# ---- sdram_ahb_memtest_master_flat ----
### Metal layers overlaid, sdram_ahb_memtest_master_flat

Only two layers are drawn.
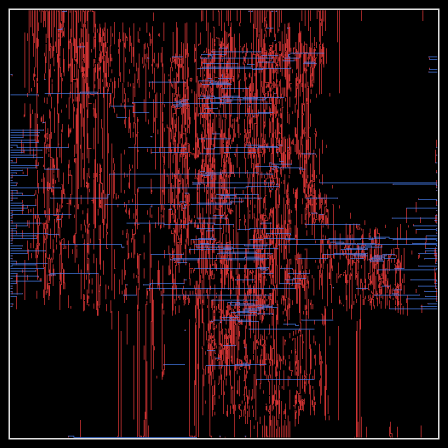

[src/rtl/sdram_ahb_memtest_master_pkg.sv]
// Shared definitions for the AHB3-Lite SDRAM memory-test master.
// Holds the AHB transfer encodings driven by the master and the
// sequencer state type.
package sdram_ahb_memtest_master_pkg;

  // AHB3-Lite HTRANS encodings. BUSY is never issued by this master.
  localparam logic [1:0] HTRANS_IDLE   = 2'b00;
  localparam logic [1:0] HTRANS_NONSEQ = 2'b10;
  localparam logic [1:0] HTRANS_SEQ    = 2'b11;

  // Fixed control attributes: word beats, INCR4 bursts, privileged data access.
  localparam logic [2:0] HSIZE_WORD   = 3'b010;
  localparam logic [2:0] HBURST_INCR4 = 3'b011;
  localparam logic [3:0] HPROT_DATA   = 4'b0011;

  typedef enum logic [2:0] {
    ST_IDLE,
    ST_WRITE,
    ST_WDRAIN,
    ST_READ,
    ST_RDRAIN,
    ST_DONE
  } memtest_state_t;

endpackage

[src/rtl/sdram_ahb_memtest_master_if.sv]
// AHB3-Lite point-to-point link between the memory-test master and one
// SDRAM controller port.
//   master modport : drives HSEL/HTRANS/HSIZE/HBURST/HPROT/HMASTLOCK/HWRITE/
//                    HADDR/HWDATA, receives HRDATA/HREADY/HRESP.
//   slave modport  : the mirror image.
interface sdram_ahb_memtest_master_if #(
  parameter int HADDR_SIZE = 32,
  parameter int HDATA_SIZE = 32
);
  logic                  HSEL;
  logic [1:0]            HTRANS;
  logic [2:0]            HSIZE;
  logic [2:0]            HBURST;
  logic [3:0]            HPROT;
  logic                  HMASTLOCK;
  logic                  HWRITE;
  logic [HADDR_SIZE-1:0] HADDR;
  logic [HDATA_SIZE-1:0] HWDATA;
  logic [HDATA_SIZE-1:0] HRDATA;
  logic                  HREADY;
  logic                  HRESP;

  modport master (
    output HSEL, HTRANS, HSIZE, HBURST, HPROT, HMASTLOCK, HWRITE, HADDR, HWDATA,
    input  HRDATA, HREADY, HRESP
  );

  modport slave (
    input  HSEL, HTRANS, HSIZE, HBURST, HPROT, HMASTLOCK, HWRITE, HADDR, HWDATA,
    output HRDATA, HREADY, HRESP
  );
endinterface

[src/rtl/sdram_memtest_pattern.sv]
// Combinational test-pattern generator:
//   pat = addr ^ seed ^ (addr << 2), truncated/extended to HDATA_SIZE.
// Ports: addr (byte address), seed (run seed), pat (expected data word).
module sdram_memtest_pattern #(
  parameter int HADDR_SIZE = 32,
  parameter int HDATA_SIZE = 32
) (
  input  logic [HADDR_SIZE-1:0] addr,
  input  logic [HDATA_SIZE-1:0] seed,
  output logic [HDATA_SIZE-1:0] pat
);
  logic [HADDR_SIZE-1:0] mix;

  // The shifted copy makes neighbouring words differ in more than the low
  // address bits, so stuck or bridged data lines show up quickly.
  assign mix = addr ^ {addr[HADDR_SIZE-3:0], 2'b00};
  assign pat = HDATA_SIZE'(mix) ^ seed;
endmodule

[src/rtl/sdram_ahb_memtest_master.sv]
// AHB3-Lite memory-test master. On start it writes nbursts INCR4 word bursts
// of an address-derived pattern from base_addr_i, then reads the region back
// with the same burst sequence and checks every beat.
// Ports:
//   HCLK, HRESETn      clock, asynchronous active-low reset
//   start_i            run request, honoured only in IDLE/DONE
//   base_addr_i        16-byte aligned start address
//   nbursts_i          number of INCR4 bursts (0 = no transfers)
//   seed_i             pattern seed
//   busy_o / done_o    run in progress / one-cycle completion pulse
//   fail_o             sticky failure (mismatch, HRESP error, misaligned base)
//   errcnt_o           saturating count of mismatching read beats
//   first_err_addr_o   address of the first failure
//   ahb                AHB3-Lite master modport
module sdram_ahb_memtest_master
  import sdram_ahb_memtest_master_pkg::*;
#(
  parameter int HADDR_SIZE = 32,
  parameter int HDATA_SIZE = 32,
  parameter int LEN_SIZE   = 16
) (
  input  logic                  HCLK,
  input  logic                  HRESETn,
  input  logic                  start_i,
  input  logic [HADDR_SIZE-1:0] base_addr_i,
  input  logic [LEN_SIZE-1:0]   nbursts_i,
  input  logic [HDATA_SIZE-1:0] seed_i,
  output logic                  busy_o,
  output logic                  done_o,
  output logic                  fail_o,
  output logic [LEN_SIZE+1:0]   errcnt_o,
  output logic [HADDR_SIZE-1:0] first_err_addr_o,
  sdram_ahb_memtest_master_if.master ahb
);
  localparam int CNT_W = LEN_SIZE + 2;

  memtest_state_t        state;
  logic [HADDR_SIZE-1:0] base_q;
  logic [HADDR_SIZE-1:0] haddr;
  logic [HADDR_SIZE-1:0] dphase_addr;   // address whose data phase is on the bus
  logic                  dphase_valid;
  logic [HDATA_SIZE-1:0] seed_q;
  logic [HDATA_SIZE-1:0] hwdata;
  logic [HDATA_SIZE-1:0] wr_pat;
  logic [HDATA_SIZE-1:0] cmp_pat;
  logic [CNT_W-1:0]      beat_cnt;      // index of the beat in the address phase
  logic [CNT_W-1:0]      last_beat;
  logic [1:0]            htrans;
  logic                  hsel;
  logic                  hwrite;
  logic                  cmp_en;
  logic                  mismatch;

  sdram_memtest_pattern #(.HADDR_SIZE(HADDR_SIZE), .HDATA_SIZE(HDATA_SIZE)) u_wr_pat (
    .addr (haddr),
    .seed (seed_q),
    .pat  (wr_pat)
  );

  sdram_memtest_pattern #(.HADDR_SIZE(HADDR_SIZE), .HDATA_SIZE(HDATA_SIZE)) u_cmp_pat (
    .addr (dphase_addr),
    .seed (seed_q),
    .pat  (cmp_pat)
  );

  assign ahb.HSEL      = hsel;
  assign ahb.HTRANS    = htrans;
  assign ahb.HSIZE     = HSIZE_WORD;
  assign ahb.HBURST    = HBURST_INCR4;
  assign ahb.HPROT     = HPROT_DATA;
  assign ahb.HMASTLOCK = 1'b0;
  assign ahb.HWRITE    = hwrite;
  assign ahb.HADDR     = haddr;
  assign ahb.HWDATA    = hwdata;

  // A read beat is checked in the cycle its data phase completes.
  assign cmp_en   = ahb.HREADY && dphase_valid && (state == ST_READ || state == ST_RDRAIN);
  assign mismatch = (ahb.HRDATA != cmp_pat);

  // NOTE: state is updated only with non-blocking assignments, so every
  // branch below reads the values held at the start of the cycle.
  always_ff @(posedge HCLK or negedge HRESETn) begin
    if (!HRESETn) begin
      state            <= ST_IDLE;
      base_q           <= '0;
      haddr            <= '0;
      dphase_addr      <= '0;
      dphase_valid     <= 1'b0;
      seed_q           <= '0;
      hwdata           <= '0;
      beat_cnt         <= '0;
      last_beat        <= '0;
      htrans           <= HTRANS_IDLE;
      hsel             <= 1'b0;
      hwrite           <= 1'b0;
      busy_o           <= 1'b0;
      done_o           <= 1'b0;
      fail_o           <= 1'b0;
      errcnt_o         <= '0;
      first_err_addr_o <= '0;
    end else begin
      done_o <= 1'b0;
      case (state)
        ST_IDLE, ST_DONE: begin
          if (start_i) begin
            fail_o           <= 1'b0;
            errcnt_o         <= '0;
            first_err_addr_o <= '0;
            seed_q           <= seed_i;
            base_q           <= base_addr_i;
            last_beat        <= {nbursts_i, 2'b00} - CNT_W'(1);
            beat_cnt         <= '0;
            if (base_addr_i[3:0] != 4'h0) begin
              fail_o           <= 1'b1;
              first_err_addr_o <= base_addr_i;
              state            <= ST_DONE;
              done_o           <= 1'b1;
            end else if (nbursts_i == '0) begin
              state  <= ST_DONE;
              done_o <= 1'b1;
            end else begin
              state  <= ST_WRITE;
              busy_o <= 1'b1;
              hsel   <= 1'b1;
              hwrite <= 1'b1;
              htrans <= HTRANS_NONSEQ;
              haddr  <= base_addr_i;
            end
          end
        end

        default: begin
          if (ahb.HRESP) begin
            if (!ahb.HREADY) begin
              // First error cycle: cancel the pending address phase.
              htrans <= HTRANS_IDLE;
              fail_o <= 1'b1;
              if (!fail_o) first_err_addr_o <= dphase_addr;
            end else begin
              state        <= ST_DONE;
              done_o       <= 1'b1;
              busy_o       <= 1'b0;
              hsel         <= 1'b0;
              hwrite       <= 1'b0;
              htrans       <= HTRANS_IDLE;
              dphase_valid <= 1'b0;
            end
          end else if (ahb.HREADY) begin
            if (cmp_en && mismatch) begin
              fail_o <= 1'b1;
              if (errcnt_o != '1) errcnt_o <= errcnt_o + CNT_W'(1);
              if (!fail_o) first_err_addr_o <= dphase_addr;
            end

            case (state)
              ST_WRITE, ST_READ: begin
                if (htrans[1]) begin
                  dphase_valid <= 1'b1;
                  dphase_addr  <= haddr;
                  if (state == ST_WRITE) hwdata <= wr_pat;
                  if (beat_cnt == last_beat) begin
                    htrans <= HTRANS_IDLE;
                    state  <= (state == ST_WRITE) ? ST_WDRAIN : ST_RDRAIN;
                  end else begin
                    haddr    <= haddr + HADDR_SIZE'(4);
                    beat_cnt <= beat_cnt + CNT_W'(1);
                    // Every fourth beat opens a new burst.
                    htrans   <= (beat_cnt[1:0] == 2'b11) ? HTRANS_NONSEQ : HTRANS_SEQ;
                  end
                end
              end

              ST_WDRAIN: begin
                dphase_valid <= 1'b0;
                state        <= ST_READ;
                haddr        <= base_q;
                hwrite       <= 1'b0;
                htrans       <= HTRANS_NONSEQ;
                beat_cnt     <= '0;
              end

              default: begin  // ST_RDRAIN: last read beat checked above
                state        <= ST_DONE;
                done_o       <= 1'b1;
                busy_o       <= 1'b0;
                hsel         <= 1'b0;
                htrans       <= HTRANS_IDLE;
                dphase_valid <= 1'b0;
              end
            endcase
          end
        end
      endcase
    end
  end
endmodule

[src/flat_wrapper.sv]
// flat-port wrapper written by rule: the top's interface ports become plain ports
module sdram_ahb_memtest_master_flat import sdram_ahb_memtest_master_pkg::*;
#(
  parameter int HADDR_SIZE = 32,
  parameter int HDATA_SIZE = 32,
  parameter int LEN_SIZE   = 16
)
  (HCLK, HRESETn, start_i, base_addr_i, nbursts_i, seed_i, busy_o, done_o, fail_o, errcnt_o, first_err_addr_o, ahb_HSEL, ahb_HTRANS, ahb_HSIZE, ahb_HBURST, ahb_HPROT, ahb_HMASTLOCK, ahb_HWRITE, ahb_HADDR, ahb_HWDATA, ahb_HRDATA, ahb_HREADY, ahb_HRESP);
  sdram_ahb_memtest_master_if #(.HADDR_SIZE(HADDR_SIZE), .HDATA_SIZE(HDATA_SIZE)) ahb_i ();
  input  logic HCLK;
  input  logic HRESETn;
  input  logic start_i;
  input  logic [HADDR_SIZE-1:0] base_addr_i;
  input  logic [LEN_SIZE-1:0] nbursts_i;
  input  logic [HDATA_SIZE-1:0] seed_i;
  output logic busy_o;
  output logic done_o;
  output logic fail_o;
  output logic [LEN_SIZE+1:0] errcnt_o;
  output logic [HADDR_SIZE-1:0] first_err_addr_o;
  output wire logic [$bits(ahb_i.HSEL)-1:0] ahb_HSEL;
  output wire logic [$bits(ahb_i.HTRANS)-1:0] ahb_HTRANS;
  output wire logic [$bits(ahb_i.HSIZE)-1:0] ahb_HSIZE;
  output wire logic [$bits(ahb_i.HBURST)-1:0] ahb_HBURST;
  output wire logic [$bits(ahb_i.HPROT)-1:0] ahb_HPROT;
  output wire logic [$bits(ahb_i.HMASTLOCK)-1:0] ahb_HMASTLOCK;
  output wire logic [$bits(ahb_i.HWRITE)-1:0] ahb_HWRITE;
  output wire logic [$bits(ahb_i.HADDR)-1:0] ahb_HADDR;
  output wire logic [$bits(ahb_i.HWDATA)-1:0] ahb_HWDATA;
  input wire logic [$bits(ahb_i.HRDATA)-1:0] ahb_HRDATA;
  input wire logic [$bits(ahb_i.HREADY)-1:0] ahb_HREADY;
  input wire logic [$bits(ahb_i.HRESP)-1:0] ahb_HRESP;
  assign ahb_HSEL = ahb_i.HSEL;
  assign ahb_HTRANS = ahb_i.HTRANS;
  assign ahb_HSIZE = ahb_i.HSIZE;
  assign ahb_HBURST = ahb_i.HBURST;
  assign ahb_HPROT = ahb_i.HPROT;
  assign ahb_HMASTLOCK = ahb_i.HMASTLOCK;
  assign ahb_HWRITE = ahb_i.HWRITE;
  assign ahb_HADDR = ahb_i.HADDR;
  assign ahb_HWDATA = ahb_i.HWDATA;
  assign ahb_i.HRDATA = ahb_HRDATA;
  assign ahb_i.HREADY = ahb_HREADY;
  assign ahb_i.HRESP = ahb_HRESP;
  sdram_ahb_memtest_master #(.HADDR_SIZE(HADDR_SIZE), .HDATA_SIZE(HDATA_SIZE), .LEN_SIZE(LEN_SIZE)) u_core (.HCLK(HCLK), .HRESETn(HRESETn), .start_i(start_i), .base_addr_i(base_addr_i), .nbursts_i(nbursts_i), .seed_i(seed_i), .busy_o(busy_o), .done_o(done_o), .fail_o(fail_o), .errcnt_o(errcnt_o), .first_err_addr_o(first_err_addr_o), .ahb(ahb_i));
endmodule
[config.mk]
export PLATFORM = sky130hd
export DESIGN_NAME = sdram_ahb_memtest_master_flat
export DESIGN_NICKNAME = d
export VERILOG_FILES = /design/src/rtl/sdram_ahb_memtest_master_pkg.sv /design/src/rtl/sdram_ahb_memtest_master_if.sv /design/src/rtl/sdram_memtest_pattern.sv /design/src/rtl/sdram_ahb_memtest_master.sv /design/src/flat_wrapper.sv
export SDC_FILE = /design/constraint.sdc
export NUM_CORES = 1
export LEC_CHECK = 0
export CAP_MARGIN = 10
export CORE_MARGIN = 3
export CORE_UTILIZATION = 30
export DETAILED_ROUTE_END_ITERATION = 10
export SETUP_SLACK_MARGIN = 0.3
export SLEW_MARGIN = 20
export SYNTH_ARGS = -nofsm -noshare
export SYNTH_HDL_FRONTEND = slang
export SYNTH_HIERARCHICAL = 1
export SYNTH_SLANG_ARGS = --single-unit
[constraint.sdc]
create_clock -name HCLK -period 6.6 [get_ports HCLK]
set_input_delay 1.32 -clock HCLK [delete_from_list [all_inputs] [get_ports HCLK]]
set_output_delay 1.32 -clock HCLK [all_outputs]
set_load 0.05 [all_outputs]
# ---- alu_op_sequencer ----
## config.mk

```make
export PLATFORM = sky130hd
export DESIGN_NAME = alu_op_sequencer
export DESIGN_NICKNAME = d
export VERILOG_FILES = /design/src/rtl/alu_op_sequencer.sv
export SDC_FILE = /design/constraint.sdc
export NUM_CORES = 1
export LEC_CHECK = 0
export CAP_MARGIN = 20
export CORE_ASPECT_RATIO = 0.8
export CORE_UTILIZATION = 43
export CTS_BUF_LIST = sky130_fd_sc_hd__clkbuf_4 sky130_fd_sc_hd__clkbuf_8
export DETAILED_ROUTE_END_ITERATION = 16
export PLACE_DENSITY = 0.87
export SYNTH_ARGS = -nofsm -noshare
export SYNTH_HDL_FRONTEND = slang
export SYNTH_SLANG_ARGS = --single-unit
```

## constraint.sdc

```tcl
create_clock -name clk -period 3.93 [get_ports clk]
set_input_delay 0.786 -clock clk [delete_from_list [all_inputs] [get_ports clk]]
set_output_delay 0.786 -clock clk [all_outputs]
set_load 0.01 [all_outputs]
```

## src/rtl/alu_op_sequencer.sv

```systemverilog
// rtl/alu_op_sequencer.sv - one-command-at-a-time ALU sequencer with accumulator; optional SEQ_FLAGS_EN adds flag_z/flag_n
module alu_op_sequencer #(
  parameter int WIDTH = 12
) (
  input  logic             clk,
  input  logic             rst,
  input  logic             cmd_valid,
  output logic             cmd_ready,
  input  logic [2:0]       cmd_op,
  input  logic [WIDTH-1:0] cmd_data,
  output logic [2:0]       alu_sel,
  output logic [WIDTH-1:0] alu_a,
  output logic [WIDTH-1:0] alu_b,
  input  logic [WIDTH-1:0] alu_result,
  output logic [WIDTH-1:0] acc,
  output logic             rsp_valid,
  input  logic             rsp_ready,
  output logic [WIDTH-1:0] rsp_data,
  output logic             rsp_err
`ifdef SEQ_FLAGS_EN
  ,
  output logic             flag_z,
  output logic             flag_n
`endif
);

  localparam logic [2:0] OP_INC = 3'd5;
  localparam logic [2:0] OP_NOP = 3'd6;
  localparam logic [2:0] OP_ILL = 3'd7;

  typedef enum logic [1:0] {IDLE, ISSUE, RESP} state_t;

  state_t           state;
  logic [2:0]       op_q;
  logic [WIDTH-1:0] data_q;
  logic [WIDTH-1:0] acc_next;

  // nop and illegal ops leave the accumulator untouched
  always_comb begin
    acc_next = acc;
    if (op_q <= OP_INC) acc_next = alu_result;
  end

  assign cmd_ready = !rst && (state == IDLE);
  assign alu_a     = acc;
  assign alu_b     = data_q;

  always_ff @(posedge clk or posedge rst) begin
    if (rst) begin
      state     <= IDLE;
      op_q      <= 3'd0;
      data_q    <= '0;
      acc       <= '0;
      rsp_data  <= '0;
      rsp_valid <= 1'b0;
      rsp_err   <= 1'b0;
      alu_sel   <= OP_NOP;
`ifdef SEQ_FLAGS_EN
      flag_z    <= 1'b1;
      flag_n    <= 1'b0;
`endif
    end else begin
      case (state)
        IDLE: begin
          if (cmd_valid) begin
            op_q    <= cmd_op;
            data_q  <= cmd_data;
            alu_sel <= cmd_op;
            state   <= ISSUE;
          end
        end
        ISSUE: begin
          acc       <= acc_next;
          rsp_data  <= acc_next;
          rsp_err   <= (op_q == OP_ILL);
          rsp_valid <= 1'b1;
          alu_sel   <= OP_NOP;
`ifdef SEQ_FLAGS_EN
          flag_z    <= (acc_next == '0);
          flag_n    <= acc_next[WIDTH-1];
`endif
          state     <= RESP;
        end
        RESP: begin
          if (rsp_ready) begin
            rsp_valid <= 1'b0;
            state     <= IDLE;
          end
        end
        default: state <= IDLE;
      endcase
    end
  end

endmodule
```

### Cell area per tile, alu_op_sequencer

The bar under the picture is 20 µm long. 7 x 6 tiles, from dark purple (low) to yellow (high), 0 to 100% covered.
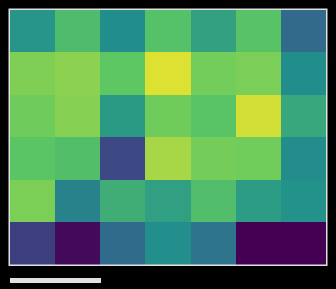
nearly empty tiles: 4.8%
fullest tile: 95%
mean over tiles: 59%

==> run summary, alu_op_sequencer <==
yosys + openroad results -> Core Box Area=0.00347 mm², met3 usage=0.0543, setup ws final=1240 ps, Final Core Density=0.682, fin. max-slew vios=0, placed inst area=0.00226 mm², initial antenna violation count=0, hold_sp=alu_b[3], cell taking the most area after synthesis=dfrtp_1, Worst R2R End=rsp_data[8], global route hottest layer=met2, total gr overflow=0, # diodes=0, P&R area growth vs syn=49.9%, Top Layout Cells=84 x clkdlybuf4s50_1, 32 x dfrtp_1, 17 x mux2_2, xor and xnor fraction of the mapped netlist area=0, chip area=0.00392 mm², Placed Instances=211, most numerous logic cell after layout=clkdlybuf4s50_1, WL/cell=13.8 µm, Met3 Wirelength=between 150 and 200 µm, Worst-Margin Slew=439 ps, GR Util All Layers=0.165, outcome=completed, Syn Inst Count=approximately 110, Die Y=56.2 µm, syn_area_per_cell=14.2 µm², clock share of power=0.141, # fillers=238, CP startpoint kind=input pin, root buffer cell=clkbuf_8, WS Path Type=input pin to output pin, count leader, synth=dfrtp_1, VDD IR max=0.570 mV, post-cts hold-fix buffer tally=0, total power=between 2 and 2.5 mW, yosys cell count=111, crit path time final=approximately 2700 ps, worst setup path end=cmd_ready
## alu_op_sequencer: sequential cells by signal, summed over array words and instances, names as in the netlist
name / count
alu_b: 12
rsp_err: 1
rsp_valid: 1
alu_sel: 3
op_q: 3
rsp_data: 12
state: 2
## alu_op_sequencer: layout make-up
type                    instances  share of cell area
clock buffers                   8              0.0465
inverters                       2             0.00317
multi-input cells              48               0.210
flip-flops and latches         34               0.360
well taps                      42              0.0222
repair buffers                 85               0.358
## alu_op_sequencer: worst reg2reg max path, stage by stage (launching register included)
cell and delay [ps]:
dfrtp_1 610, nand2b_4 110, a21o_4 280, mux2_4 330
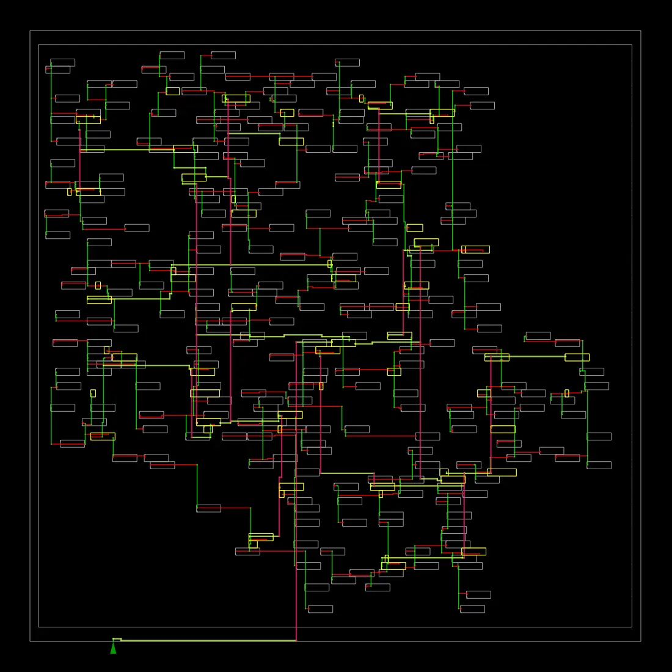
*Clock wiring as the flow saved it, sdram_ahb_memtest_master_flat*
seq_cells: 255
Final Skew: 33.3 ps
clkbuf count: 51
clk latency late pin: 550 ps

About 'Metal layers overlaid' of sdram_ahb_memtest_master_flat:
legend:
  met2:
    colour: red
    wire_length: 22.7 mm
  met3:
    colour: blue
    wire_length: 4060 µm

==> run summary, sdram_ahb_memtest_master_flat <==
yosys + openroad results -> Die X=231 µm, fin area=0.0192 mm², Logic inverters=24, # fillers=4940, Synth Register Bits=about 260, post-synth cell types=80, outcome=completed, most numerous logic cell after layout=nand2_1, Critical Path RT=7000 ps, GR Util met1=0.299, flop2flop setup slack=2820 ps, Core Box Area=~0.049 mm², hold path depth=2, Num Clock Sinks=roughly 260, Num CTS Buffers=34, Seq. pwr=3.06 mW, global route hottest layer=met1
==> sdram_ahb_memtest_master_flat: through the flow <==
step / cells / hold WS (ps)
final: 2423 / 472
after global routing: 2423 / 497
after CTS: 2420 / 473
after detailed placement: 2358 / 458
after global placement: 2358 / 452
after floorplan: 1557 / 440
==> sdram_ahb_memtest_master_flat: tightest hold or removal path, delay by kind of cell, from the launching register on <==
family           cells  cell delay, ps
DFF                  1             330
and+or+nand+nor      2             110

# ---- writeback_sequencer ----
### Metal layers overlaid, writeback_sequencer

Only two layers are drawn.
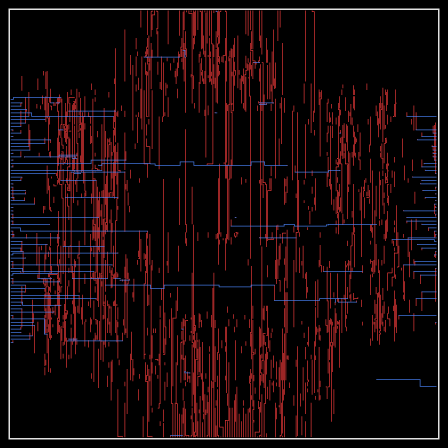

==> config.mk <==
export PLATFORM = sky130hd
export DESIGN_NAME = writeback_sequencer
export DESIGN_NICKNAME = d
export VERILOG_FILES = /design/src/rtl/writeback_sequencer.sv
export SDC_FILE = /design/constraint.sdc
export NUM_CORES = 1
export LEC_CHECK = 0
export CORE_MARGIN = 4
export CORE_UTILIZATION = 23
export CTS_CLUSTER_DIAMETER = 30
export DETAILED_ROUTE_END_ITERATION = 6
export PLACE_DENSITY = 0.5
export SLEW_MARGIN = 15
export SYNTH_ARGS = -nofsm -noshare
export SYNTH_HDL_FRONTEND = slang
export SYNTH_SLANG_ARGS = --single-unit
==> constraint.sdc <==
create_clock -name clk -period 2.2 [get_ports clk]
set_input_delay 0.44 -clock clk [delete_from_list [all_inputs] [get_ports clk]]
set_output_delay 0.44 -clock clk [all_outputs]
set_load 0.03 [all_outputs]
==> src/rtl/writeback_sequencer.sv <==
// writeback_sequencer: selects the result and drives the register-file write port, serialising link writes over two cycles
module writeback_sequencer #(
  parameter int DATA_W   = 32,
  parameter int REG_AW   = 4,
  parameter int LINK_REG = 14,
  parameter int PC_REG   = 15,
  parameter int CNT_W    = 32
) (
  input  logic              clk,
  input  logic              reset,
  input  logic              in_valid,
  output logic              in_ready,
  input  logic              in_we,
  input  logic [REG_AW-1:0] in_dest,
  input  logic [DATA_W-1:0] in_alu_result,
  input  logic              in_is_load,
  input  logic              in_byte,
  input  logic [DATA_W-1:0] in_mem_data,
  input  logic              in_link,
  input  logic [DATA_W-1:0] in_link_val,
  output logic              rf_we,
  output logic [REG_AW-1:0] rf_dest,
  output logic [DATA_W-1:0] rf_data,
  output logic              pc_redirect,
  output logic [DATA_W-1:0] pc_target,
  output logic [CNT_W-1:0]  retired_count
);
  typedef enum logic {S_IDLE, S_LINK2} state_t;
  state_t state;
  logic pend_we, accept, nx_we, nx_pc;
  logic [REG_AW-1:0] pend_dest, nx_dest;
  logic [DATA_W-1:0] pend_data, res, nx_data;
  assign in_ready = state == S_IDLE;
  assign accept = in_valid && in_ready;
  assign res = in_is_load ? (in_byte ? {{(DATA_W-8){1'b0}}, in_mem_data[7:0]} : in_mem_data) : in_alu_result;
  // Next write-port values; the pending half of a linked pair always wins in S_LINK2
  always_comb begin
    nx_we = (state == S_LINK2) ? pend_we : accept && (in_link || in_we);
    nx_dest = (state == S_LINK2) ? pend_dest : !accept ? rf_dest : in_link ? REG_AW'(LINK_REG) : in_dest;
    nx_data = (state == S_LINK2) ? pend_data : !accept ? rf_data : in_link ? in_link_val : res;
    nx_pc = nx_we && nx_dest == REG_AW'(PC_REG);
  end
  always_ff @(posedge clk) begin
    if (reset) begin
      state <= S_IDLE;
      pend_we <= 1'b0;
      pend_dest <= '0;
      pend_data <= '0;
      rf_we <= 1'b0;
      rf_dest <= '0;
      rf_data <= '0;
      pc_redirect <= 1'b0;
      pc_target <= '0;
      retired_count <= '0;
    end else begin
      rf_we <= nx_we;
      rf_dest <= nx_dest;
      rf_data <= nx_data;
      pc_redirect <= nx_pc;
      if (nx_pc) pc_target <= nx_data;
      if (accept) retired_count <= retired_count + CNT_W'(1);
      state <= (state == S_IDLE && accept && in_link) ? S_LINK2 : S_IDLE;
      if (accept && in_link) begin
        pend_we <= in_we;
        pend_dest <= in_dest;
        pend_data <= res;
      end
    end
  end
endmodule

# ---- dffram_arbiter ----
<file path="config.mk">
export PLATFORM = sky130hd
export DESIGN_NAME = dffram_arbiter
export DESIGN_NICKNAME = d
export VERILOG_FILES = /design/src/rtl/dffram_arbiter.sv
export SDC_FILE = /design/constraint.sdc
export NUM_CORES = 1
export LEC_CHECK = 0
export CAP_MARGIN = 20
export CORE_AREA = 2 2 97 99
export DETAILED_ROUTE_END_ITERATION = 8
export DIE_AREA = 0 0 99 101
export GPL_TIMING_DRIVEN = 0
export PLACE_DENSITY_LB_ADDON = 0.12
export RECOVER_POWER = 50
export SKIP_LAST_GASP = 1
export SYNTH_ARGS = -nofsm -noshare
export SYNTH_HDL_FRONTEND = slang
export SYNTH_SLANG_ARGS = --single-unit
</file>
<file path="constraint.sdc">
create_clock -name CLK -period 1.21 [get_ports CLK]
set_clock_uncertainty 0.1 [all_clocks]
set_input_delay 0.121 -clock CLK [delete_from_list [all_inputs] [get_ports CLK]]
set_output_delay 0.121 -clock CLK [all_outputs]
set_load 0.01 [all_outputs]
</file>
<file path="src/rtl/dffram_arbiter.sv">
// Two-port round-robin arbiter in front of a single-port DFFRAM (1-cycle registered read).
// Grants are combinational; each response is routed back to its issuing port one cycle later.
module dffram_arbiter #(
  parameter int AW = 12,
  parameter int DW = 32
) (
  input  logic          CLK,
  input  logic          RST,
  input  logic          P0_REQ,
  input  logic [3:0]    P0_WE,
  input  logic [AW-1:0] P0_ADDR,
  input  logic [DW-1:0] P0_WDATA,
  output logic          P0_GNT,
  output logic          P0_RVALID,
  output logic [DW-1:0] P0_RDATA,
  input  logic          P1_REQ,
  input  logic [3:0]    P1_WE,
  input  logic [AW-1:0] P1_ADDR,
  input  logic [DW-1:0] P1_WDATA,
  output logic          P1_GNT,
  output logic          P1_RVALID,
  output logic [DW-1:0] P1_RDATA,
  output logic          RAM_EN,
  output logic [3:0]    RAM_WE,
  output logic [AW-1:0] RAM_A,
  output logic [DW-1:0] RAM_DI,
  input  logic [DW-1:0] RAM_DO
);
  localparam int NP = 2;

  typedef struct packed {
    logic [3:0]    we;
    logic [AW-1:0] addr;
    logic [DW-1:0] wdata;
  } req_t;

  typedef enum logic [1:0] {IDLE, RSP0, RSP1} state_t;

  req_t   [NP-1:0]         preq;
  logic   [NP-1:0]         req, gnt, rvalid;
  logic   [NP-1:0][DW-1:0] rdata;
  logic                    last, sel, rsp_vld, rsp_id;
  state_t                  state, state_nxt;

  assign preq[0] = '{we: P0_WE, addr: P0_ADDR, wdata: P0_WDATA};
  assign preq[1] = '{we: P1_WE, addr: P1_ADDR, wdata: P1_WDATA};

  // Requests are masked during reset so nothing reaches the RAM.
  assign req    = {P1_REQ, P0_REQ} & {NP{~RST}};
  assign gnt[0] = req[0] & (~req[1] | last);
  assign gnt[1] = req[1] & (~req[0] | ~last);
  assign sel    = gnt[1];

  // With no grant sel is 0, so the RAM pins follow port 0.
  assign RAM_EN = |gnt;
  assign RAM_WE = preq[sel].we;
  assign RAM_A  = preq[sel].addr;
  assign RAM_DI = preq[sel].wdata;

  always_ff @(posedge CLK) begin
    if (RST)       last <= 1'b1;
    else if (|gnt) last <= sel;
  end

  always_ff @(posedge CLK) begin
    if (RST) state <= IDLE;
    else     state <= state_nxt;
  end

  always_comb begin
    state_nxt = IDLE;
    if (gnt[0])      state_nxt = RSP0;
    else if (gnt[1]) state_nxt = RSP1;
  end

  assign rsp_vld = (state != IDLE);
  assign rsp_id  = (state == RSP1);

  // RST gating drops a response that was pending when reset arrived.
  for (genvar i = 0; i < NP; i++) begin : g_rsp
    assign rvalid[i] = rsp_vld & (rsp_id == 1'(i)) & ~RST;
    assign rdata[i]  = rvalid[i] ? RAM_DO : '0;
  end

  assign P0_GNT    = gnt[0];
  assign P1_GNT    = gnt[1];
  assign P0_RVALID = rvalid[0];
  assign P1_RVALID = rvalid[1];
  assign P0_RDATA  = rdata[0];
  assign P1_RDATA  = rdata[1];
endmodule

</file>
# ---- rv32m_div_unit ----
### src/rtl/rv32m_div_unit.sv
// Iterative radix-2 restoring divider for RV32M DIV/DIVU/REM/REMU.
// Optional macro RV32M_DIV_FASTPATH_EN: divide-by-zero and signed overflow complete in one cycle.
//   state | meaning
//   IDLE  | waiting for start; operands latched on start
//   CALC  | one quotient bit per cycle, XLEN cycles
//   FIX   | sign correction, result/rd_out registered
//   DONE  | done/wb_we pulse
module rv32m_div_unit #(
  parameter int XLEN  = 32,
  parameter int index = 5
) (
  input  logic             CLK,
  input  logic             RST,
  input  logic             start,
  input  logic [1:0]       op,
  input  logic [XLEN-1:0]  rs1_val,
  input  logic [XLEN-1:0]  rs2_val,
  input  logic [index-1:0] rd_in,
  output logic             busy,
  output logic             done,
  output logic             wb_we,
  output logic [index-1:0] rd_out,
  output logic [XLEN-1:0]  result
);

  localparam int CW = $clog2(XLEN + 1);

  typedef enum logic [1:0] {IDLE, CALC, FIX, DONE} state_t;
  state_t state, state_nxt;

  logic             sel_rem, q_neg, r_neg, div0_q;
  logic [index-1:0] rd_q;
  logic [XLEN-1:0]  rem, quo, dvs;
  logic [CW-1:0]    count;

  logic            is_signed, s1, s2, div0_in, fast;
  logic [XLEN-1:0] abs1, abs2;
  logic [XLEN:0]   rem_sh, diff;
  logic            ge;
  logic [XLEN-1:0] quo_fix, rem_fix;

  assign is_signed = ~op[0];
  assign s1        = is_signed & rs1_val[XLEN-1];
  assign s2        = is_signed & rs2_val[XLEN-1];
  assign abs1      = s1 ? (~rs1_val + 1'b1) : rs1_val;
  assign abs2      = s2 ? (~rs2_val + 1'b1) : rs2_val;
  assign div0_in   = (rs2_val == '0);

`ifdef RV32M_DIV_FASTPATH_EN
  logic ovf_in;
  assign ovf_in = is_signed && (rs1_val == {1'b1, {(XLEN-1){1'b0}}}) && (rs2_val == '1);
  assign fast   = div0_in | ovf_in;
`else
  assign fast   = 1'b0;
`endif

  assign rem_sh = {rem, quo[XLEN-1]};
  assign diff   = rem_sh - {1'b0, dvs};
  assign ge     = ~diff[XLEN];

  // The iterative quotient for x/0 is all ones before sign fix; force it so signed x/0 stays all ones.
  assign quo_fix = div0_q ? '1 : (q_neg ? (~quo + 1'b1) : quo);
  assign rem_fix = r_neg ? (~rem + 1'b1) : rem;

  always_ff @(posedge CLK or posedge RST) begin
    if (RST) state <= IDLE;
    else     state <= state_nxt;
  end

  always_comb begin
    state_nxt = state;
    busy      = (state != IDLE);
    done      = (state == DONE);
    wb_we     = (state == DONE);
    case (state)
      IDLE:    if (start) state_nxt = fast ? DONE : CALC;
      CALC:    if (count == CW'(1)) state_nxt = FIX;
      FIX:     state_nxt = DONE;
      DONE:    state_nxt = IDLE;
      default: state_nxt = IDLE;
    endcase
  end

  always_ff @(posedge CLK or posedge RST) begin
    if (RST) begin
      sel_rem <= 1'b0;
      q_neg   <= 1'b0;
      r_neg   <= 1'b0;
      div0_q  <= 1'b0;
      rd_q    <= '0;
      rem     <= '0;
      quo     <= '0;
      dvs     <= '0;
      count   <= '0;
      result  <= '0;
      rd_out  <= '0;
    end else begin
      case (state)
        IDLE: if (start) begin
          sel_rem <= op[1];
          q_neg   <= s1 ^ s2;
          r_neg   <= s1;
          div0_q  <= div0_in;
          rd_q    <= rd_in;
          rem     <= '0;
          quo     <= abs1;
          dvs     <= abs2;
          count   <= CW'(XLEN);
`ifdef RV32M_DIV_FASTPATH_EN
          if (fast) begin
            if (div0_in) result <= op[1] ? rs1_val : '1;
            else         result <= op[1] ? '0 : rs1_val;
            rd_out <= rd_in;
          end
`endif
        end
        CALC: begin
          rem   <= ge ? diff[XLEN-1:0] : rem_sh[XLEN-1:0];
          quo   <= {quo[XLEN-2:0], ge};
          count <= count - 1'b1;
        end
        FIX: begin
          result <= sel_rem ? rem_fix : quo_fix;
          rd_out <= rd_q;
        end
        default: ;
      endcase
    end
  end

endmodule

### config.mk
export PLATFORM = sky130hd
export DESIGN_NAME = rv32m_div_unit
export DESIGN_NICKNAME = d
export VERILOG_FILES = /design/src/rtl/rv32m_div_unit.sv
export SDC_FILE = /design/constraint.sdc
export NUM_CORES = 1
export LEC_CHECK = 0
export CAP_MARGIN = 20
export CORE_ASPECT_RATIO = 1.4
export CORE_MARGIN = 5
export CORE_UTILIZATION = 50
export DETAILED_ROUTE_END_ITERATION = 12
export PLACE_DENSITY = 0.73
export SLEW_MARGIN = 20
export SYNTH_ARGS = -nofsm -noshare
export SYNTH_HDL_FRONTEND = slang
export SYNTH_SLANG_ARGS = --single-unit
### constraint.sdc
create_clock -name CLK -period 6.6 [get_ports CLK]
set_input_delay 1.32 -clock CLK [delete_from_list [all_inputs] [get_ports CLK]]
set_output_delay 1.32 -clock CLK [all_outputs]
set_load 0.02 [all_outputs]
# ---- crc_step ----
### src/rtl/crc_pkg.sv
// Package for the streaming CRC checker.
// Contents:
//   state_e     FSM states of the checker
//   *_DEF       default CRC width, data width, polynomial, init and residue values
//   crc_update  bit-serial reflected CRC update over one data word
package crc_pkg;

    typedef enum logic [1:0] {
        IDLE  = 2'd0,
        CALC  = 2'd1,
        CHECK = 2'd2,
        DONE  = 2'd3
    } state_e;

    localparam int         CRC_W_DEF  = 8;
    localparam int         DATA_W_DEF = 8;
    localparam logic [7:0] POLY_DEF   = 8'hC6;
    localparam logic [7:0] INIT_DEF   = 8'h0D;
    localparam logic [7:0] MATCH_DEF  = 8'h00;

    // Widest CRC register / data word the helper can process. Callers
    // zero-extend their operands into this width and truncate the result.
    localparam int MAX_W = 64;

    // Reflected (LSB-first) update of crc by the low data_w bits of data.
    // The upper bits of crc and poly must be zero; a right shift then keeps
    // them zero, so the result is exact for any register width <= MAX_W.
    function automatic logic [MAX_W-1:0] crc_update(
        input logic [MAX_W-1:0] crc,
        input logic [MAX_W-1:0] data,
        input logic [MAX_W-1:0] poly,
        input int               data_w
    );
        logic [MAX_W-1:0] c;
        c = crc;
        for (int j = 0; j < MAX_W; j++) begin
            if (j < data_w) begin
                if (c[0] != data[j]) begin
                    c = (c >> 1) ^ poly;
                end else begin
                    c = c >> 1;
                end
            end
        end
        return c;
    endfunction

endpackage

### src/rtl/crc_step.sv
// Combinational CRC step: advances a CRC register by one DATA_W-bit word.
// Ports:
//   crc_i   current CRC register value
//   data_i  data word, consumed LSB first
//   crc_o   CRC register value after the whole word
module crc_step
    import crc_pkg::*;
#(
    parameter int               CRC_W  = CRC_W_DEF,
    parameter int               DATA_W = DATA_W_DEF,
    parameter logic [CRC_W-1:0] POLY   = CRC_W'(POLY_DEF)
) (
    input  logic [CRC_W-1:0]  crc_i,
    input  logic [DATA_W-1:0] data_i,
    output logic [CRC_W-1:0]  crc_o
);

    // Operands are widened to the helper's width; the result never has
    // bits above CRC_W set, so the truncating cast loses nothing.
    assign crc_o = CRC_W'(crc_update(MAX_W'(crc_i), MAX_W'(data_i), MAX_W'(POLY), DATA_W));

endmodule

### config.mk
export PLATFORM = sky130hd
export DESIGN_NAME = crc_step
export DESIGN_NICKNAME = d
export VERILOG_FILES = /design/src/rtl/crc_pkg.sv /design/src/rtl/crc_step.sv
export SDC_FILE = /design/constraint.sdc
export NUM_CORES = 1
export LEC_CHECK = 0
export CAP_MARGIN = 20
export CELL_PAD_IN_SITES_DETAIL_PLACEMENT = 0
export CELL_PAD_IN_SITES_GLOBAL_PLACEMENT = 1
export CORE_AREA = 2 2 39 41
export DETAILED_ROUTE_END_ITERATION = 10
export DIE_AREA = 0 0 41 43
export PLACE_DENSITY = 0.72
export SKIP_LAST_GASP = 1
export SLEW_MARGIN = 20
export SYNTH_ARGS = -nofsm -noshare
export SYNTH_HDL_FRONTEND = slang
export SYNTH_SLANG_ARGS = --single-unit
### constraint.sdc
create_clock -name vclk -period 1.2
set_input_delay 0.12 -clock vclk [all_inputs]
set_output_delay 0.12 -clock vclk [all_outputs]
set_load 0.1 [all_outputs]

==> layout pictures side by side <==
Metal layers overlaid.
Only two layers are drawn.
(a)
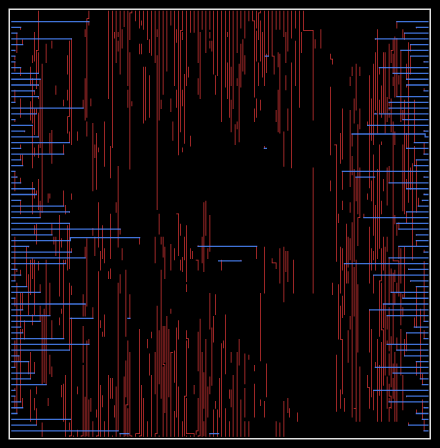
(b)
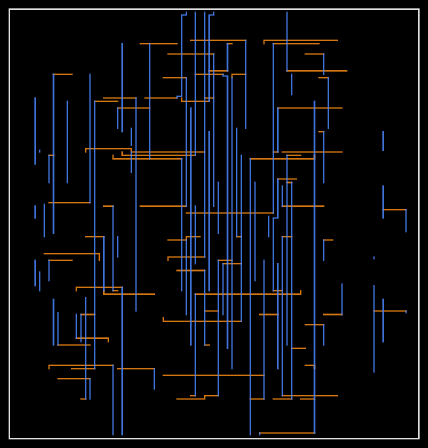
(c)
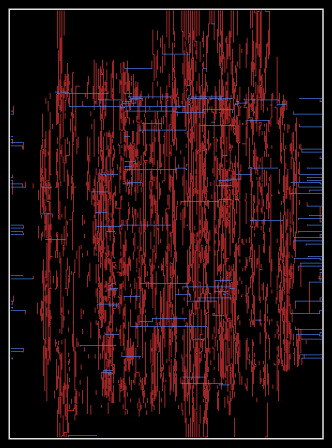
Of these, most wire: (c)
(c) comes from rv32m_div_unit.
(a) comes from dffram_arbiter.
(b) comes from crc_step.

### Cell area per tile, dffram_arbiter

The bar under the picture is 20 µm long. 10 x 10 tiles, from dark purple (low) to yellow (high), 0 to 100% covered.
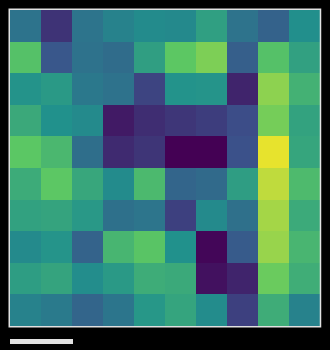
tiles over 75% full: 8.0%
fullest tile: 97%
emptiest ninth of the die: middle
nearly empty tiles: 3.0%
mean over tiles: 47%

==> run summary, dffram_arbiter <==
yosys + openroad results -> outcome=finished with violations, failing checks=negative setup slack, post_cts resized=600, Largest register FFs=2, yosys cell count=139, port buffer count=248, total gr overflow=0, DRT iter0 DRCs=31, top sig layer=met4, Post-Synth Adder-Cell Area=0, vias=about 2300, fp util=0.131, WS Path Type=flop to output pin, setup ws final=-546 ps, Worst Hold End=state[0], worst reg-to-reg path cell count=7, Log Warnings=29, Worst R2R End=state[1], Post-synth EDFFs=0, placed inst area=0.00379 mm², Top delay family on crit path=buffers and inverters, WL/cell=15.0 µm, post-cts hold-fix buffer tally=0, top post-synthesis cells by area=mux2_2 42%, and2_1 34%, dfxtp_1 5.1%, buf_6 4.8%, mux2_1 3.8%, Core Box Area=around 0.0090 mm², WL met2=4.69 mm, setup violators final=roughly 120, crit path time final=between 1500 and 2000 ps, Internal=between 1 and 1.5 mW, cell taking the most area after synthesis=mux2_2, global route hottest layer=met2, DRT Wirelength=8.32 mm, comb pwr=1.46 mW, # fillers=798, Bufs and invs on worst path=4, top cells by count=64 x and2_1, 44 x mux2_2, 5 x buf_6, 4 x clkbuf_1, 4 x mux2_1, Hold WC Path Type=input pin to flop, root buffer cell=clkbuf_8, largest power group=combinational cells, Biggest register=state, VDD IR max=0.281 mV
## dffram_arbiter: through the flow
stage          TNS, ps  worst slack, ps   util  power, mW
2_1_floorplan    -1940            -41.0      -      0.460
3_3_place_gp   -119870            -1200  0.423       1.27
3_5_place_dp   -122850            -1240  0.423       1.27
4_1_cts         -48350             -542  0.482       1.74
5_1_grt         -54580             -623  0.538       1.97
6_report        -46890             -546  0.538       1.86
## dffram_arbiter: worst reg2reg max path: stages (launching register included)
cell	delay [ps]
dfxtp_2	320
nand2_2	80
nand3b_4	110
buf_6	140
buf_6	120
buf_16	130
buf_6	110
inv_2	30
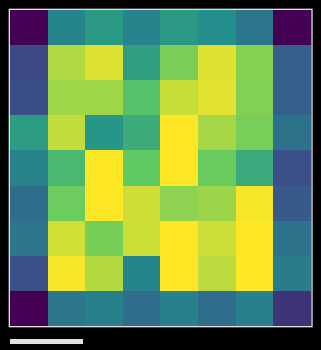
*Cell area per tile, crc_step*
The bar under the picture is 10 µm long. 8 x 9 tiles, from dark purple (low) to yellow (high), 0 to 100% covered.
tiles over 75% full: 49%
nearly empty tiles: 4.2%
mean over tiles: 64%

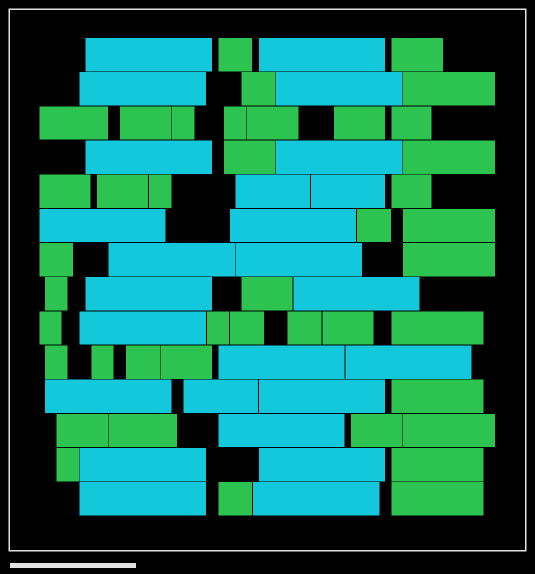
*Cells coloured by class, crc_step*
The bar under the picture is 10 µm long.
legend:
  other buffers and delay cells:
    colour: green
    cells: 42
    share_of_their_area: 42%
  all other logic:
    colour: cyan
    cells: 25
    share_of_their_area: 58%

==> run summary, crc_step <==
yosys + openroad results -> outcome=finished with violations, failing checks=negative setup slack, DRT Wirelength=1.03 mm, hold path depth=5, clock share of power=0, sw frac=0.552, Syn Inst Count=25, Worst EP arrival=1340 ps, Final period util=1.21, Cell Pwr Density=2350 mW/mm², DRT Pass-1 Iters=1, Antenna Violating Nets Remaining=0, setup violators final=8, setup ws final=-257 ps, Die Y=43 µm, cell taking the most area after synthesis=xnor2_1, Critical Path Slowest Stage Cell=xnor2_4, P&R area growth vs syn=333%, Final non-clock buffer share=0.410, # fillers=68, largest cell class by area=multi-input combinational cells, Internal=between 1 and 1.5 mW, most numerous logic cell after layout=xnor2_4, Cell Rows=14, initial antenna violation count=0, share of cells above drive strength 1=0.970, largest power group=combinational cells, Setup TNS=-1570 ps, Logic area=654 µm², vias=320, Complex Gates by Area=0, total power=2.68 mW, Top delay family on crit path=XOR/XNOR gates, DRT iter0 DRCs=0, chip area=0.00176 mm², Cell Area, Synth=264 µm², xor and xnor fraction of the mapped netlist area=1.00, crit path time final=1460 ps, WP depth=8
## crc_step: Yosys cell counts
| master | count |
|---|---|
| xnor2_1 | 16 |
| xor2_1 | 3 |
| xor2_2 | 2 |
| xnor2_2 | 4 |
## crc_step: path summary, 6_finish.rpt
path | startpoint | endpoint | slack [ps]
worst max-delay path | crc_i[4] | crc_o[5] | -260
worst min-delay path | crc_i[2] | crc_o[3] | 900
## crc_step: layer usage
layer / vias to the layer above / share of wire / GRT usage
met3: 0 / 0.040 / 0
met1: 149 / 0.26 / 0.146
met5: - / 0 / 0
met4: 0 / 0 / 0
li1: 156 / - / -
met2: 15 / 0.70 / 0.272
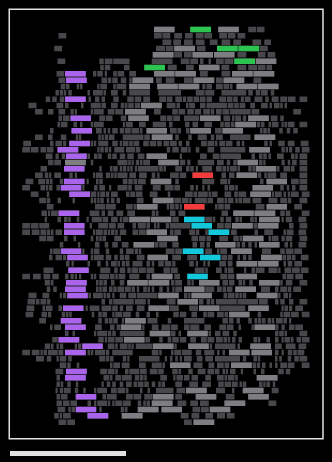
*Register map, names as in the netlist, rv32m_div_unit*
The bar under the picture is 50 µm long.
legend:
  count:
    colour: cyan
    placed_flops: 6
    where: middle
  rd_q:
    colour: green
    placed_flops: 5
  dvs:
    colour: purple
    placed_flops: 32
    where: a vertical strip on the left
  state:
    colour: red
    placed_flops: 2
not coloured: 105

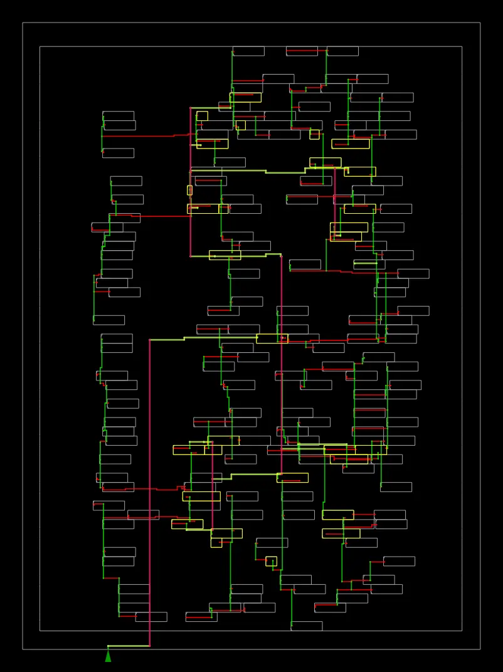
*Clock wiring as the flow saved it, rv32m_div_unit*
Num CTS Buffers: 17
Num Clock Sinks: 150

==> run summary, rv32m_div_unit <==
yosys + openroad results -> largest cell class by area=multi-input combinational cells, Simple-Gate Fraction of Synth Area=0.156, Final Skew=approximately 12 ps, Post-synth EDFFs=0, CTS tree=built, Die Y=around 180 µm, met2 usage=0.385, chip area=between 0.02 and 0.025 mm², root buffer cell=clkbuf_16, placed inst area=0.0121 mm², Top delay family on crit path=simple AND/OR/NAND/NOR gates, Placer Congestion=0.892, comb pwr=4.22 mW, Leakage=5.35 nW, post-cts hold-fix buffer tally=0, Comb gates=977, critical path peak fanout=4, met3 usage=0.0255, switching power=between 3 and 4 mW, cell taking the most area after synthesis=dfrtp_1, hold_sp=dvs[28], total power=a little over 7 mW, Worst EP arrival=4520 ps, Flop pwr share=0.260, I/O Pins=between 100 and 150, total gr overflow=0, outcome=completed, most used cell, CP=or3_1, Max Fclk=0.236 GHz, Placed Instances=between 1500 and 2000, Cell Pwr Density=560 mW/mm², Slew HR=0.267, Internal=3.91 mW, Synth Register Bits=~150, Max H-tree Level=4, fp util=0.509, Setup crit end kind=flop, Final non-clock buffer share=0.0955
## rv32m_div_unit: registers in the layout, summed over array words and instances (netlist names)
signal and cells:
rd_out 5, rem 32, result 32, r_neg 1
quo 32, div0_q 1, sel_rem 1, state 2
count 6, q_neg 1, dvs 32, rd_q 5
## rv32m_div_unit: how the worst max path moves through the flow
stage	from	end
after global placement	rs2_val[6]	dvs[30]
final	rs2_val[6]	dvs[30]
after global routing	rs2_val[6]	dvs[30]
after detailed placement	rs2_val[6]	dvs[30]
after CTS	rs2_val[6]	dvs[30]
after floorplan	RST	count[0]
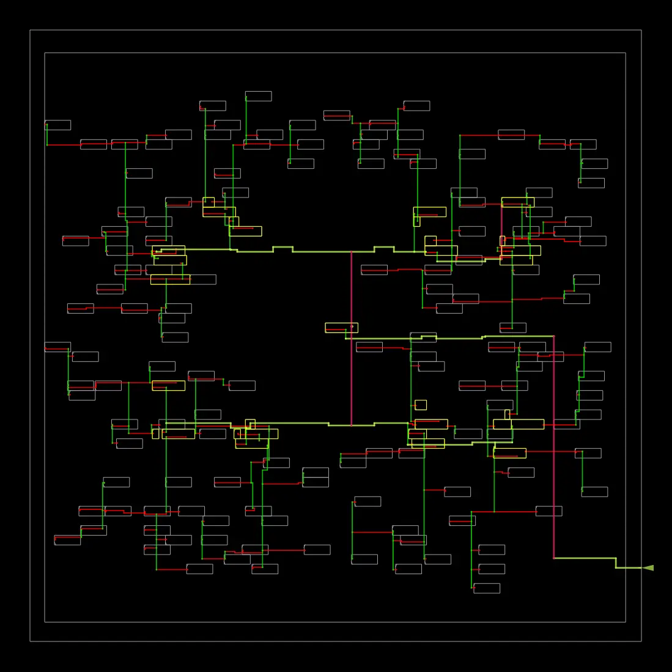
*Clock wiring as the flow saved it, writeback_sequencer*
Num Clock Sinks: 140
Num CTS Buffers: 17

About 'Metal layers overlaid' of writeback_sequencer:
legend:
  met2:
    colour: red
    wire_length: 10100 µm
  met3:
    colour: blue
    wire_length: 1620 µm

==> run summary, writeback_sequencer <==
yosys + openroad results -> root buffer cell=clkbuf_16, Synth Register Bits=140, count leader, synth=dfxtp_1, Die X=172 µm, Slew HR=0.638, Max Cap Viol=0, Worst Hold End=pend_dest[1], Internal=~4.8 mW, I/O Pins=210, Simple-Gate Fraction of Synth Area=0.208, Comb gates=472, largest power group=the clock network, clk latency late pin=420 ps, clock share of power=0.437, outcome=completed, Place WS=-395 ps, Placed Instances=1205, Log Warnings=28, xor and xnor fraction of the mapped netlist area=0.0437, logic share of the area=0.327, Die Y=172 µm, fin area=around 0.0096 mm², Worst EP arrival=2400 ps
-- writeback_sequencer: repair_timing --
item / CTS / global route
buffers inserted: 0 / 2
resized: 0 / 7
endpoints found under the setup margin: 0 / 32
hold buffers: 0 / 0
-- writeback_sequencer: sequential cells by signal, indices dropped and copies added, names as in the netlist --
register,count
pc_redirect,1
pc_target,32
pend_data,32
pend_dest,4
pend_we,1
retired_count,32
rf_data,32
rf_dest,4
rf_we,1
state,1

# ---- fetch_unit ----
### Cell area per tile, fetch_unit

The bar under the picture is 50 µm long. 15 x 8 tiles, from dark purple (low) to yellow (high), 0 to 100% covered.
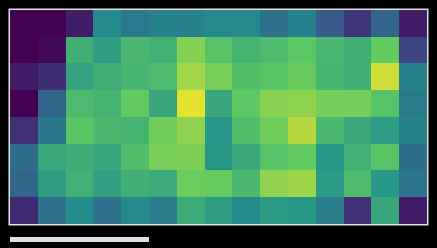

<file path="config.mk">
export PLATFORM = sky130hd
export DESIGN_NAME = fetch_unit
export DESIGN_NICKNAME = d
export VERILOG_FILES = /design/src/rtl/fetch_pkg.sv /design/src/rtl/fetch_fifo.sv /design/src/rtl/fetch_unit.sv
export SDC_FILE = /design/constraint.sdc
export NUM_CORES = 1
export LEC_CHECK = 0
export CAP_MARGIN = 10
export CELL_PAD_IN_SITES_DETAIL_PLACEMENT = 1
export CELL_PAD_IN_SITES_GLOBAL_PLACEMENT = 1
export CORE_ASPECT_RATIO = 0.5
export CORE_MARGIN = 2
export CORE_UTILIZATION = 46
export CTS_BUF_LIST = sky130_fd_sc_hd__clkbuf_8
export CTS_CLUSTER_SIZE = 12
export DETAILED_ROUTE_END_ITERATION = 8
export PLACE_DENSITY = 0.94
export SLEW_MARGIN = 20
export SYNTH_ARGS = -nofsm -noshare
export SYNTH_HDL_FRONTEND = slang
export SYNTH_HIERARCHICAL = 1
export SYNTH_SLANG_ARGS = --single-unit
</file>
<file path="constraint.sdc">
create_clock -name clk -period 9.1 [get_ports clk]
set_clock_uncertainty 0.15 [all_clocks]
set_input_delay 1.82 -clock clk [delete_from_list [all_inputs] [get_ports clk]]
set_output_delay 1.82 -clock clk [all_outputs]
set_load 0.03 [all_outputs]
</file>
<file path="src/rtl/fetch_pkg.sv">
// Shared widths, word/instruction types and buffer entry layout for the fetch unit.
package fetch_pkg;

  localparam int unsigned ADDR_W = 11;
  localparam int unsigned DATA_W = 32;

  typedef logic [ADDR_W-1:0] waddr_t;
  typedef logic [DATA_W-1:0] instr_t;

  typedef struct packed {
    instr_t instr;
    waddr_t pc;
  } fetch_entry_t;

  // Word address increment; wraps 2047 -> 0 through the natural 11-bit overflow.
  function automatic waddr_t pc_inc(input waddr_t pc);
    return pc + waddr_t'(1);
  endfunction

endpackage

</file>
<file path="src/rtl/fetch_fifo.sv">
// Instruction buffer: circular FIFO with synchronous flush and simultaneous push/pop when full.
module fetch_fifo #(
  parameter int unsigned  WIDTH = 43,
  parameter int unsigned  DEPTH = 2,
  localparam int unsigned PTR_W = (DEPTH > 1) ? $clog2(DEPTH) : 1,
  localparam int unsigned CNT_W = $clog2(DEPTH + 1)
) (
  input  logic             clk,
  input  logic             resetn,
  input  logic             i_flush,
  input  logic             i_push,
  input  logic [WIDTH-1:0] i_data,
  input  logic             i_pop,
  output logic             o_valid,
  output logic [WIDTH-1:0] o_data,
  output logic [CNT_W-1:0] o_count
);

  logic [WIDTH-1:0] r_mem [DEPTH];
  logic [PTR_W-1:0] r_rd;
  logic [PTR_W-1:0] r_wr;
  logic [CNT_W-1:0] r_count;
  logic             w_pop;
  logic             w_push;

  function automatic logic [PTR_W-1:0] ptr_inc(input logic [PTR_W-1:0] p);
    return (p == PTR_W'(DEPTH - 1)) ? '0 : p + PTR_W'(1);
  endfunction

  assign w_pop  = i_pop & (r_count != '0);
  // A full buffer still takes a push when the head leaves in the same cycle.
  assign w_push = i_push & ((r_count != CNT_W'(DEPTH)) | w_pop);

  always_ff @(posedge clk) begin
    if (!resetn || i_flush) begin
      r_rd    <= '0;
      r_wr    <= '0;
      r_count <= '0;
    end else begin
      if (w_push) r_wr <= ptr_inc(r_wr);
      if (w_pop)  r_rd <= ptr_inc(r_rd);
      r_count <= r_count + CNT_W'(w_push) - CNT_W'(w_pop);
    end
  end

  always_ff @(posedge clk) begin
    if (resetn && !i_flush && w_push) r_mem[r_wr] <= i_data;
  end

  assign o_valid = (r_count != '0);
  assign o_data  = r_mem[r_rd];
  assign o_count = r_count;

endmodule

</file>
<file path="src/rtl/fetch_unit.sv">
// Instruction fetch: 1-cycle-latency memory, tagged in-flight request, buffered decode handshake.
// Optional build macro FETCH_BYPASS_EN forwards the memory response straight to decode.
module fetch_unit
  import fetch_pkg::*;
#(
  parameter waddr_t      RESET_PC  = 11'd0,
  parameter int unsigned BUF_DEPTH = 2
) (
  input  logic   clk,
  input  logic   resetn,
  input  logic   redirect_valid,
  input  waddr_t redirect_pc,
  output logic   mem_r_en,
  output waddr_t mem_r_adrs,
  input  instr_t mem_data,
  output logic   if_valid,
  input  logic   if_ready,
  output instr_t if_instr,
  output waddr_t if_pc
);

  localparam int unsigned CNT_W = $clog2(BUF_DEPTH + 1);

  waddr_t           r_pc;
  waddr_t           r_tag;
  logic             r_inflight;
  logic             w_resp;
  logic             w_push;
  logic             w_pop;
  logic             w_valid;
  logic             w_issue;
  logic             w_head_valid;
  logic [CNT_W-1:0] w_count;
  fetch_entry_t     w_head;
  fetch_entry_t     w_resp_entry;
  fetch_entry_t     w_out;
  int               w_occ;

  // A redirect in the response cycle drops the word: flush wins over push.
  assign w_resp       = resetn & r_inflight & ~redirect_valid;
  assign w_resp_entry = '{instr: mem_data, pc: r_tag};

`ifdef FETCH_BYPASS_EN
  logic w_byp;
  assign w_byp   = w_resp & ~w_head_valid;
  assign w_valid = w_head_valid | w_byp;
  assign w_out   = w_head_valid ? w_head : w_resp_entry;
  // A bypassed word taken by decode this cycle never enters the buffer.
  assign w_push  = w_resp & ~(w_byp & if_ready);
`else
  assign w_valid = w_head_valid;
  assign w_out   = w_head;
  assign w_push  = w_resp;
`endif

  assign w_pop   = w_valid & if_ready;
  assign w_occ   = int'(w_count) + int'(r_inflight) - int'(w_pop);
  assign w_issue = resetn & ~redirect_valid & (w_occ < int'(BUF_DEPTH));

  fetch_fifo #(
    .WIDTH ($bits(fetch_entry_t)),
    .DEPTH (BUF_DEPTH)
  ) u_fifo (
    .clk     (clk),
    .resetn  (resetn),
    .i_flush (redirect_valid),
    .i_push  (w_push),
    .i_data  (w_resp_entry),
    .i_pop   (w_head_valid & if_ready),
    .o_valid (w_head_valid),
    .o_data  (w_head),
    .o_count (w_count)
  );

  always_ff @(posedge clk) begin
    if (!resetn) begin
      r_pc       <= RESET_PC;
      r_tag      <= '0;
      r_inflight <= 1'b0;
    end else if (redirect_valid) begin
      r_pc       <= redirect_pc;
      r_inflight <= 1'b0;
    end else begin
      r_inflight <= w_issue;
      if (w_issue) begin
        r_tag <= r_pc;
        r_pc  <= pc_inc(r_pc);
      end
    end
  end

  assign mem_r_en   = w_issue;
  assign mem_r_adrs = w_issue ? r_pc : '0;
  assign if_valid   = resetn & w_valid;
  assign if_instr   = resetn ? w_out.instr : '0;
  assign if_pc      = resetn ? w_out.pc : '0;

endmodule

</file>
# ---- zion_rmw_write_ctrl ----
<file path="config.mk">
export PLATFORM = sky130hd
export DESIGN_NAME = zion_rmw_write_ctrl
export DESIGN_NICKNAME = d
export VERILOG_FILES = /design/src/rtl/zion_rmw_write_ctrl.sv
export SDC_FILE = /design/constraint.sdc
export NUM_CORES = 1
export LEC_CHECK = 0
export ABC_CLOCK_PERIOD_IN_PS = 5900
export CORE_UTILIZATION = 47
export CTS_BUF_LIST = sky130_fd_sc_hd__clkbuf_16
export CTS_CLUSTER_DIAMETER = 50
export DETAILED_ROUTE_END_ITERATION = 6
export PLACE_DENSITY = 0.86
export REMOVE_ABC_BUFFERS = 1
export SLEW_MARGIN = 0
export SYNTH_ARGS = -nofsm -noshare
export SYNTH_HDL_FRONTEND = slang
export SYNTH_SLANG_ARGS = --single-unit
export TNS_END_PERCENT = 5
</file>
<file path="constraint.sdc">
create_clock -name iClk -period 5.9 [get_ports iClk]
set_input_delay 0.885 -clock iClk [delete_from_list [all_inputs] [get_ports iClk]]
set_output_delay 0.885 -clock iClk [all_outputs]
set_load 0.01 [all_outputs]
</file>
<file path="src/rtl/zion_rmw_write_ctrl.sv">
// Read-modify-write controller for a single-port memory without byte enables.
// Full masks write directly, empty masks are dropped, partial masks read, merge and write back.
module zion_rmw_write_ctrl #(
    parameter int WIDTH_ADDR = 32,
    parameter int WIDTH_DATA = 32,
    parameter bit MASK_FLAG  = 1'b0,
    parameter int RD_LATENCY = 1
) (
    input  logic                  iClk,
    input  logic                  iRst,
    input  logic                  iReqVld,
    output logic                  oReqRdy,
    input  logic [WIDTH_ADDR-1:0] iReqAddr,
    input  logic [WIDTH_DATA-1:0] iReqDat,
    input  logic [WIDTH_DATA-1:0] iReqMask,
    output logic                  oMemEn,
    output logic                  oMemWe,
    output logic [WIDTH_ADDR-1:0] oMemAddr,
    output logic [WIDTH_DATA-1:0] oMemWDat,
    input  logic [WIDTH_DATA-1:0] iMemRDat,
    output logic                  oBusy,
    output logic                  oDone
);

    if (RD_LATENCY < 1 || RD_LATENCY > 4) begin : g_bad_rd_latency
        $fatal(1, "zion_rmw_write_ctrl: RD_LATENCY must be in 1..4");
    end

    typedef enum logic [2:0] {
        S_IDLE,
        S_RD,
        S_WAIT,
        S_WR,
        S_SKIP
    } state_t;

    state_t                r_state;
    state_t                w_state_nxt;
    logic [WIDTH_ADDR-1:0] r_addr;
    logic [WIDTH_DATA-1:0] r_dat;
    logic [WIDTH_DATA-1:0] r_mask;
    logic [WIDTH_DATA-1:0] r_merged;
    logic [1:0]            r_cnt;
    logic                  w_acc;
    logic [WIDTH_DATA-1:0] w_mask_eff;
    logic                  w_mask_full;

    function automatic logic [WIDTH_DATA-1:0] merge_bits(
        input logic [WIDTH_DATA-1:0] rd,
        input logic [WIDTH_DATA-1:0] wd,
        input logic [WIDTH_DATA-1:0] m
    );
        return (rd & ~m) | (wd & m);
    endfunction

    // Normalise polarity once so everything downstream sees 1 = write this bit.
    assign w_mask_eff  = MASK_FLAG ? ~iReqMask : iReqMask;
    assign oReqRdy     = (r_state == S_IDLE) && !iRst;
    assign w_acc       = iReqVld && oReqRdy;
    assign oBusy       = (r_state != S_IDLE);
    assign w_mask_full = &r_mask;

    always_ff @(posedge iClk or posedge iRst) begin
        if (iRst) begin
            r_state  <= S_IDLE;
            r_addr   <= '0;
            r_dat    <= '0;
            r_mask   <= '0;
            r_merged <= '0;
            r_cnt    <= '0;
        end else begin
            r_state <= w_state_nxt;
            if (w_acc) begin
                r_addr <= iReqAddr;
                r_dat  <= iReqDat;
                r_mask <= w_mask_eff;
            end
            if (r_state == S_RD) begin
                r_cnt <= 2'(RD_LATENCY - 1);
            end else if (r_state == S_WAIT && r_cnt != 2'd0) begin
                r_cnt <= r_cnt - 2'd1;
            end
            // Read data is only guaranteed valid in the last WAIT cycle.
            if (r_state == S_WAIT && r_cnt == 2'd0) begin
                r_merged <= merge_bits(iMemRDat, r_dat, r_mask);
            end
        end
    end

    always_comb begin
        w_state_nxt = r_state;
        oMemEn      = 1'b0;
        oMemWe      = 1'b0;
        oMemAddr    = '0;
        oMemWDat    = '0;
        oDone       = 1'b0;
        case (r_state)
            S_IDLE: begin
                if (w_acc) begin
                    if (&w_mask_eff) begin
                        w_state_nxt = S_WR;
                    end else if (w_mask_eff == '0) begin
                        w_state_nxt = S_SKIP;
                    end else begin
                        w_state_nxt = S_RD;
                    end
                end
            end
            S_RD: begin
                oMemEn      = 1'b1;
                oMemAddr    = r_addr;
                w_state_nxt = S_WAIT;
            end
            S_WAIT: begin
                if (r_cnt == 2'd0) begin
                    w_state_nxt = S_WR;
                end
            end
            S_WR: begin
                oMemEn      = 1'b1;
                oMemWe      = 1'b1;
                oMemAddr    = r_addr;
                oMemWDat    = w_mask_full ? r_dat : r_merged;
                oDone       = 1'b1;
                w_state_nxt = S_IDLE;
            end
            S_SKIP: begin
                oDone       = 1'b1;
                w_state_nxt = S_IDLE;
            end
            default: begin
                w_state_nxt = S_IDLE;
            end
        endcase
    end

endmodule

</file>
# ---- mc_control_fsm ----
**config.mk**
```make
export PLATFORM = sky130hd
export DESIGN_NAME = mc_control_fsm
export DESIGN_NICKNAME = d
export VERILOG_FILES = /design/src/rtl/mc_ctrl_pkg.sv /design/src/rtl/mc_control_fsm_decode.sv /design/src/rtl/mc_control_fsm.sv
export SDC_FILE = /design/constraint.sdc
export NUM_CORES = 1
export LEC_CHECK = 0
export CAP_MARGIN = 15
export CORE_UTILIZATION = 45
export CTS_CLUSTER_SIZE = 20
export DETAILED_ROUTE_END_ITERATION = 6
export GPL_TIMING_DRIVEN = 0
export PLACE_DENSITY = 0.78
export SYNTH_ARGS = -nofsm -noshare
export SYNTH_HDL_FRONTEND = slang
export SYNTH_SLANG_ARGS = --single-unit
```
**constraint.sdc**
```tcl
create_clock -name clk -period 2.3 [get_ports clk]
set_input_delay 0.345 -clock clk [delete_from_list [all_inputs] [get_ports clk]]
set_output_delay 0.345 -clock clk [all_outputs]
set_load 0.02 [all_outputs]
```
**src/rtl/mc_ctrl_pkg.sv**
```systemverilog
// mc_ctrl_pkg: shared opcodes, state encoding and control-field encodings
// for the multi-cycle MIPS-lite control sequencer.
package mc_ctrl_pkg;

    localparam logic [5:0] OP_RTYPE = 6'h00;
    localparam logic [5:0] OP_J     = 6'h02;
    localparam logic [5:0] OP_JAL   = 6'h03;
    localparam logic [5:0] OP_BEQ   = 6'h04;
    localparam logic [5:0] OP_ORI   = 6'h0d;
    localparam logic [5:0] OP_LUI   = 6'h0f;
    localparam logic [5:0] OP_LB    = 6'h20;
    localparam logic [5:0] OP_LW    = 6'h23;
    localparam logic [5:0] OP_SB    = 6'h28;
    localparam logic [5:0] OP_SW    = 6'h2b;

    localparam logic [5:0] F_NOP  = 6'h00;
    localparam logic [5:0] F_JR   = 6'h08;
    localparam logic [5:0] F_ADDU = 6'h21;
    localparam logic [5:0] F_SUBU = 6'h23;

    // FETCH is all-zero so the debug state port reads 0 while in reset
    typedef enum logic [3:0] {
        S_FETCH, S_DECODE, S_EXE_R, S_WB_R, S_EXE_ORI, S_WB_I, S_LUI, S_MEM_ADR,
        S_MEM_RD, S_WB_MEM, S_MEM_WR, S_BRANCH, S_JUMP, S_JAL, S_JR, S_ILL
    } state_t;

    typedef enum logic [1:0] {ALU_ADD, ALU_SUB, ALU_OR, ALU_RSV} alu_ctr_t;
    typedef enum logic [1:0] {A3_RT, A3_RD, A3_RA, A3_RSV} a3_sel_t;
    typedef enum logic [1:0] {WD_ALU, WD_MDR, WD_LUI, WD_PC} wd_sel_t;
    typedef enum logic [1:0] {B_REG, B_FOUR, B_IMM, B_IMM_SL2} alu_b_sel_t;
    typedef enum logic [1:0] {PC_ALU, PC_ALUOUT, PC_JUMP, PC_REG} pc_src_t;

    typedef struct packed {
        logic       mem_req;
        logic       iord;
        logic       pc_we;
        logic       ir_we;
        logic       grf_we;
        logic       dm_we;
        logic       byte_sel;
        a3_sel_t    a3_sel;
        wd_sel_t    wd_sel;
        logic       alu_a_sel;
        alu_b_sel_t alu_b_sel;
        alu_ctr_t   alu_ctr;
        logic       ext_op;
        pc_src_t    pc_src;
        logic       instr_done;
    } ctrl_t;

endpackage

```
**src/rtl/mc_control_fsm_decode.sv**
```systemverilog
// mc_decode: combinational op/funct to post-DECODE dispatch state.
module mc_decode
    import mc_ctrl_pkg::*;
(
    input  logic [5:0] op_i,
    input  logic [5:0] funct_i,
    output state_t     next_o
);

    always_comb begin
        next_o = S_ILL;
        case (op_i)
            OP_RTYPE: next_o = (funct_i == F_ADDU || funct_i == F_SUBU || funct_i == F_NOP) ? S_EXE_R :
                               (funct_i == F_JR) ? S_JR : S_ILL;
            OP_ORI:                      next_o = S_EXE_ORI;
            OP_LUI:                      next_o = S_LUI;
            OP_LW, OP_SW, OP_LB, OP_SB:  next_o = S_MEM_ADR;
            OP_BEQ:                      next_o = S_BRANCH;
            OP_J:                        next_o = S_JUMP;
            OP_JAL:                      next_o = S_JAL;
            default:                     next_o = S_ILL;
        endcase
    end

endmodule

```
**src/rtl/mc_control_fsm.sv**
```systemverilog
// mc_control_fsm: multi-cycle control sequencer for the MIPS-lite datapath,
// with memory request handshake, sticky illegal flag and retire counter.
module mc_control_fsm
    import mc_ctrl_pkg::*;
#(
    parameter int CNT_W = 32
) (
    input  logic             clk,
    input  logic             reset,
    input  logic [5:0]       op,
    input  logic [5:0]       funct,
    input  logic             zero,
    input  logic             mem_ready,
    output logic             mem_req,
    output logic             iord,
    output logic             pc_we,
    output logic             ir_we,
    output logic             grf_we,
    output logic             dm_we,
    output logic             byte_sel,
    output logic [1:0]       a3_sel,
    output logic [1:0]       wd_sel,
    output logic             alu_a_sel,
    output logic [1:0]       alu_b_sel,
    output logic [1:0]       alu_ctr,
    output logic             ext_op,
    output logic [1:0]       pc_src,
    output logic             instr_done,
    output logic             illegal,
    output logic [CNT_W-1:0] instr_cnt,
    output logic [3:0]       state
);

    state_t            state_q, state_d, dec_state;
    logic [CNT_W-1:0]  cnt_q, cnt_d;
    logic              illegal_q, illegal_d;
    ctrl_t             c, co;

    mc_decode u_decode (
        .op_i    (op),
        .funct_i (funct),
        .next_o  (dec_state)
    );

    always_ff @(posedge clk or posedge reset) begin
        if (reset) begin
            state_q   <= S_FETCH;
            cnt_q     <= '0;
            illegal_q <= 1'b0;
        end else begin
            state_q   <= state_d;
            cnt_q     <= cnt_d;
            illegal_q <= illegal_d;
        end
    end

    always_comb begin
        c       = '0;
        state_d = state_q;
        case (state_q)
            S_FETCH: begin
                c.mem_req   = 1'b1;
                c.alu_b_sel = B_FOUR;
                c.ir_we     = mem_ready;
                c.pc_we     = mem_ready;
                state_d     = mem_ready ? S_DECODE : S_FETCH;
            end
            // branch target PC+4+(imm<<2) is precomputed here into ALUOut
            S_DECODE: begin
                c.alu_b_sel = B_IMM_SL2;
                c.ext_op    = 1'b1;
                state_d     = dec_state;
            end
            S_EXE_R: begin
                c.alu_a_sel = 1'b1;
                c.alu_ctr   = (funct == F_SUBU) ? ALU_SUB : ALU_ADD;
                state_d     = S_WB_R;
            end
            // funct 0 is the nop encoding: walk the R path but never write
            S_WB_R: begin
                c.grf_we     = (funct != F_NOP);
                c.a3_sel     = A3_RD;
                c.instr_done = 1'b1;
                state_d      = S_FETCH;
            end
            S_EXE_ORI: begin
                c.alu_a_sel = 1'b1;
                c.alu_b_sel = B_IMM;
                c.alu_ctr   = ALU_OR;
                state_d     = S_WB_I;
            end
            S_WB_I: begin
                c.grf_we     = 1'b1;
                c.instr_done = 1'b1;
                state_d      = S_FETCH;
            end
            S_LUI: begin
                c.grf_we     = 1'b1;
                c.wd_sel     = WD_LUI;
                c.instr_done = 1'b1;
                state_d      = S_FETCH;
            end
            S_MEM_ADR: begin
                c.alu_a_sel = 1'b1;
                c.alu_b_sel = B_IMM;
                c.ext_op    = 1'b1;
                state_d     = (op == OP_LW || op == OP_LB) ? S_MEM_RD : S_MEM_WR;
            end
            S_MEM_RD: begin
                c.mem_req  = 1'b1;
                c.iord     = 1'b1;
                c.byte_sel = (op == OP_LB);
                state_d    = mem_ready ? S_WB_MEM : S_MEM_RD;
            end
            S_WB_MEM: begin
                c.grf_we     = 1'b1;
                c.wd_sel     = WD_MDR;
                c.byte_sel   = (op == OP_LB);
                c.instr_done = 1'b1;
                state_d      = S_FETCH;
            end
            S_MEM_WR: begin
                c.mem_req    = 1'b1;
                c.dm_we      = 1'b1;
                c.iord       = 1'b1;
                c.byte_sel   = (op == OP_SB);
                c.instr_done = mem_ready;
                state_d      = mem_ready ? S_FETCH : S_MEM_WR;
            end
            S_BRANCH: begin
                c.alu_a_sel  = 1'b1;
                c.alu_ctr    = ALU_SUB;
                c.pc_src     = PC_ALUOUT;
                c.pc_we      = zero;
                c.instr_done = 1'b1;
                state_d      = S_FETCH;
            end
            S_JUMP: begin
                c.pc_we      = 1'b1;
                c.pc_src     = PC_JUMP;
                c.instr_done = 1'b1;
                state_d      = S_FETCH;
            end
            // PC already holds PC+4, so it is the link value
            S_JAL: begin
                c.pc_we      = 1'b1;
                c.pc_src     = PC_JUMP;
                c.grf_we     = 1'b1;
                c.a3_sel     = A3_RA;
                c.wd_sel     = WD_PC;
                c.instr_done = 1'b1;
                state_d      = S_FETCH;
            end
            S_JR: begin
                c.pc_we      = 1'b1;
                c.pc_src     = PC_REG;
                c.instr_done = 1'b1;
                state_d      = S_FETCH;
            end
            S_ILL: begin
                c.instr_done = 1'b1;
                state_d      = S_FETCH;
            end
            default: state_d = S_FETCH;
        endcase
    end

    assign cnt_d     = c.instr_done ? cnt_q + CNT_W'(1) : cnt_q;
    assign illegal_d = illegal_q | (state_q == S_ILL);

    // all control is forced quiet while reset is asserted
    assign co         = reset ? '0 : c;
    assign mem_req    = co.mem_req;
    assign iord       = co.iord;
    assign pc_we      = co.pc_we;
    assign ir_we      = co.ir_we;
    assign grf_we     = co.grf_we;
    assign dm_we      = co.dm_we;
    assign byte_sel   = co.byte_sel;
    assign a3_sel     = co.a3_sel;
    assign wd_sel     = co.wd_sel;
    assign alu_a_sel  = co.alu_a_sel;
    assign alu_b_sel  = co.alu_b_sel;
    assign alu_ctr    = co.alu_ctr;
    assign ext_op     = co.ext_op;
    assign pc_src     = co.pc_src;
    assign instr_done = co.instr_done;
    assign illegal    = ~reset & (illegal_q | (state_q == S_ILL));
    assign instr_cnt  = cnt_q;
    assign state      = state_q;

endmodule

```
# ---- bac_uploader_flat ----
### src/rtl/bac_uploader_if.sv
// Signal bundle between the upload engine, the core memory read port and the
// data_io host upload port.
interface bac_uploader_if #(
    parameter int ADDR_W = 16
);
    logic              start;
    logic [ADDR_W-1:0] start_addr;
    logic [ADDR_W-1:0] length;
    logic              abort;
    logic [ADDR_W-1:0] mem_addr;
    logic              mem_rd;
    logic [7:0]        mem_dout;
    logic              ioctl_upload;
    logic [7:0]        up_data;
    logic              up_valid;
    logic              up_ready;
    logic              busy;
    logic              done;

    modport master (
        output start, start_addr, length, abort, mem_dout, up_ready,
        input  mem_addr, mem_rd, ioctl_upload, up_data, up_valid, busy, done
    );

    modport slave (
        input  start, start_addr, length, abort, mem_dout, up_ready,
        output mem_addr, mem_rd, ioctl_upload, up_data, up_valid, busy, done
    );
endinterface

### src/rtl/bac_uploader.sv
// Upload engine: reads a byte range from core memory and streams it to the
// data_io host upload port through a latency pipe and a 2-entry prefetch FIFO.
module bac_uploader #(
    parameter int MEM_LAT = 1,
    parameter int ADDR_W  = 16
) (
    input logic           clk_sys,
    input logic           reset,
    bac_uploader_if.slave bus
);

    typedef enum logic [1:0] {
        IDLE,
        RUN,
        FIN
    } state_t;

    state_t            state_q, state_d;
    logic [ADDR_W-1:0] issueAddr_q, issueAddr_d;
    logic [ADDR_W-1:0] issueLeft_q, issueLeft_d;
    logic [ADDR_W-1:0] outLeft_q, outLeft_d;
    logic [MEM_LAT-1:0] pipe_q, pipe_d;
    logic [7:0]        fifoMem_q [2];
    logic [7:0]        fifoMem_d [2];
    logic              rdPtr_q, rdPtr_d;
    logic              wrPtr_q, wrPtr_d;
    logic [1:0]        fifoCount_q, fifoCount_d;

    logic [2:0]        inflight;
    logic [3:0]        occupancy;
    logic              issue;
    logic              push;
    logic              pop;
    logic              flush;

    always_comb begin
        inflight = '0;
        for (int i = 0; i < MEM_LAT; i++) begin
            inflight = inflight + 3'(pipe_q[i]);
        end
    end

    assign pop   = (fifoCount_q != 2'd0) && bus.up_ready;
    assign push  = pipe_q[MEM_LAT-1];
    assign flush = bus.abort && (state_q != IDLE);

    // A byte leaving the FIFO this cycle frees its slot, which is what lets
    // the two slots carry one byte per cycle at MEM_LAT=1.
    assign occupancy = {2'b00, fifoCount_q} + {1'b0, inflight} - {3'b000, pop};
    assign issue     = (state_q == RUN) && !bus.abort &&
                       (issueLeft_q != '0) && (occupancy < 4'd2);

    always_comb begin
        state_d     = state_q;
        issueAddr_d = issueAddr_q;
        issueLeft_d = issueLeft_q;
        outLeft_d   = outLeft_q;
        fifoMem_d   = fifoMem_q;
        rdPtr_d     = rdPtr_q;
        wrPtr_d     = wrPtr_q;
        fifoCount_d = fifoCount_q + 2'(push) - 2'(pop);

        pipe_d[0] = issue;
        for (int i = 1; i < MEM_LAT; i++) begin
            pipe_d[i] = pipe_q[i-1];
        end

        if (push) begin
            fifoMem_d[wrPtr_q] = bus.mem_dout;
            wrPtr_d            = ~wrPtr_q;
        end
        if (pop) begin
            rdPtr_d   = ~rdPtr_q;
            outLeft_d = outLeft_q - ADDR_W'(1);
        end
        if (issue) begin
            issueAddr_d = issueAddr_q + ADDR_W'(1);
            issueLeft_d = issueLeft_q - ADDR_W'(1);
        end

        case (state_q)
            IDLE: begin
                if (bus.start && !bus.abort) begin
                    if (bus.length != '0) begin
                        issueAddr_d = bus.start_addr;
                        issueLeft_d = bus.length;
                        outLeft_d   = bus.length;
                        state_d     = RUN;
                    end else begin
                        state_d = FIN;
                    end
                end
            end
            RUN: begin
                if (pop && (outLeft_q == ADDR_W'(1))) begin
                    state_d = FIN;
                end
            end
            FIN:     state_d = IDLE;
            default: state_d = IDLE;
        endcase

        // Abort drops everything still queued or on its way back from memory.
        if (flush) begin
            state_d     = IDLE;
            pipe_d      = '0;
            fifoCount_d = 2'd0;
            rdPtr_d     = 1'b0;
            wrPtr_d     = 1'b0;
            issueLeft_d = '0;
            outLeft_d   = '0;
        end
    end

    always_ff @(posedge clk_sys) begin
        if (reset) begin
            state_q      <= IDLE;
            issueAddr_q  <= '0;
            issueLeft_q  <= '0;
            outLeft_q    <= '0;
            pipe_q       <= '0;
            fifoMem_q[0] <= '0;
            fifoMem_q[1] <= '0;
            rdPtr_q      <= 1'b0;
            wrPtr_q      <= 1'b0;
            fifoCount_q  <= 2'd0;
        end else begin
            state_q      <= state_d;
            issueAddr_q  <= issueAddr_d;
            issueLeft_q  <= issueLeft_d;
            outLeft_q    <= outLeft_d;
            pipe_q       <= pipe_d;
            fifoMem_q    <= fifoMem_d;
            rdPtr_q      <= rdPtr_d;
            wrPtr_q      <= wrPtr_d;
            fifoCount_q  <= fifoCount_d;
        end
    end

    assign bus.mem_rd       = issue;
    assign bus.mem_addr     = issueAddr_q;
    assign bus.ioctl_upload = (state_q == RUN);
    assign bus.up_valid     = (fifoCount_q != 2'd0);
    assign bus.up_data      = fifoMem_q[rdPtr_q];
    assign bus.busy         = (state_q != IDLE);
    assign bus.done         = (state_q == FIN);

    fifoNoOverflow: assert property (@(posedge clk_sys) disable iff (reset)
        !(push && !pop && (fifoCount_q == 2'd2)));

endmodule
### src/flat_wrapper.sv
// flat-port wrapper written by rule: the top's interface ports become plain ports
module bac_uploader_flat 
#(
    parameter int MEM_LAT = 1,
    parameter int ADDR_W  = 16
)
  (clk_sys, reset, bus_start, bus_start_addr, bus_length, bus_abort, bus_mem_dout, bus_up_ready, bus_mem_addr, bus_mem_rd, bus_ioctl_upload, bus_up_data, bus_up_valid, bus_busy, bus_done);
  bac_uploader_if #(.ADDR_W(ADDR_W)) bus_i ();
  input logic clk_sys;
  input logic reset;
  input wire logic [$bits(bus_i.start)-1:0] bus_start;
  input wire logic [$bits(bus_i.start_addr)-1:0] bus_start_addr;
  input wire logic [$bits(bus_i.length)-1:0] bus_length;
  input wire logic [$bits(bus_i.abort)-1:0] bus_abort;
  input wire logic [$bits(bus_i.mem_dout)-1:0] bus_mem_dout;
  input wire logic [$bits(bus_i.up_ready)-1:0] bus_up_ready;
  output wire logic [$bits(bus_i.mem_addr)-1:0] bus_mem_addr;
  output wire logic [$bits(bus_i.mem_rd)-1:0] bus_mem_rd;
  output wire logic [$bits(bus_i.ioctl_upload)-1:0] bus_ioctl_upload;
  output wire logic [$bits(bus_i.up_data)-1:0] bus_up_data;
  output wire logic [$bits(bus_i.up_valid)-1:0] bus_up_valid;
  output wire logic [$bits(bus_i.busy)-1:0] bus_busy;
  output wire logic [$bits(bus_i.done)-1:0] bus_done;
  assign bus_i.start = bus_start;
  assign bus_i.start_addr = bus_start_addr;
  assign bus_i.length = bus_length;
  assign bus_i.abort = bus_abort;
  assign bus_i.mem_dout = bus_mem_dout;
  assign bus_i.up_ready = bus_up_ready;
  assign bus_mem_addr = bus_i.mem_addr;
  assign bus_mem_rd = bus_i.mem_rd;
  assign bus_ioctl_upload = bus_i.ioctl_upload;
  assign bus_up_data = bus_i.up_data;
  assign bus_up_valid = bus_i.up_valid;
  assign bus_busy = bus_i.busy;
  assign bus_done = bus_i.done;
  bac_uploader #(.MEM_LAT(MEM_LAT), .ADDR_W(ADDR_W)) u_core (.clk_sys(clk_sys), .reset(reset), .bus(bus_i));
endmodule
### config.mk
export PLATFORM = sky130hd
export DESIGN_NAME = bac_uploader_flat
export DESIGN_NICKNAME = d
export VERILOG_FILES = /design/src/rtl/bac_uploader_if.sv /design/src/rtl/bac_uploader.sv /design/src/flat_wrapper.sv
export SDC_FILE = /design/constraint.sdc
export NUM_CORES = 1
export LEC_CHECK = 0
export ABC_AREA = 1
export CAP_MARGIN = 15
export CORE_MARGIN = 2
export CORE_UTILIZATION = 45
export DETAILED_ROUTE_END_ITERATION = 16
export PLACE_DENSITY = 0.71
export SLEW_MARGIN = 25
export SYNTH_ARGS = -nofsm -noshare
export SYNTH_HDL_FRONTEND = slang
export SYNTH_SLANG_ARGS = --single-unit
### constraint.sdc
create_clock -name clk_sys -period 6.15 [get_ports clk_sys]
set_clock_uncertainty 0.05 [all_clocks]
set_input_delay 1.23 -clock clk_sys [delete_from_list [all_inputs] [get_ports clk_sys]]
set_output_delay 1.23 -clock clk_sys [all_outputs]
set_load 0.01 [all_outputs]
### Register map, names as in the netlist, zion_rmw_write_ctrl

The bar under the picture is 20 µm long.
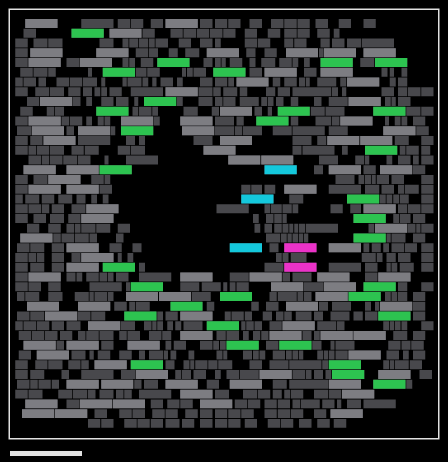
legend:
  r_state:
    colour: cyan
    placed_flops: 3
  r_merged:
    colour: green
    placed_flops: 32
    where: all over the die
  r_cnt:
    colour: magenta
    placed_flops: 2
not coloured: 96

==> run summary, zion_rmw_write_ctrl <==
yosys + openroad results -> outcome=completed, DRT Pass-1 Iters=5, Setup TNS=0 ps, Worst Setup SP=r_state[0], worst setup path end=oMemWDat[27], Core Box Area=between 0.01 and 0.015 mm², Place WS=1910 ps, GR Util All Layers=0.263, # diodes=0, clock share of power=0.221, YS chip area=0.00647 mm², switching power=1.44 mW, Cell Pwr Density=a little under 500 mW/mm², Num CTS Buffers=17, setup violators final=0, Mux area share=0.233, Final period util=0.751, initial antenna violation count=0, critical path peak fanout=34, comb pwr=1.74 mW, Simple-Gate Fraction of Synth Area=0.123, Cell Rows=42, vias in the first global route=approximately 5700, Complex Gates by Area=0.0938
-- zion_rmw_write_ctrl: state kept, by name (all words and copies together) (netlist names) --
name,flops
r_addr,32
r_state,3
r_mask,32
r_cnt,2
r_merged,32
r_dat,32
-- zion_rmw_write_ctrl: final cells by class --
type / instances / area, µm² / area share
clock buffer: 17 / 425 / 0.0467
clock inverter: 14 / 123 / 0.0134
timing repair buffer: 206 / 2040 / 0.224
tap: 176 / 220 / 0.0242
inverter: 4 / 20.0 / 0.00220
sequential: 133 / 3330 / 0.365
multi-input combinational: 381 / 2960 / 0.324
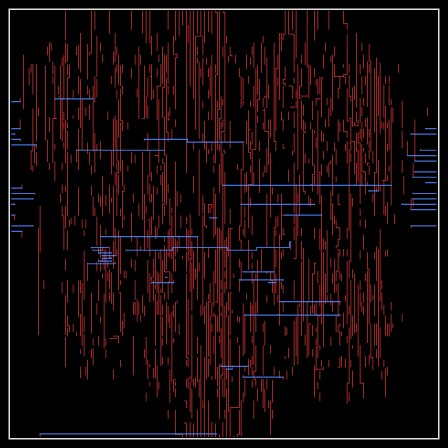
*Metal layers overlaid, bac_uploader_flat*
Only two layers are drawn.
legend:
  met2:
    colour: red
    wire_length: 5460 µm
  met3:
    colour: blue
    wire_length: 461 µm

==> run summary, bac_uploader_flat <==
yosys + openroad results -> outcome=completed, Max Fclk=around 0.22 GHz, main flop type=dfxtp_1, M1 wire length=5.77 mm, Comb gates=573, Critical Path Slowest Stage Cell=clkdlybuf4s50_1, critical path peak fanout=12, post_cts resized=0, Max Cap Viol=0, post-cts hold-fix buffer tally=0, Leakage=just over 3 nW, Top-area cell share=0.294, worst hold margin=435 ps, Seq/Total Area, Yosys=0.294, Placer Congestion=roughly 0.84, Clock transition at path regs=90 ps, post-synth cell types=35, global route hottest layer=met2, GR Util met1=0.278, synth warn=0, Num CTS Buffers=9, Longest Clk Path Bufs=2, GR Util All Layers=0.209, final hold vios=0, final std cells w/o fill=between 1000 and 1500, Logic area=0.00268 mm², placed inst area=0.00560 mm², worst reg-to-reg path cell count=16, yosys cell count=between 800 and 900, WL/cell=11.4 µm, seq_cells=71
bac_uploader_flat: critical path, delay by kind of cell:
kind / cells / cell delay, ps
AND/OR/NAND/NOR: 7 / 780
adder cells (fa/ha/maj): 1 / 280
buffers and inverters: 3 / 1040
bac_uploader_flat: report_power, final:
part | internal, mW | switching, mW
registers | 0.502 | 0.0497
clock network | 0.151 | 0.203
logic | 0.186 | 0.269
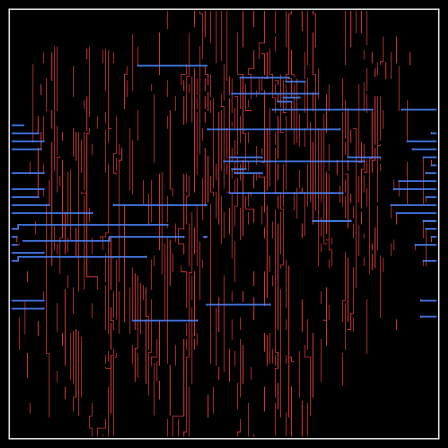
*Metal layers overlaid, mc_control_fsm*
Only two layers are drawn.
legend:
  met2:
    colour: red
    wire_length: 2980 µm
  met3:
    colour: blue
    wire_length: 399 µm

==> run summary, mc_control_fsm <==
yosys + openroad results -> Top non-seq family=simple AND/OR/NAND/NOR gates, setup ws final=61.1 ps, sw frac=0.394, Hold WC Path Type=input pin to async pin, Internal=1.87 mW, Final Skew=7.81 ps, fraction of registers with async set/reset=1.00, top post-synthesis cells by area=dfrtp_1 41%, xnor2_1 8.9%, xor2_1 4.2%, nand3_1 3.1%, nand2_1 3.0%, Longest Clk Path Bufs=2, post_cts resized=39, # diodes=0, Complex Gates by Area=0.0957, Worst EP arrival=1890 ps, fin area=0.00330 mm², Seq/Total Area, Yosys=0.407, Place WS=-954 ps, total gr overflow=0, critical path peak fanout=10, Logic inverters=8, synth warn=0, root buffer cell=clkbuf_8, top sig layer=met4, Final Core Density=0.689, # fillers=slightly below 400, Leakage=between 1 and 1.5 nW, port buffer count=71, logic share of the area=0.396, vias per cell=between 5 and 6, worst hold margin=between 150 and 200 ps, GR Util met1=0.330, P&R area growth vs syn=45.0%, post-CTS setup repair buffer count=3, initial antenna violation count=0, final std cells w/o fill=397, share of cells above drive strength 1=0.194, WL met2=2.98 mm, top cells by count=37 x dfrtp_1, 23 x xnor2_1, 18 x nand2_1, 17 x nor2_1, 14 x nand3_1, WS Path Type=flop to output pin, Mux area share=0.0193, ClkCell Share=0.0417, final hold vios=0, Syn Inst Count=244, yosys cell count=244, Largest register FFs=32, DRT Wirelength=approximately 6.2 mm, DRT iter0 DRCs=178, outcome=completed, Core Box Area=0.00479 mm², Max Cap Viol=0, placed inst area=0.00308 mm², Slew HR=0.422
-- mc_control_fsm: power groups by stage --
stage          logic, mW  clock network [mW]  registers (mW)
2_1_floorplan      0.808                   0           0.949
3_3_place_gp        1.41                   0           0.863
3_5_place_dp        1.43                   0           0.866
4_1_cts             1.44               0.698           0.873
5_1_grt             1.64               0.719           0.889
6_report            1.53               0.686           0.875
-- mc_control_fsm: worst max-delay path, cell delays in order (launching register included) --
cell      delay, ps
dfrtp_1         390
clkbuf_4        190
nand2b_2        240
mux2_2          280
o22a_1          180
nor2_1          130
buf_2           190
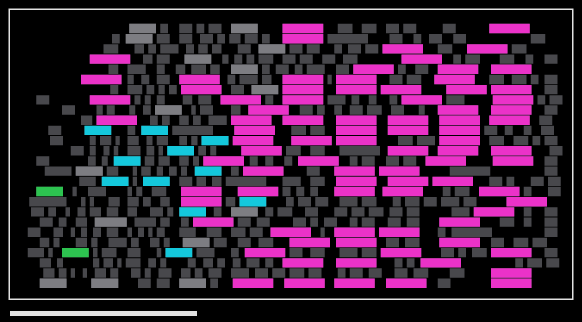
*Register map, names as in the netlist, fetch_unit*
The bar under the picture is 50 µm long.
legend:
  r_pc:
    colour: cyan
    placed_flops: 11
  u_fifo/r_mem:
    colour: magenta
    placed_flops: 86
  u_fifo/o_count:
    colour: green
    placed_flops: 2

Notes on 'Cell area per tile' of fetch_unit above:
mean over tiles: 55%
nearly empty tiles: 3.3%
fullest tile: 96%
tiles over 75% full: 19%
emptiest ninth of the die: top left
densest ninth of the die: middle

==> run summary, fetch_unit <==
yosys + openroad results -> Cell Rows=26, top cells by count=86 x edfxtp_1, 56 x and2_1, 44 x mux2_2, 28 x dfxtp_1, 13 x o21ai_0, post-synth cell types=between 40 and 50, Mapped Nets=408, Syn Inst Count=357, CP startpoint kind=input pin, yosys cell count=357, cell taking the most area after synthesis=edfxtp_1, Post-Synth Adder-Cell Area=0.0117, # fillers=1015, hold_sp=r_tag[9], Cell Area, Synth=0.00491 mm², Synth Register Bits=114, outcome=completed, root buffer cell=clkbuf_8, Worst-Margin Slew=666 ps, flop2flop setup slack=5880 ps, vias in the first global route=3660, Bufs and invs on worst path=3, Worst EP arrival=4780 ps
fetch_unit: power by group:
| group | internal (mW) | switching (mW) | leakage, nW |
|---|---|---|---|
| sequential | 0.565 | 0.00890 | 0.986 |
| clock | 0.351 | 0.213 | 0.231 |
| combinational | 0.0436 | 0.0454 | 0.984 |
| total | 0.960 | 0.268 | 2.20 |
fetch_unit: cell type report:
class,instances,area (µm²),area share
Clock inverter,15,239,0.0366
Timing Repair Buffer,106,1050,0.160
Sequential cell,114,3150,0.481
Multi-Input combinational cell,218,1670,0.255
Clock buffer,17,234,0.0358
Tap cell,140,175,0.0268
Inverter,7,26.3,0.00402

==> notes/layouts.md <==
Pictures saved along the way, in no particular order.

Cell area per tile.
image #1
The bar under the picture is 20 µm long. 12 x 12 tiles, from dark purple (low) to yellow (high), 0 to 100% covered.
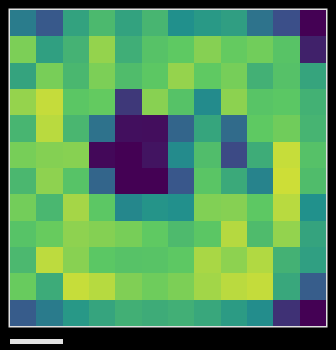
image #2
The bar under the picture is 20 µm long. 7 x 7 tiles, from dark purple (low) to yellow (high), 0 to 100% covered.
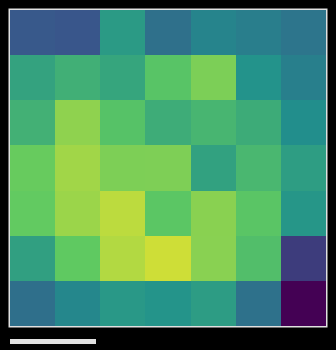
image #3
The bar under the picture is 20 µm long. 11 x 11 tiles, from dark purple (low) to yellow (high), 0 to 100% covered.
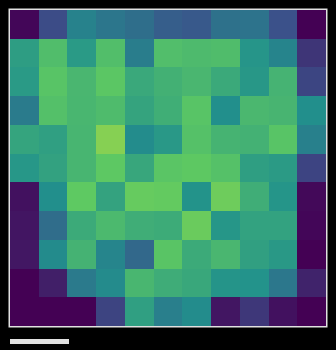
image #3 -> bac_uploader_flat
image #2 -> mc_control_fsm
image #1 -> zion_rmw_write_ctrl


# ---- xadc_drp_fake_source ----
### Clock wiring as the flow saved it, xadc_drp_fake_source

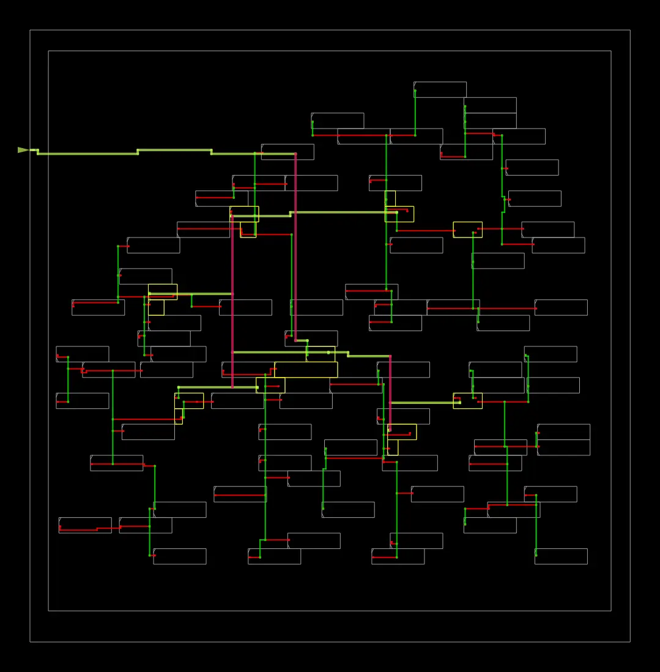

### src/rtl/xadc_drp_fake_source.sv
// ============================================================================
// Module   : xadc_drp_fake_source
// Purpose  : Synthetic XADC DRP-to-AXIS source producing ramped voltage and
//            current samples after each end-of-sequence event.
//            Optional macro XADC_FAKE_NOISE_EN adds LFSR dither to code[1:0].
// Revision : 1.0 - initial release
// ============================================================================
`default_nettype none

module xadc_drp_fake_source #(
    parameter int unsigned SAMPLE_PERIOD = 100,
    parameter logic [11:0] VOLTAGE_START = 12'h800,
    parameter logic [11:0] VOLTAGE_STEP  = 12'd1,
    parameter logic [11:0] CURRENT_START = 12'h100,
    parameter logic [11:0] CURRENT_STEP  = 12'd3
) (
    input  logic        xadc_dclk,
    input  logic        xadc_reset_n,
    output logic [15:0] voltage_tdata,
    output logic        voltage_tvalid,
    input  logic        voltage_tready,
    output logic [15:0] current_tdata,
    output logic        current_tvalid,
    input  logic        current_tready,
    output logic        eos,
    output logic [7:0]  overrun_count
);

    localparam logic [15:0] c_LAST = 16'(SAMPLE_PERIOD - 1);

    logic [15:0] cnt_q, cnt_d;
    logic        cur_trig_q;
    logic [11:0] vramp_q, vramp_d;
    logic [11:0] cramp_q, cramp_d;
    logic [15:0] vdata_q, vdata_d;
    logic [15:0] cdata_q, cdata_d;
    logic        vvalid_q, vvalid_d;
    logic        cvalid_q, cvalid_d;
    logic [7:0]  ovf_q, ovf_d;
    logic        w_eos;
    logic        w_v_drop;
    logic        w_c_drop;
    logic [8:0]  w_ovf_sum;
    logic [1:0]  w_noise;

`ifdef XADC_FAKE_NOISE_EN
    logic [15:0] lfsr_q;
    logic        w_fb;

    assign w_fb    = lfsr_q[15] ^ lfsr_q[13] ^ lfsr_q[12] ^ lfsr_q[10];
    assign w_noise = lfsr_q[1:0];

    always_ff @(posedge xadc_dclk or negedge xadc_reset_n) begin
        if (!xadc_reset_n) begin
            lfsr_q <= 16'hACE1;
        end else begin
            lfsr_q <= {lfsr_q[14:0], w_fb};
        end
    end
`else
    assign w_noise = 2'b00;
`endif

    assign w_eos = (cnt_q == c_LAST);

    always_comb begin
        cnt_d    = w_eos ? 16'd0 : cnt_q + 16'd1;
        vramp_d  = vramp_q;
        cramp_d  = cramp_q;
        vdata_d  = vdata_q;
        cdata_d  = cdata_q;
        vvalid_d = vvalid_q;
        cvalid_d = cvalid_q;
        w_v_drop = 1'b0;
        w_c_drop = 1'b0;

        // A slot may only be refilled if empty or being emptied this cycle.
        if (w_eos) begin
            vramp_d = vramp_q + VOLTAGE_STEP;
            if (!vvalid_q || voltage_tready) begin
                vdata_d  = {vramp_q ^ {10'd0, w_noise}, 4'h0};
                vvalid_d = 1'b1;
            end else begin
                w_v_drop = 1'b1;
            end
        end else if (vvalid_q && voltage_tready) begin
            vvalid_d = 1'b0;
        end

        if (cur_trig_q) begin
            cramp_d = cramp_q + CURRENT_STEP;
            if (!cvalid_q || current_tready) begin
                cdata_d  = {cramp_q ^ {10'd0, w_noise}, 4'h0};
                cvalid_d = 1'b1;
            end else begin
                w_c_drop = 1'b1;
            end
        end else if (cvalid_q && current_tready) begin
            cvalid_d = 1'b0;
        end

        w_ovf_sum = {1'b0, ovf_q} + {8'd0, w_v_drop} + {8'd0, w_c_drop};
        ovf_d     = w_ovf_sum[8] ? 8'hFF : w_ovf_sum[7:0];
    end

    always_ff @(posedge xadc_dclk or negedge xadc_reset_n) begin
        if (!xadc_reset_n) begin
            cnt_q      <= 16'd0;
            cur_trig_q <= 1'b0;
            vramp_q    <= VOLTAGE_START;
            cramp_q    <= CURRENT_START;
            vdata_q    <= 16'h0000;
            cdata_q    <= 16'h0000;
            vvalid_q   <= 1'b0;
            cvalid_q   <= 1'b0;
            ovf_q      <= 8'd0;
        end else begin
            cnt_q      <= cnt_d;
            cur_trig_q <= w_eos;
            vramp_q    <= vramp_d;
            cramp_q    <= cramp_d;
            vdata_q    <= vdata_d;
            cdata_q    <= cdata_d;
            vvalid_q   <= vvalid_d;
            cvalid_q   <= cvalid_d;
            ovf_q      <= ovf_d;
        end
    end

    assign voltage_tdata  = vdata_q;
    assign voltage_tvalid = vvalid_q;
    assign current_tdata  = cdata_q;
    assign current_tvalid = cvalid_q;
    assign eos            = w_eos;
    assign overrun_count  = ovf_q;

endmodule

`default_nettype wire

### config.mk
export PLATFORM = sky130hd
export DESIGN_NAME = xadc_drp_fake_source
export DESIGN_NICKNAME = d
export VERILOG_FILES = /design/src/rtl/xadc_drp_fake_source.sv
export SDC_FILE = /design/constraint.sdc
export NUM_CORES = 1
export LEC_CHECK = 0
export CAP_MARGIN = 5
export CELL_PAD_IN_SITES_DETAIL_PLACEMENT = 0
export CELL_PAD_IN_SITES_GLOBAL_PLACEMENT = 1
export CORE_AREA = 3 3 102 104
export DETAILED_ROUTE_END_ITERATION = 10
export DIE_AREA = 0 0 105 107
export PLACE_DENSITY = 0.69
export SLEW_MARGIN = 20
export SYNTH_ARGS = -nofsm -noshare
export SYNTH_HDL_FRONTEND = slang
export SYNTH_SLANG_ARGS = --single-unit
### constraint.sdc
create_clock -name xadc_dclk -period 3.2 [get_ports xadc_dclk]
set_input_delay 0.96 -clock xadc_dclk [delete_from_list [all_inputs] [get_ports xadc_dclk]]
set_output_delay 0.96 -clock xadc_dclk [all_outputs]
set_load 0.05 [all_outputs]
# ---- sdram_port_arbiter_flat ----
`src/rtl/sdram_port_arbiter_if.sv`:
```
// -----------------------------------------------------------------------------
// sdram_port_arbiter_if
// Command channel between the SDRAM port arbiter and the SDRAM command/timing
// engine. Signal names are seen from the arbiter side.
//   o_cmd_valid  command presented
//   i_cmd_ready  engine accepts the command
//   o_cmd_op     00 read burst, 01 write burst, 10 auto-refresh
//   o_cmd_port   granted port (0 for refresh)
//   o_cmd_addr   burst start address (0 for refresh)
//   o_cmd_len    burst length in words (0 for refresh)
//   i_cmd_done   one-cycle pulse when the accepted command completes
// Modports: master = arbiter, slave = command engine.
// -----------------------------------------------------------------------------
interface sdram_port_arbiter_if #(
    parameter int ADDR_W = 23
);
    logic              o_cmd_valid;
    logic              i_cmd_ready;
    logic [1:0]        o_cmd_op;
    logic [1:0]        o_cmd_port;
    logic [ADDR_W-1:0] o_cmd_addr;
    logic [7:0]        o_cmd_len;
    logic              i_cmd_done;

    modport master (
        output o_cmd_valid, o_cmd_op, o_cmd_port, o_cmd_addr, o_cmd_len,
        input  i_cmd_ready, i_cmd_done
    );

    modport slave (
        input  o_cmd_valid, o_cmd_op, o_cmd_port, o_cmd_addr, o_cmd_len,
        output i_cmd_ready, i_cmd_done
    );
endinterface

```
`src/rtl/sdram_port_arbiter.sv`:
```
// -----------------------------------------------------------------------------
// sdram_port_arbiter
// Schedules the shared SDRAM command engine between four frame-buffer FIFO
// ports (0=WR1, 1=WR2, 2=RD1, 3=RD2) and periodic auto-refresh. Each port owns
// a burst pointer that wraps inside [base, max). One command is in flight at a
// time: IDLE (pick) -> ISSUE (valid/ready) -> WAIT (done).
// Ports:
//   i_clk, i_rst      clock, synchronous active-high reset
//   i_port_en[4]      per-port enable
//   i_load[4]         pulse: reload port pointer to its base
//   i_base, i_max     per-port region start / exclusive end (ADDR_W each)
//   i_len             per-port burst length (8 bits each)
//   i_fill            per-port FIFO used-word count (USED_W each)
//   cmd               command channel to the SDRAM engine (master side)
//   o_busy            high in ISSUE and WAIT
//   o_ref_overrun     sticky: refresh interval expired with refresh pending
// -----------------------------------------------------------------------------
module sdram_port_arbiter #(
    parameter int ADDR_W     = 23,
    parameter int USED_W     = 10,
    parameter int REF_PERIOD = 1562
) (
    input  logic                  i_clk,
    input  logic                  i_rst,
    input  logic [3:0]            i_port_en,
    input  logic [3:0]            i_load,
    input  logic [4*ADDR_W-1:0]   i_base,
    input  logic [4*ADDR_W-1:0]   i_max,
    input  logic [31:0]           i_len,
    input  logic [4*USED_W-1:0]   i_fill,
    sdram_port_arbiter_if.master  cmd,
    output logic                  o_busy,
    output logic                  o_ref_overrun
);
    localparam int CNT_W = $clog2(REF_PERIOD);
    localparam int CMP_W = (USED_W > 8) ? USED_W : 8;
    localparam logic [1:0] OP_RD  = 2'b00;
    localparam logic [1:0] OP_WR  = 2'b01;
    localparam logic [1:0] OP_REF = 2'b10;

    typedef enum logic [1:0] {S_IDLE, S_ISSUE, S_WAIT} state_t;

    state_t            r_state, w_state_nxt;
    logic [CNT_W-1:0]  r_ref_cnt;
    logic              r_ref_pending;
    logic [1:0]        r_rr_last;
    logic [ADDR_W-1:0] r_ptr [4];
    logic [1:0]        r_op, r_port;
    logic [ADDR_W-1:0] r_addr;
    logic [7:0]        r_len;

    logic [7:0]        w_len  [4];
    logic [ADDR_W-1:0] w_base [4];
    logic [ADDR_W-1:0] w_max  [4];
    logic [CMP_W-1:0]  w_fill [4];
    logic [3:0]        w_elig;
    logic              w_found;
    logic [1:0]        w_gnt, w_idx;
    logic              w_hs, w_done, w_ref_wrap;
    logic [ADDR_W:0]   w_ptr_nxt;

    assign cmd.o_cmd_valid = (r_state == S_ISSUE);
    assign cmd.o_cmd_op    = r_op;
    assign cmd.o_cmd_port  = r_port;
    assign cmd.o_cmd_addr  = r_addr;
    assign cmd.o_cmd_len   = r_len;
    assign o_busy          = (r_state != S_IDLE);

    assign w_hs       = (r_state == S_ISSUE) && cmd.i_cmd_ready;
    assign w_done     = (r_state == S_WAIT) && cmd.i_cmd_done;
    assign w_ref_wrap = (r_ref_cnt == CNT_W'(REF_PERIOD - 1));

    // Per-port unpacking and eligibility: writers need a full burst in the
    // FIFO, readers need room for one.
    always_comb begin
        for (int unsigned k = 0; k < 4; k++) begin
            w_len[k]  = i_len[k*8 +: 8];
            w_base[k] = i_base[k*ADDR_W +: ADDR_W];
            w_max[k]  = i_max[k*ADDR_W +: ADDR_W];
            w_fill[k] = CMP_W'(i_fill[k*USED_W +: USED_W]);
            if (k < 2)
                w_elig[k] = i_port_en[k] && (w_len[k] != 8'd0) && (w_fill[k] >= CMP_W'(w_len[k]));
            else
                w_elig[k] = i_port_en[k] && (w_len[k] != 8'd0) && (w_fill[k] <  CMP_W'(w_len[k]));
        end
    end

    // Round-robin search starting one past the last granted port.
    always_comb begin
        w_found = 1'b0;
        w_gnt   = r_rr_last;
        w_idx   = r_rr_last;
        for (int unsigned i = 1; i <= 4; i++) begin
            w_idx = r_rr_last + 2'(i);
            if (!w_found && w_elig[w_idx]) begin
                w_found = 1'b1;
                w_gnt   = w_idx;
            end
        end
    end

    // The latched length equals i_len at grant time; inputs are only honoured in IDLE.
    always_comb begin
        w_ptr_nxt = {1'b0, r_ptr[r_port]} + {{(ADDR_W-7){1'b0}}, r_len};
    end

    always_comb begin
        w_state_nxt = r_state;
        case (r_state)
            S_IDLE:  if (r_ref_pending || w_found) w_state_nxt = S_ISSUE;
            S_ISSUE: if (cmd.i_cmd_ready)          w_state_nxt = S_WAIT;
            S_WAIT:  if (cmd.i_cmd_done)           w_state_nxt = S_IDLE;
            default:                               w_state_nxt = S_IDLE;
        endcase
    end

    always_ff @(posedge i_clk) begin
        if (i_rst) r_state <= S_IDLE;
        else       r_state <= w_state_nxt;
    end

    always_ff @(posedge i_clk) begin
        if (i_rst) begin
            r_ref_cnt     <= '0;
            r_ref_pending <= 1'b0;
            o_ref_overrun <= 1'b0;
            r_rr_last     <= 2'd3;
            r_op          <= '0;
            r_port        <= '0;
            r_addr        <= '0;
            r_len         <= '0;
            for (int unsigned k = 0; k < 4; k++) r_ptr[k] <= '0;
        end else begin
            // Handshake clear first; a wrap only re-arms pending when it was clear.
            if (w_hs && (r_op == OP_REF)) r_ref_pending <= 1'b0;
            if (w_ref_wrap) begin
                r_ref_cnt <= '0;
                if (r_ref_pending) o_ref_overrun <= 1'b1;
                else               r_ref_pending <= 1'b1;
            end else begin
                r_ref_cnt <= r_ref_cnt + 1'b1;
            end

            if (r_state == S_IDLE) begin
                if (r_ref_pending) begin
                    r_op   <= OP_REF;
                    r_port <= '0;
                    r_addr <= '0;
                    r_len  <= '0;
                end else if (w_found) begin
                    r_op   <= w_gnt[1] ? OP_RD : OP_WR;
                    r_port <= w_gnt;
                    r_addr <= r_ptr[w_gnt];
                    r_len  <= w_len[w_gnt];
                end
            end

            if (w_hs && (r_op != OP_REF)) r_rr_last <= r_port;

            // Load takes precedence over the completion update of the same port.
            for (int unsigned k = 0; k < 4; k++) begin
                if (i_load[k])
                    r_ptr[k] <= w_base[k];
                else if (w_done && (r_op != OP_REF) && (r_port == 2'(k)))
                    r_ptr[k] <= (w_ptr_nxt >= {1'b0, w_max[k]}) ? w_base[k] : w_ptr_nxt[ADDR_W-1:0];
            end
        end
    end
endmodule

```
`src/flat_wrapper.sv`:
```
// flat-port wrapper written by rule: the top's interface ports become plain ports
module sdram_port_arbiter_flat 
#(
    parameter int ADDR_W     = 23,
    parameter int USED_W     = 10,
    parameter int REF_PERIOD = 1562
)
  (i_clk, i_rst, i_port_en, i_load, i_base, i_max, i_len, i_fill, o_busy, o_ref_overrun, cmd_o_cmd_valid, cmd_o_cmd_op, cmd_o_cmd_port, cmd_o_cmd_addr, cmd_o_cmd_len, cmd_i_cmd_ready, cmd_i_cmd_done);
  sdram_port_arbiter_if #(.ADDR_W(ADDR_W)) cmd_i ();
  input  logic i_clk;
  input  logic i_rst;
  input  logic [3:0] i_port_en;
  input  logic [3:0] i_load;
  input  logic [4*ADDR_W-1:0] i_base;
  input  logic [4*ADDR_W-1:0] i_max;
  input  logic [31:0] i_len;
  input  logic [4*USED_W-1:0] i_fill;
  output logic o_busy;
  output logic o_ref_overrun;
  output wire logic [$bits(cmd_i.o_cmd_valid)-1:0] cmd_o_cmd_valid;
  output wire logic [$bits(cmd_i.o_cmd_op)-1:0] cmd_o_cmd_op;
  output wire logic [$bits(cmd_i.o_cmd_port)-1:0] cmd_o_cmd_port;
  output wire logic [$bits(cmd_i.o_cmd_addr)-1:0] cmd_o_cmd_addr;
  output wire logic [$bits(cmd_i.o_cmd_len)-1:0] cmd_o_cmd_len;
  input wire logic [$bits(cmd_i.i_cmd_ready)-1:0] cmd_i_cmd_ready;
  input wire logic [$bits(cmd_i.i_cmd_done)-1:0] cmd_i_cmd_done;
  assign cmd_o_cmd_valid = cmd_i.o_cmd_valid;
  assign cmd_o_cmd_op = cmd_i.o_cmd_op;
  assign cmd_o_cmd_port = cmd_i.o_cmd_port;
  assign cmd_o_cmd_addr = cmd_i.o_cmd_addr;
  assign cmd_o_cmd_len = cmd_i.o_cmd_len;
  assign cmd_i.i_cmd_ready = cmd_i_cmd_ready;
  assign cmd_i.i_cmd_done = cmd_i_cmd_done;
  sdram_port_arbiter #(.ADDR_W(ADDR_W), .USED_W(USED_W), .REF_PERIOD(REF_PERIOD)) u_core (.i_clk(i_clk), .i_rst(i_rst), .i_port_en(i_port_en), .i_load(i_load), .i_base(i_base), .i_max(i_max), .i_len(i_len), .i_fill(i_fill), .cmd(cmd_i), .o_busy(o_busy), .o_ref_overrun(o_ref_overrun));
endmodule
```
`config.mk`:
```
export PLATFORM = sky130hd
export DESIGN_NAME = sdram_port_arbiter_flat
export DESIGN_NICKNAME = d
export VERILOG_FILES = /design/src/rtl/sdram_port_arbiter_if.sv /design/src/rtl/sdram_port_arbiter.sv /design/src/flat_wrapper.sv
export SDC_FILE = /design/constraint.sdc
export NUM_CORES = 1
export LEC_CHECK = 0
export CORE_ASPECT_RATIO = 1.2
export CORE_MARGIN = 1
export CORE_UTILIZATION = 41
export CTS_CLUSTER_SIZE = 20
export DETAILED_ROUTE_END_ITERATION = 10
export PLACE_DENSITY = 0.7
export SLEW_MARGIN = 5
export SYNTH_ARGS = -nofsm -noshare
export SYNTH_HDL_FRONTEND = slang
export SYNTH_SLANG_ARGS = --single-unit
export TNS_END_PERCENT = 10
```
`constraint.sdc`:
```
create_clock -name i_clk -period 7.4 [get_ports i_clk]
set_clock_uncertainty 0.05 [all_clocks]
set_input_delay 1.11 -clock i_clk [delete_from_list [all_inputs] [get_ports i_clk]]
set_output_delay 1.11 -clock i_clk [all_outputs]
set_load 0.02 [all_outputs]
```

## Gallery

Cell area per tile.
panel A
The bar under the picture is 20 µm long. 10 x 11 tiles, from dark purple (low) to yellow (high), 0 to 100% covered.
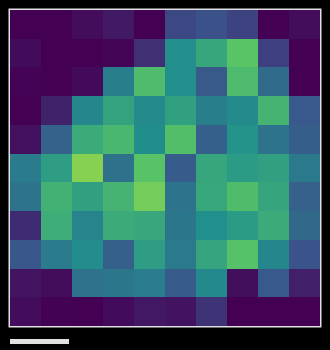
panel B
The bar under the picture is 50 µm long. 15 x 18 tiles, from dark purple (low) to yellow (high), 0 to 100% covered.
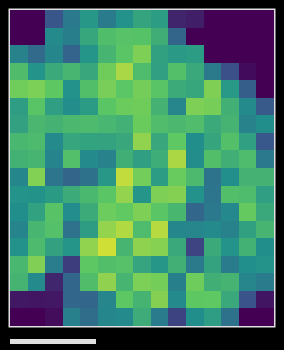
| from | picture |
|---|---|
| xadc_drp_fake_source | panel A |
| sdram_port_arbiter_flat | panel B |
Of these, largest die: panel B
Of these, highest utilization: panel B

### Metal layers overlaid, xadc_drp_fake_source

Only two layers are drawn.
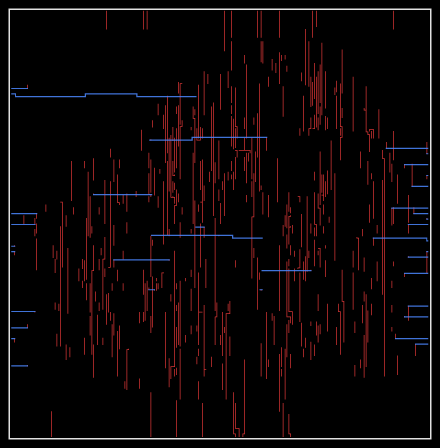
legend:
  met2:
    colour: red
    wire_length: 2560 µm
  met3:
    colour: blue
    wire_length: 266 µm

Notes on 'Clock wiring as the flow saved it' of xadc_drp_fake_source above:
Num CTS Buffers: 9
clkbuf count: 10

==> run summary, xadc_drp_fake_source <==
yosys + openroad results -> outcome=completed, Max Fclk=0.348 GHz, Syn Inst Count=260, chip area=~0.011 mm², setup ws final=324 ps, DRT Pass-1 Iters=4, largest power group=registers, Longest Clk Path Bufs=2, Setup TNS=0 ps, Worst Hold End=cnt_q[0], yosys cell count=260, fin. max-slew vios=0, Hold WC Path Type=flop to flop, main flop type=dfrtp_1, Max Cap Viol=0, Final Core Density=0.412, fp util=0.342, met3 usage=0.0331, hold_sp=cnt_q[0], vias in the first global route=1994, GR Util All Layers=0.108, share of cells above drive strength 1=0.172, Die X=105 µm, post-cts hold-fix buffer tally=0, hpwl dp=3.88 mm, WS Path Type=flop to output pin, Complex Gates by Area=0.0197, largest net degree at the start of global routing=76, post-synth cell types=39, # DRC=0, worst reg-to-reg path cell count=9, syn_area_per_cell=12.7 µm², vias per cell=roughly 4.5, DRT iter0 DRCs=84, Post-synth EDFFs=0, RSZ-0062 raised after global routing=false, hold path depth=1, flop2flop setup slack=500 ps, final std cells w/o fill=442, Seq/Total Area, Yosys=0.570, Logic pwr share=0.025, switching power=0.365 mW, most numerous logic cell after layout=dfrtp_1, Mux area share=0.0866, Placed Instances=427, Critical Path RT=2240 ps, critical path peak fanout=6, # diodes=0, vias=1992, Cell Pwr Density=421 mW/mm², root buffer cell=clkbuf_8, Clock Power=between 0.6 and 0.7 mW, clk latency late pin=~340 ps, Antenna Violating Nets Remaining=0, GR Util met1=0.148, Log Warnings=26, Largest register FFs=16, Top-area cell share=0.554, Synth Register Bits=75, xor and xnor fraction of the mapped netlist area=0.101, Die Y=107 µm, Biggest register=cnt_q, Place WS=120 ps
==> xadc_drp_fake_source: worst max-delay path, cell delays in order (launching register included) <==
cell	delay, ps
dfrtp_1	380
ha_1	250
nor4b_4	310
and4_2	290
buf_4	150
buf_4	200
==> xadc_drp_fake_source: cell type report <==
class / count / area (µm²)
flip-flops and latches: 75 / 1880
clock inverters: 5 / 55.1
multi-input cells: 174 / 1330
well taps: 133 / 166
inverters: 5 / 18.8
repair buffers: 40 / 390
fillers: 959 / 5670
clock buffers: 10 / 128
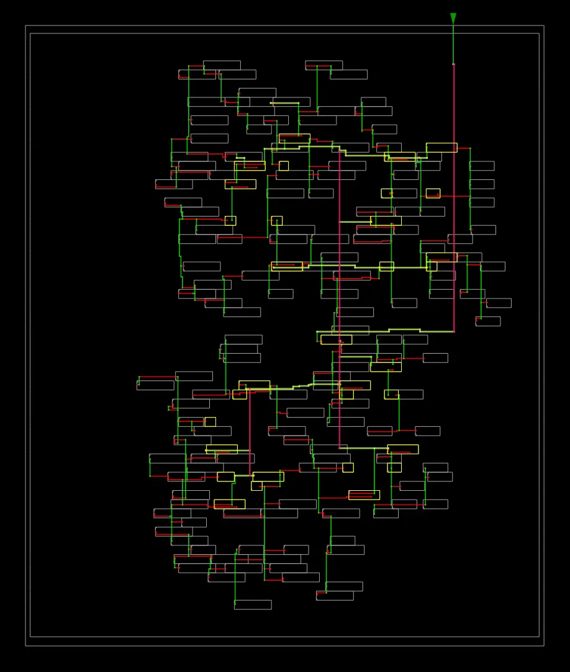
*Clock wiring as the flow saved it, sdram_port_arbiter_flat*
clk latency late pin: 440 ps
Num CTS Buffers: 17
clkbuf count: 18
Clock Power: 0.848 mW
seq_cells: 146

==> run summary, sdram_port_arbiter_flat <==
yosys + openroad results -> outcome=completed, largest net degree at the start of global routing=approximately 40, Cell Area, Synth=0.0114 mm², crit-path cells=buf_4 -> mux4_2 -> ha_1 -> or4_1 -> o2111ai_1 -> nor2b_1 -> xnor2_1 -> inv_1 -> ha_1 -> nand4_1 -> nor4_1 -> o21ai_0 -> o21a_1 -> o211ai_4 -> mux2i_1 -> nor2_1, worst reg-to-reg path cell count=16, M1 wire length=15.3 mm, Post-Synth Adder-Cell Area=0.147, Critical Path RT=7530 ps, most used cell, CP=ha_1, critical path peak fanout=24, DRT Pass-1 Iters=7, DRT Wirelength=40.0 mm, met2 usage=0.497, WP depth=16, I/O Pins=306, CTS tree=built, Critical Path Slowest Stage Cell=o211ai_4, Max Cap Viol=0, Num Clock Sinks=146, root buffer cell=clkbuf_16, Seq/total area=0.250, GR Util met1=0.328, Worst-Margin Slew=1250 ps, fin. max-slew vios=0, setup ws final=755 ps, Core Box Area=0.0272 mm², initial antenna violation count=1
sdram_port_arbiter_flat: sequential cells by signal, summed over array words and instances (netlist names), named ones only:
name                   cells
u_core.r_ptr              92
u_core.r_rr_last           2
u_core.cmd.o_cmd_op        2
u_core.r_state             2
u_core.o_ref_overrun       1
u_core.r_ref_pending       1
u_core.cmd.o_cmd_len       8
u_core.r_ref_cnt          11
u_core.cmd.o_cmd_addr     23
u_core.cmd.o_cmd_port      2
sdram_port_arbiter_flat: power breakdown:
part | switching (mW) | internal (mW)
sequential | 0.0559 | 0.937
clock | 0.391 | 0.457
combinational | 0.520 | 0.457
total | 0.967 | 1.85


==> gallery <==
Cell area per tile.
Plate I
The bar under the picture is 50 µm long. 23 x 23 tiles, from dark purple (low) to yellow (high), 0 to 100% covered.
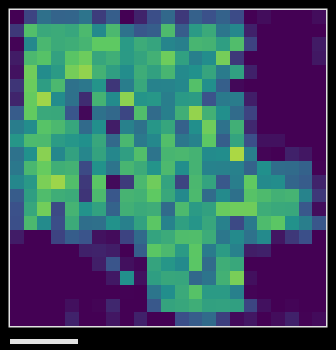
Plate II
The bar under the picture is 50 µm long. 17 x 17 tiles, from dark purple (low) to yellow (high), 0 to 100% covered.
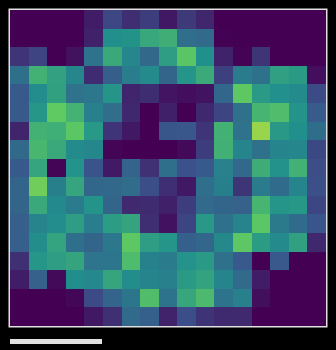
Plate III
The bar under the picture is 50 µm long. 13 x 18 tiles, from dark purple (low) to yellow (high), 0 to 100% covered.
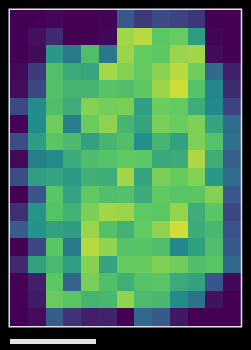
writeback_sequencer -> Plate II
sdram_ahb_memtest_master_flat -> Plate I
rv32m_div_unit -> Plate III
- largest die: Plate I
- highest utilization: Plate III

Key to Plate III:
fullest tile: 93%
densest ninth of the die: middle
emptiest ninth of the die: top left
tiles over 75% full: 22%


==> gallery <==
Wiring heat map.
picture 1
20 x 20 tiles, from dark purple (low) to yellow (high), scaled to the fullest tile. Values are wire area over tile area, all layers added.
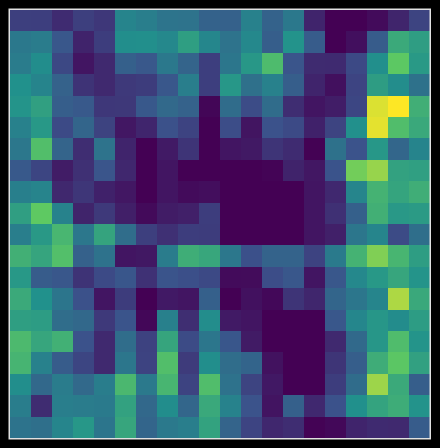
picture 2
24 x 24 tiles, from dark purple (low) to yellow (high), scaled to the fullest tile. Values are wire area over tile area, all layers added.
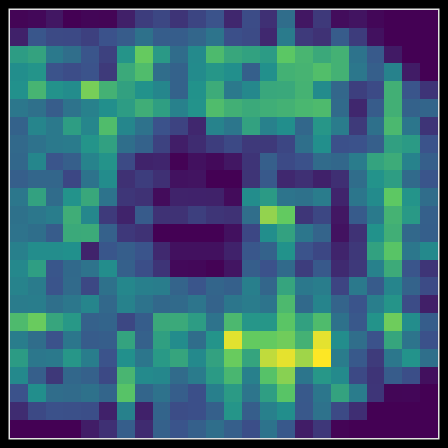
picture 3
31 x 37 tiles, from dark purple (low) to yellow (high), scaled to the fullest tile. Values are wire area over tile area, all layers added.
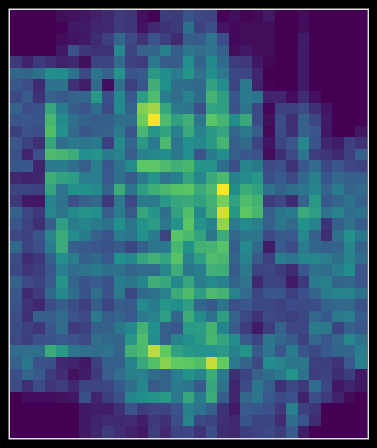
picture 4
8 x 9 tiles, from dark purple (low) to yellow (high), scaled to the fullest tile. Values are wire area over tile area, all layers added.
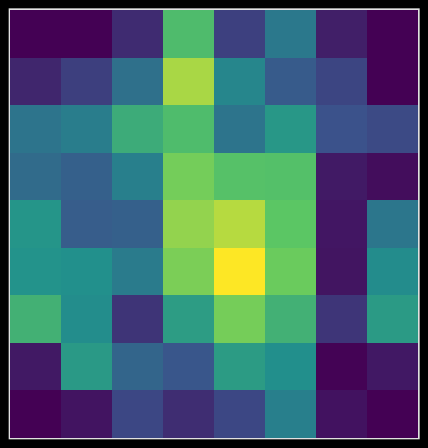
picture 5
23 x 23 tiles, from dark purple (low) to yellow (high), scaled to the fullest tile. Values are wire area over tile area, all layers added.
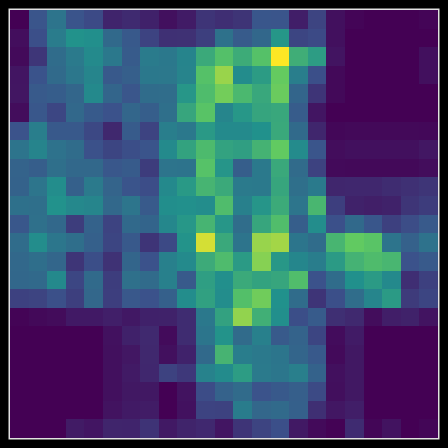
picture 6
27 x 37 tiles, from dark purple (low) to yellow (high), scaled to the fullest tile. Values are wire area over tile area, all layers added.
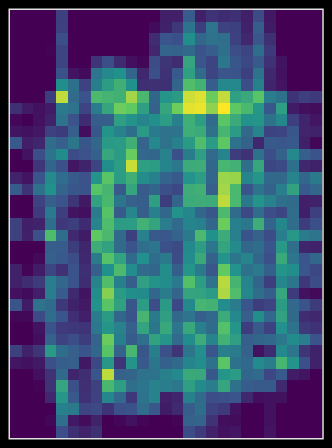
For sdram_port_arbiter_flat, see picture 3.
For sdram_ahb_memtest_master_flat, see picture 5.
For rv32m_div_unit, see picture 6.
For crc_step, see picture 4.
For zion_rmw_write_ctrl, see picture 2.
For dffram_arbiter, see picture 1.

Key to picture 2:
mean over tiles: 0.20
emptiest ninth of the die: middle
nearly empty tiles: 6.8%

Power is estimated from default activity; no workload was simulated.
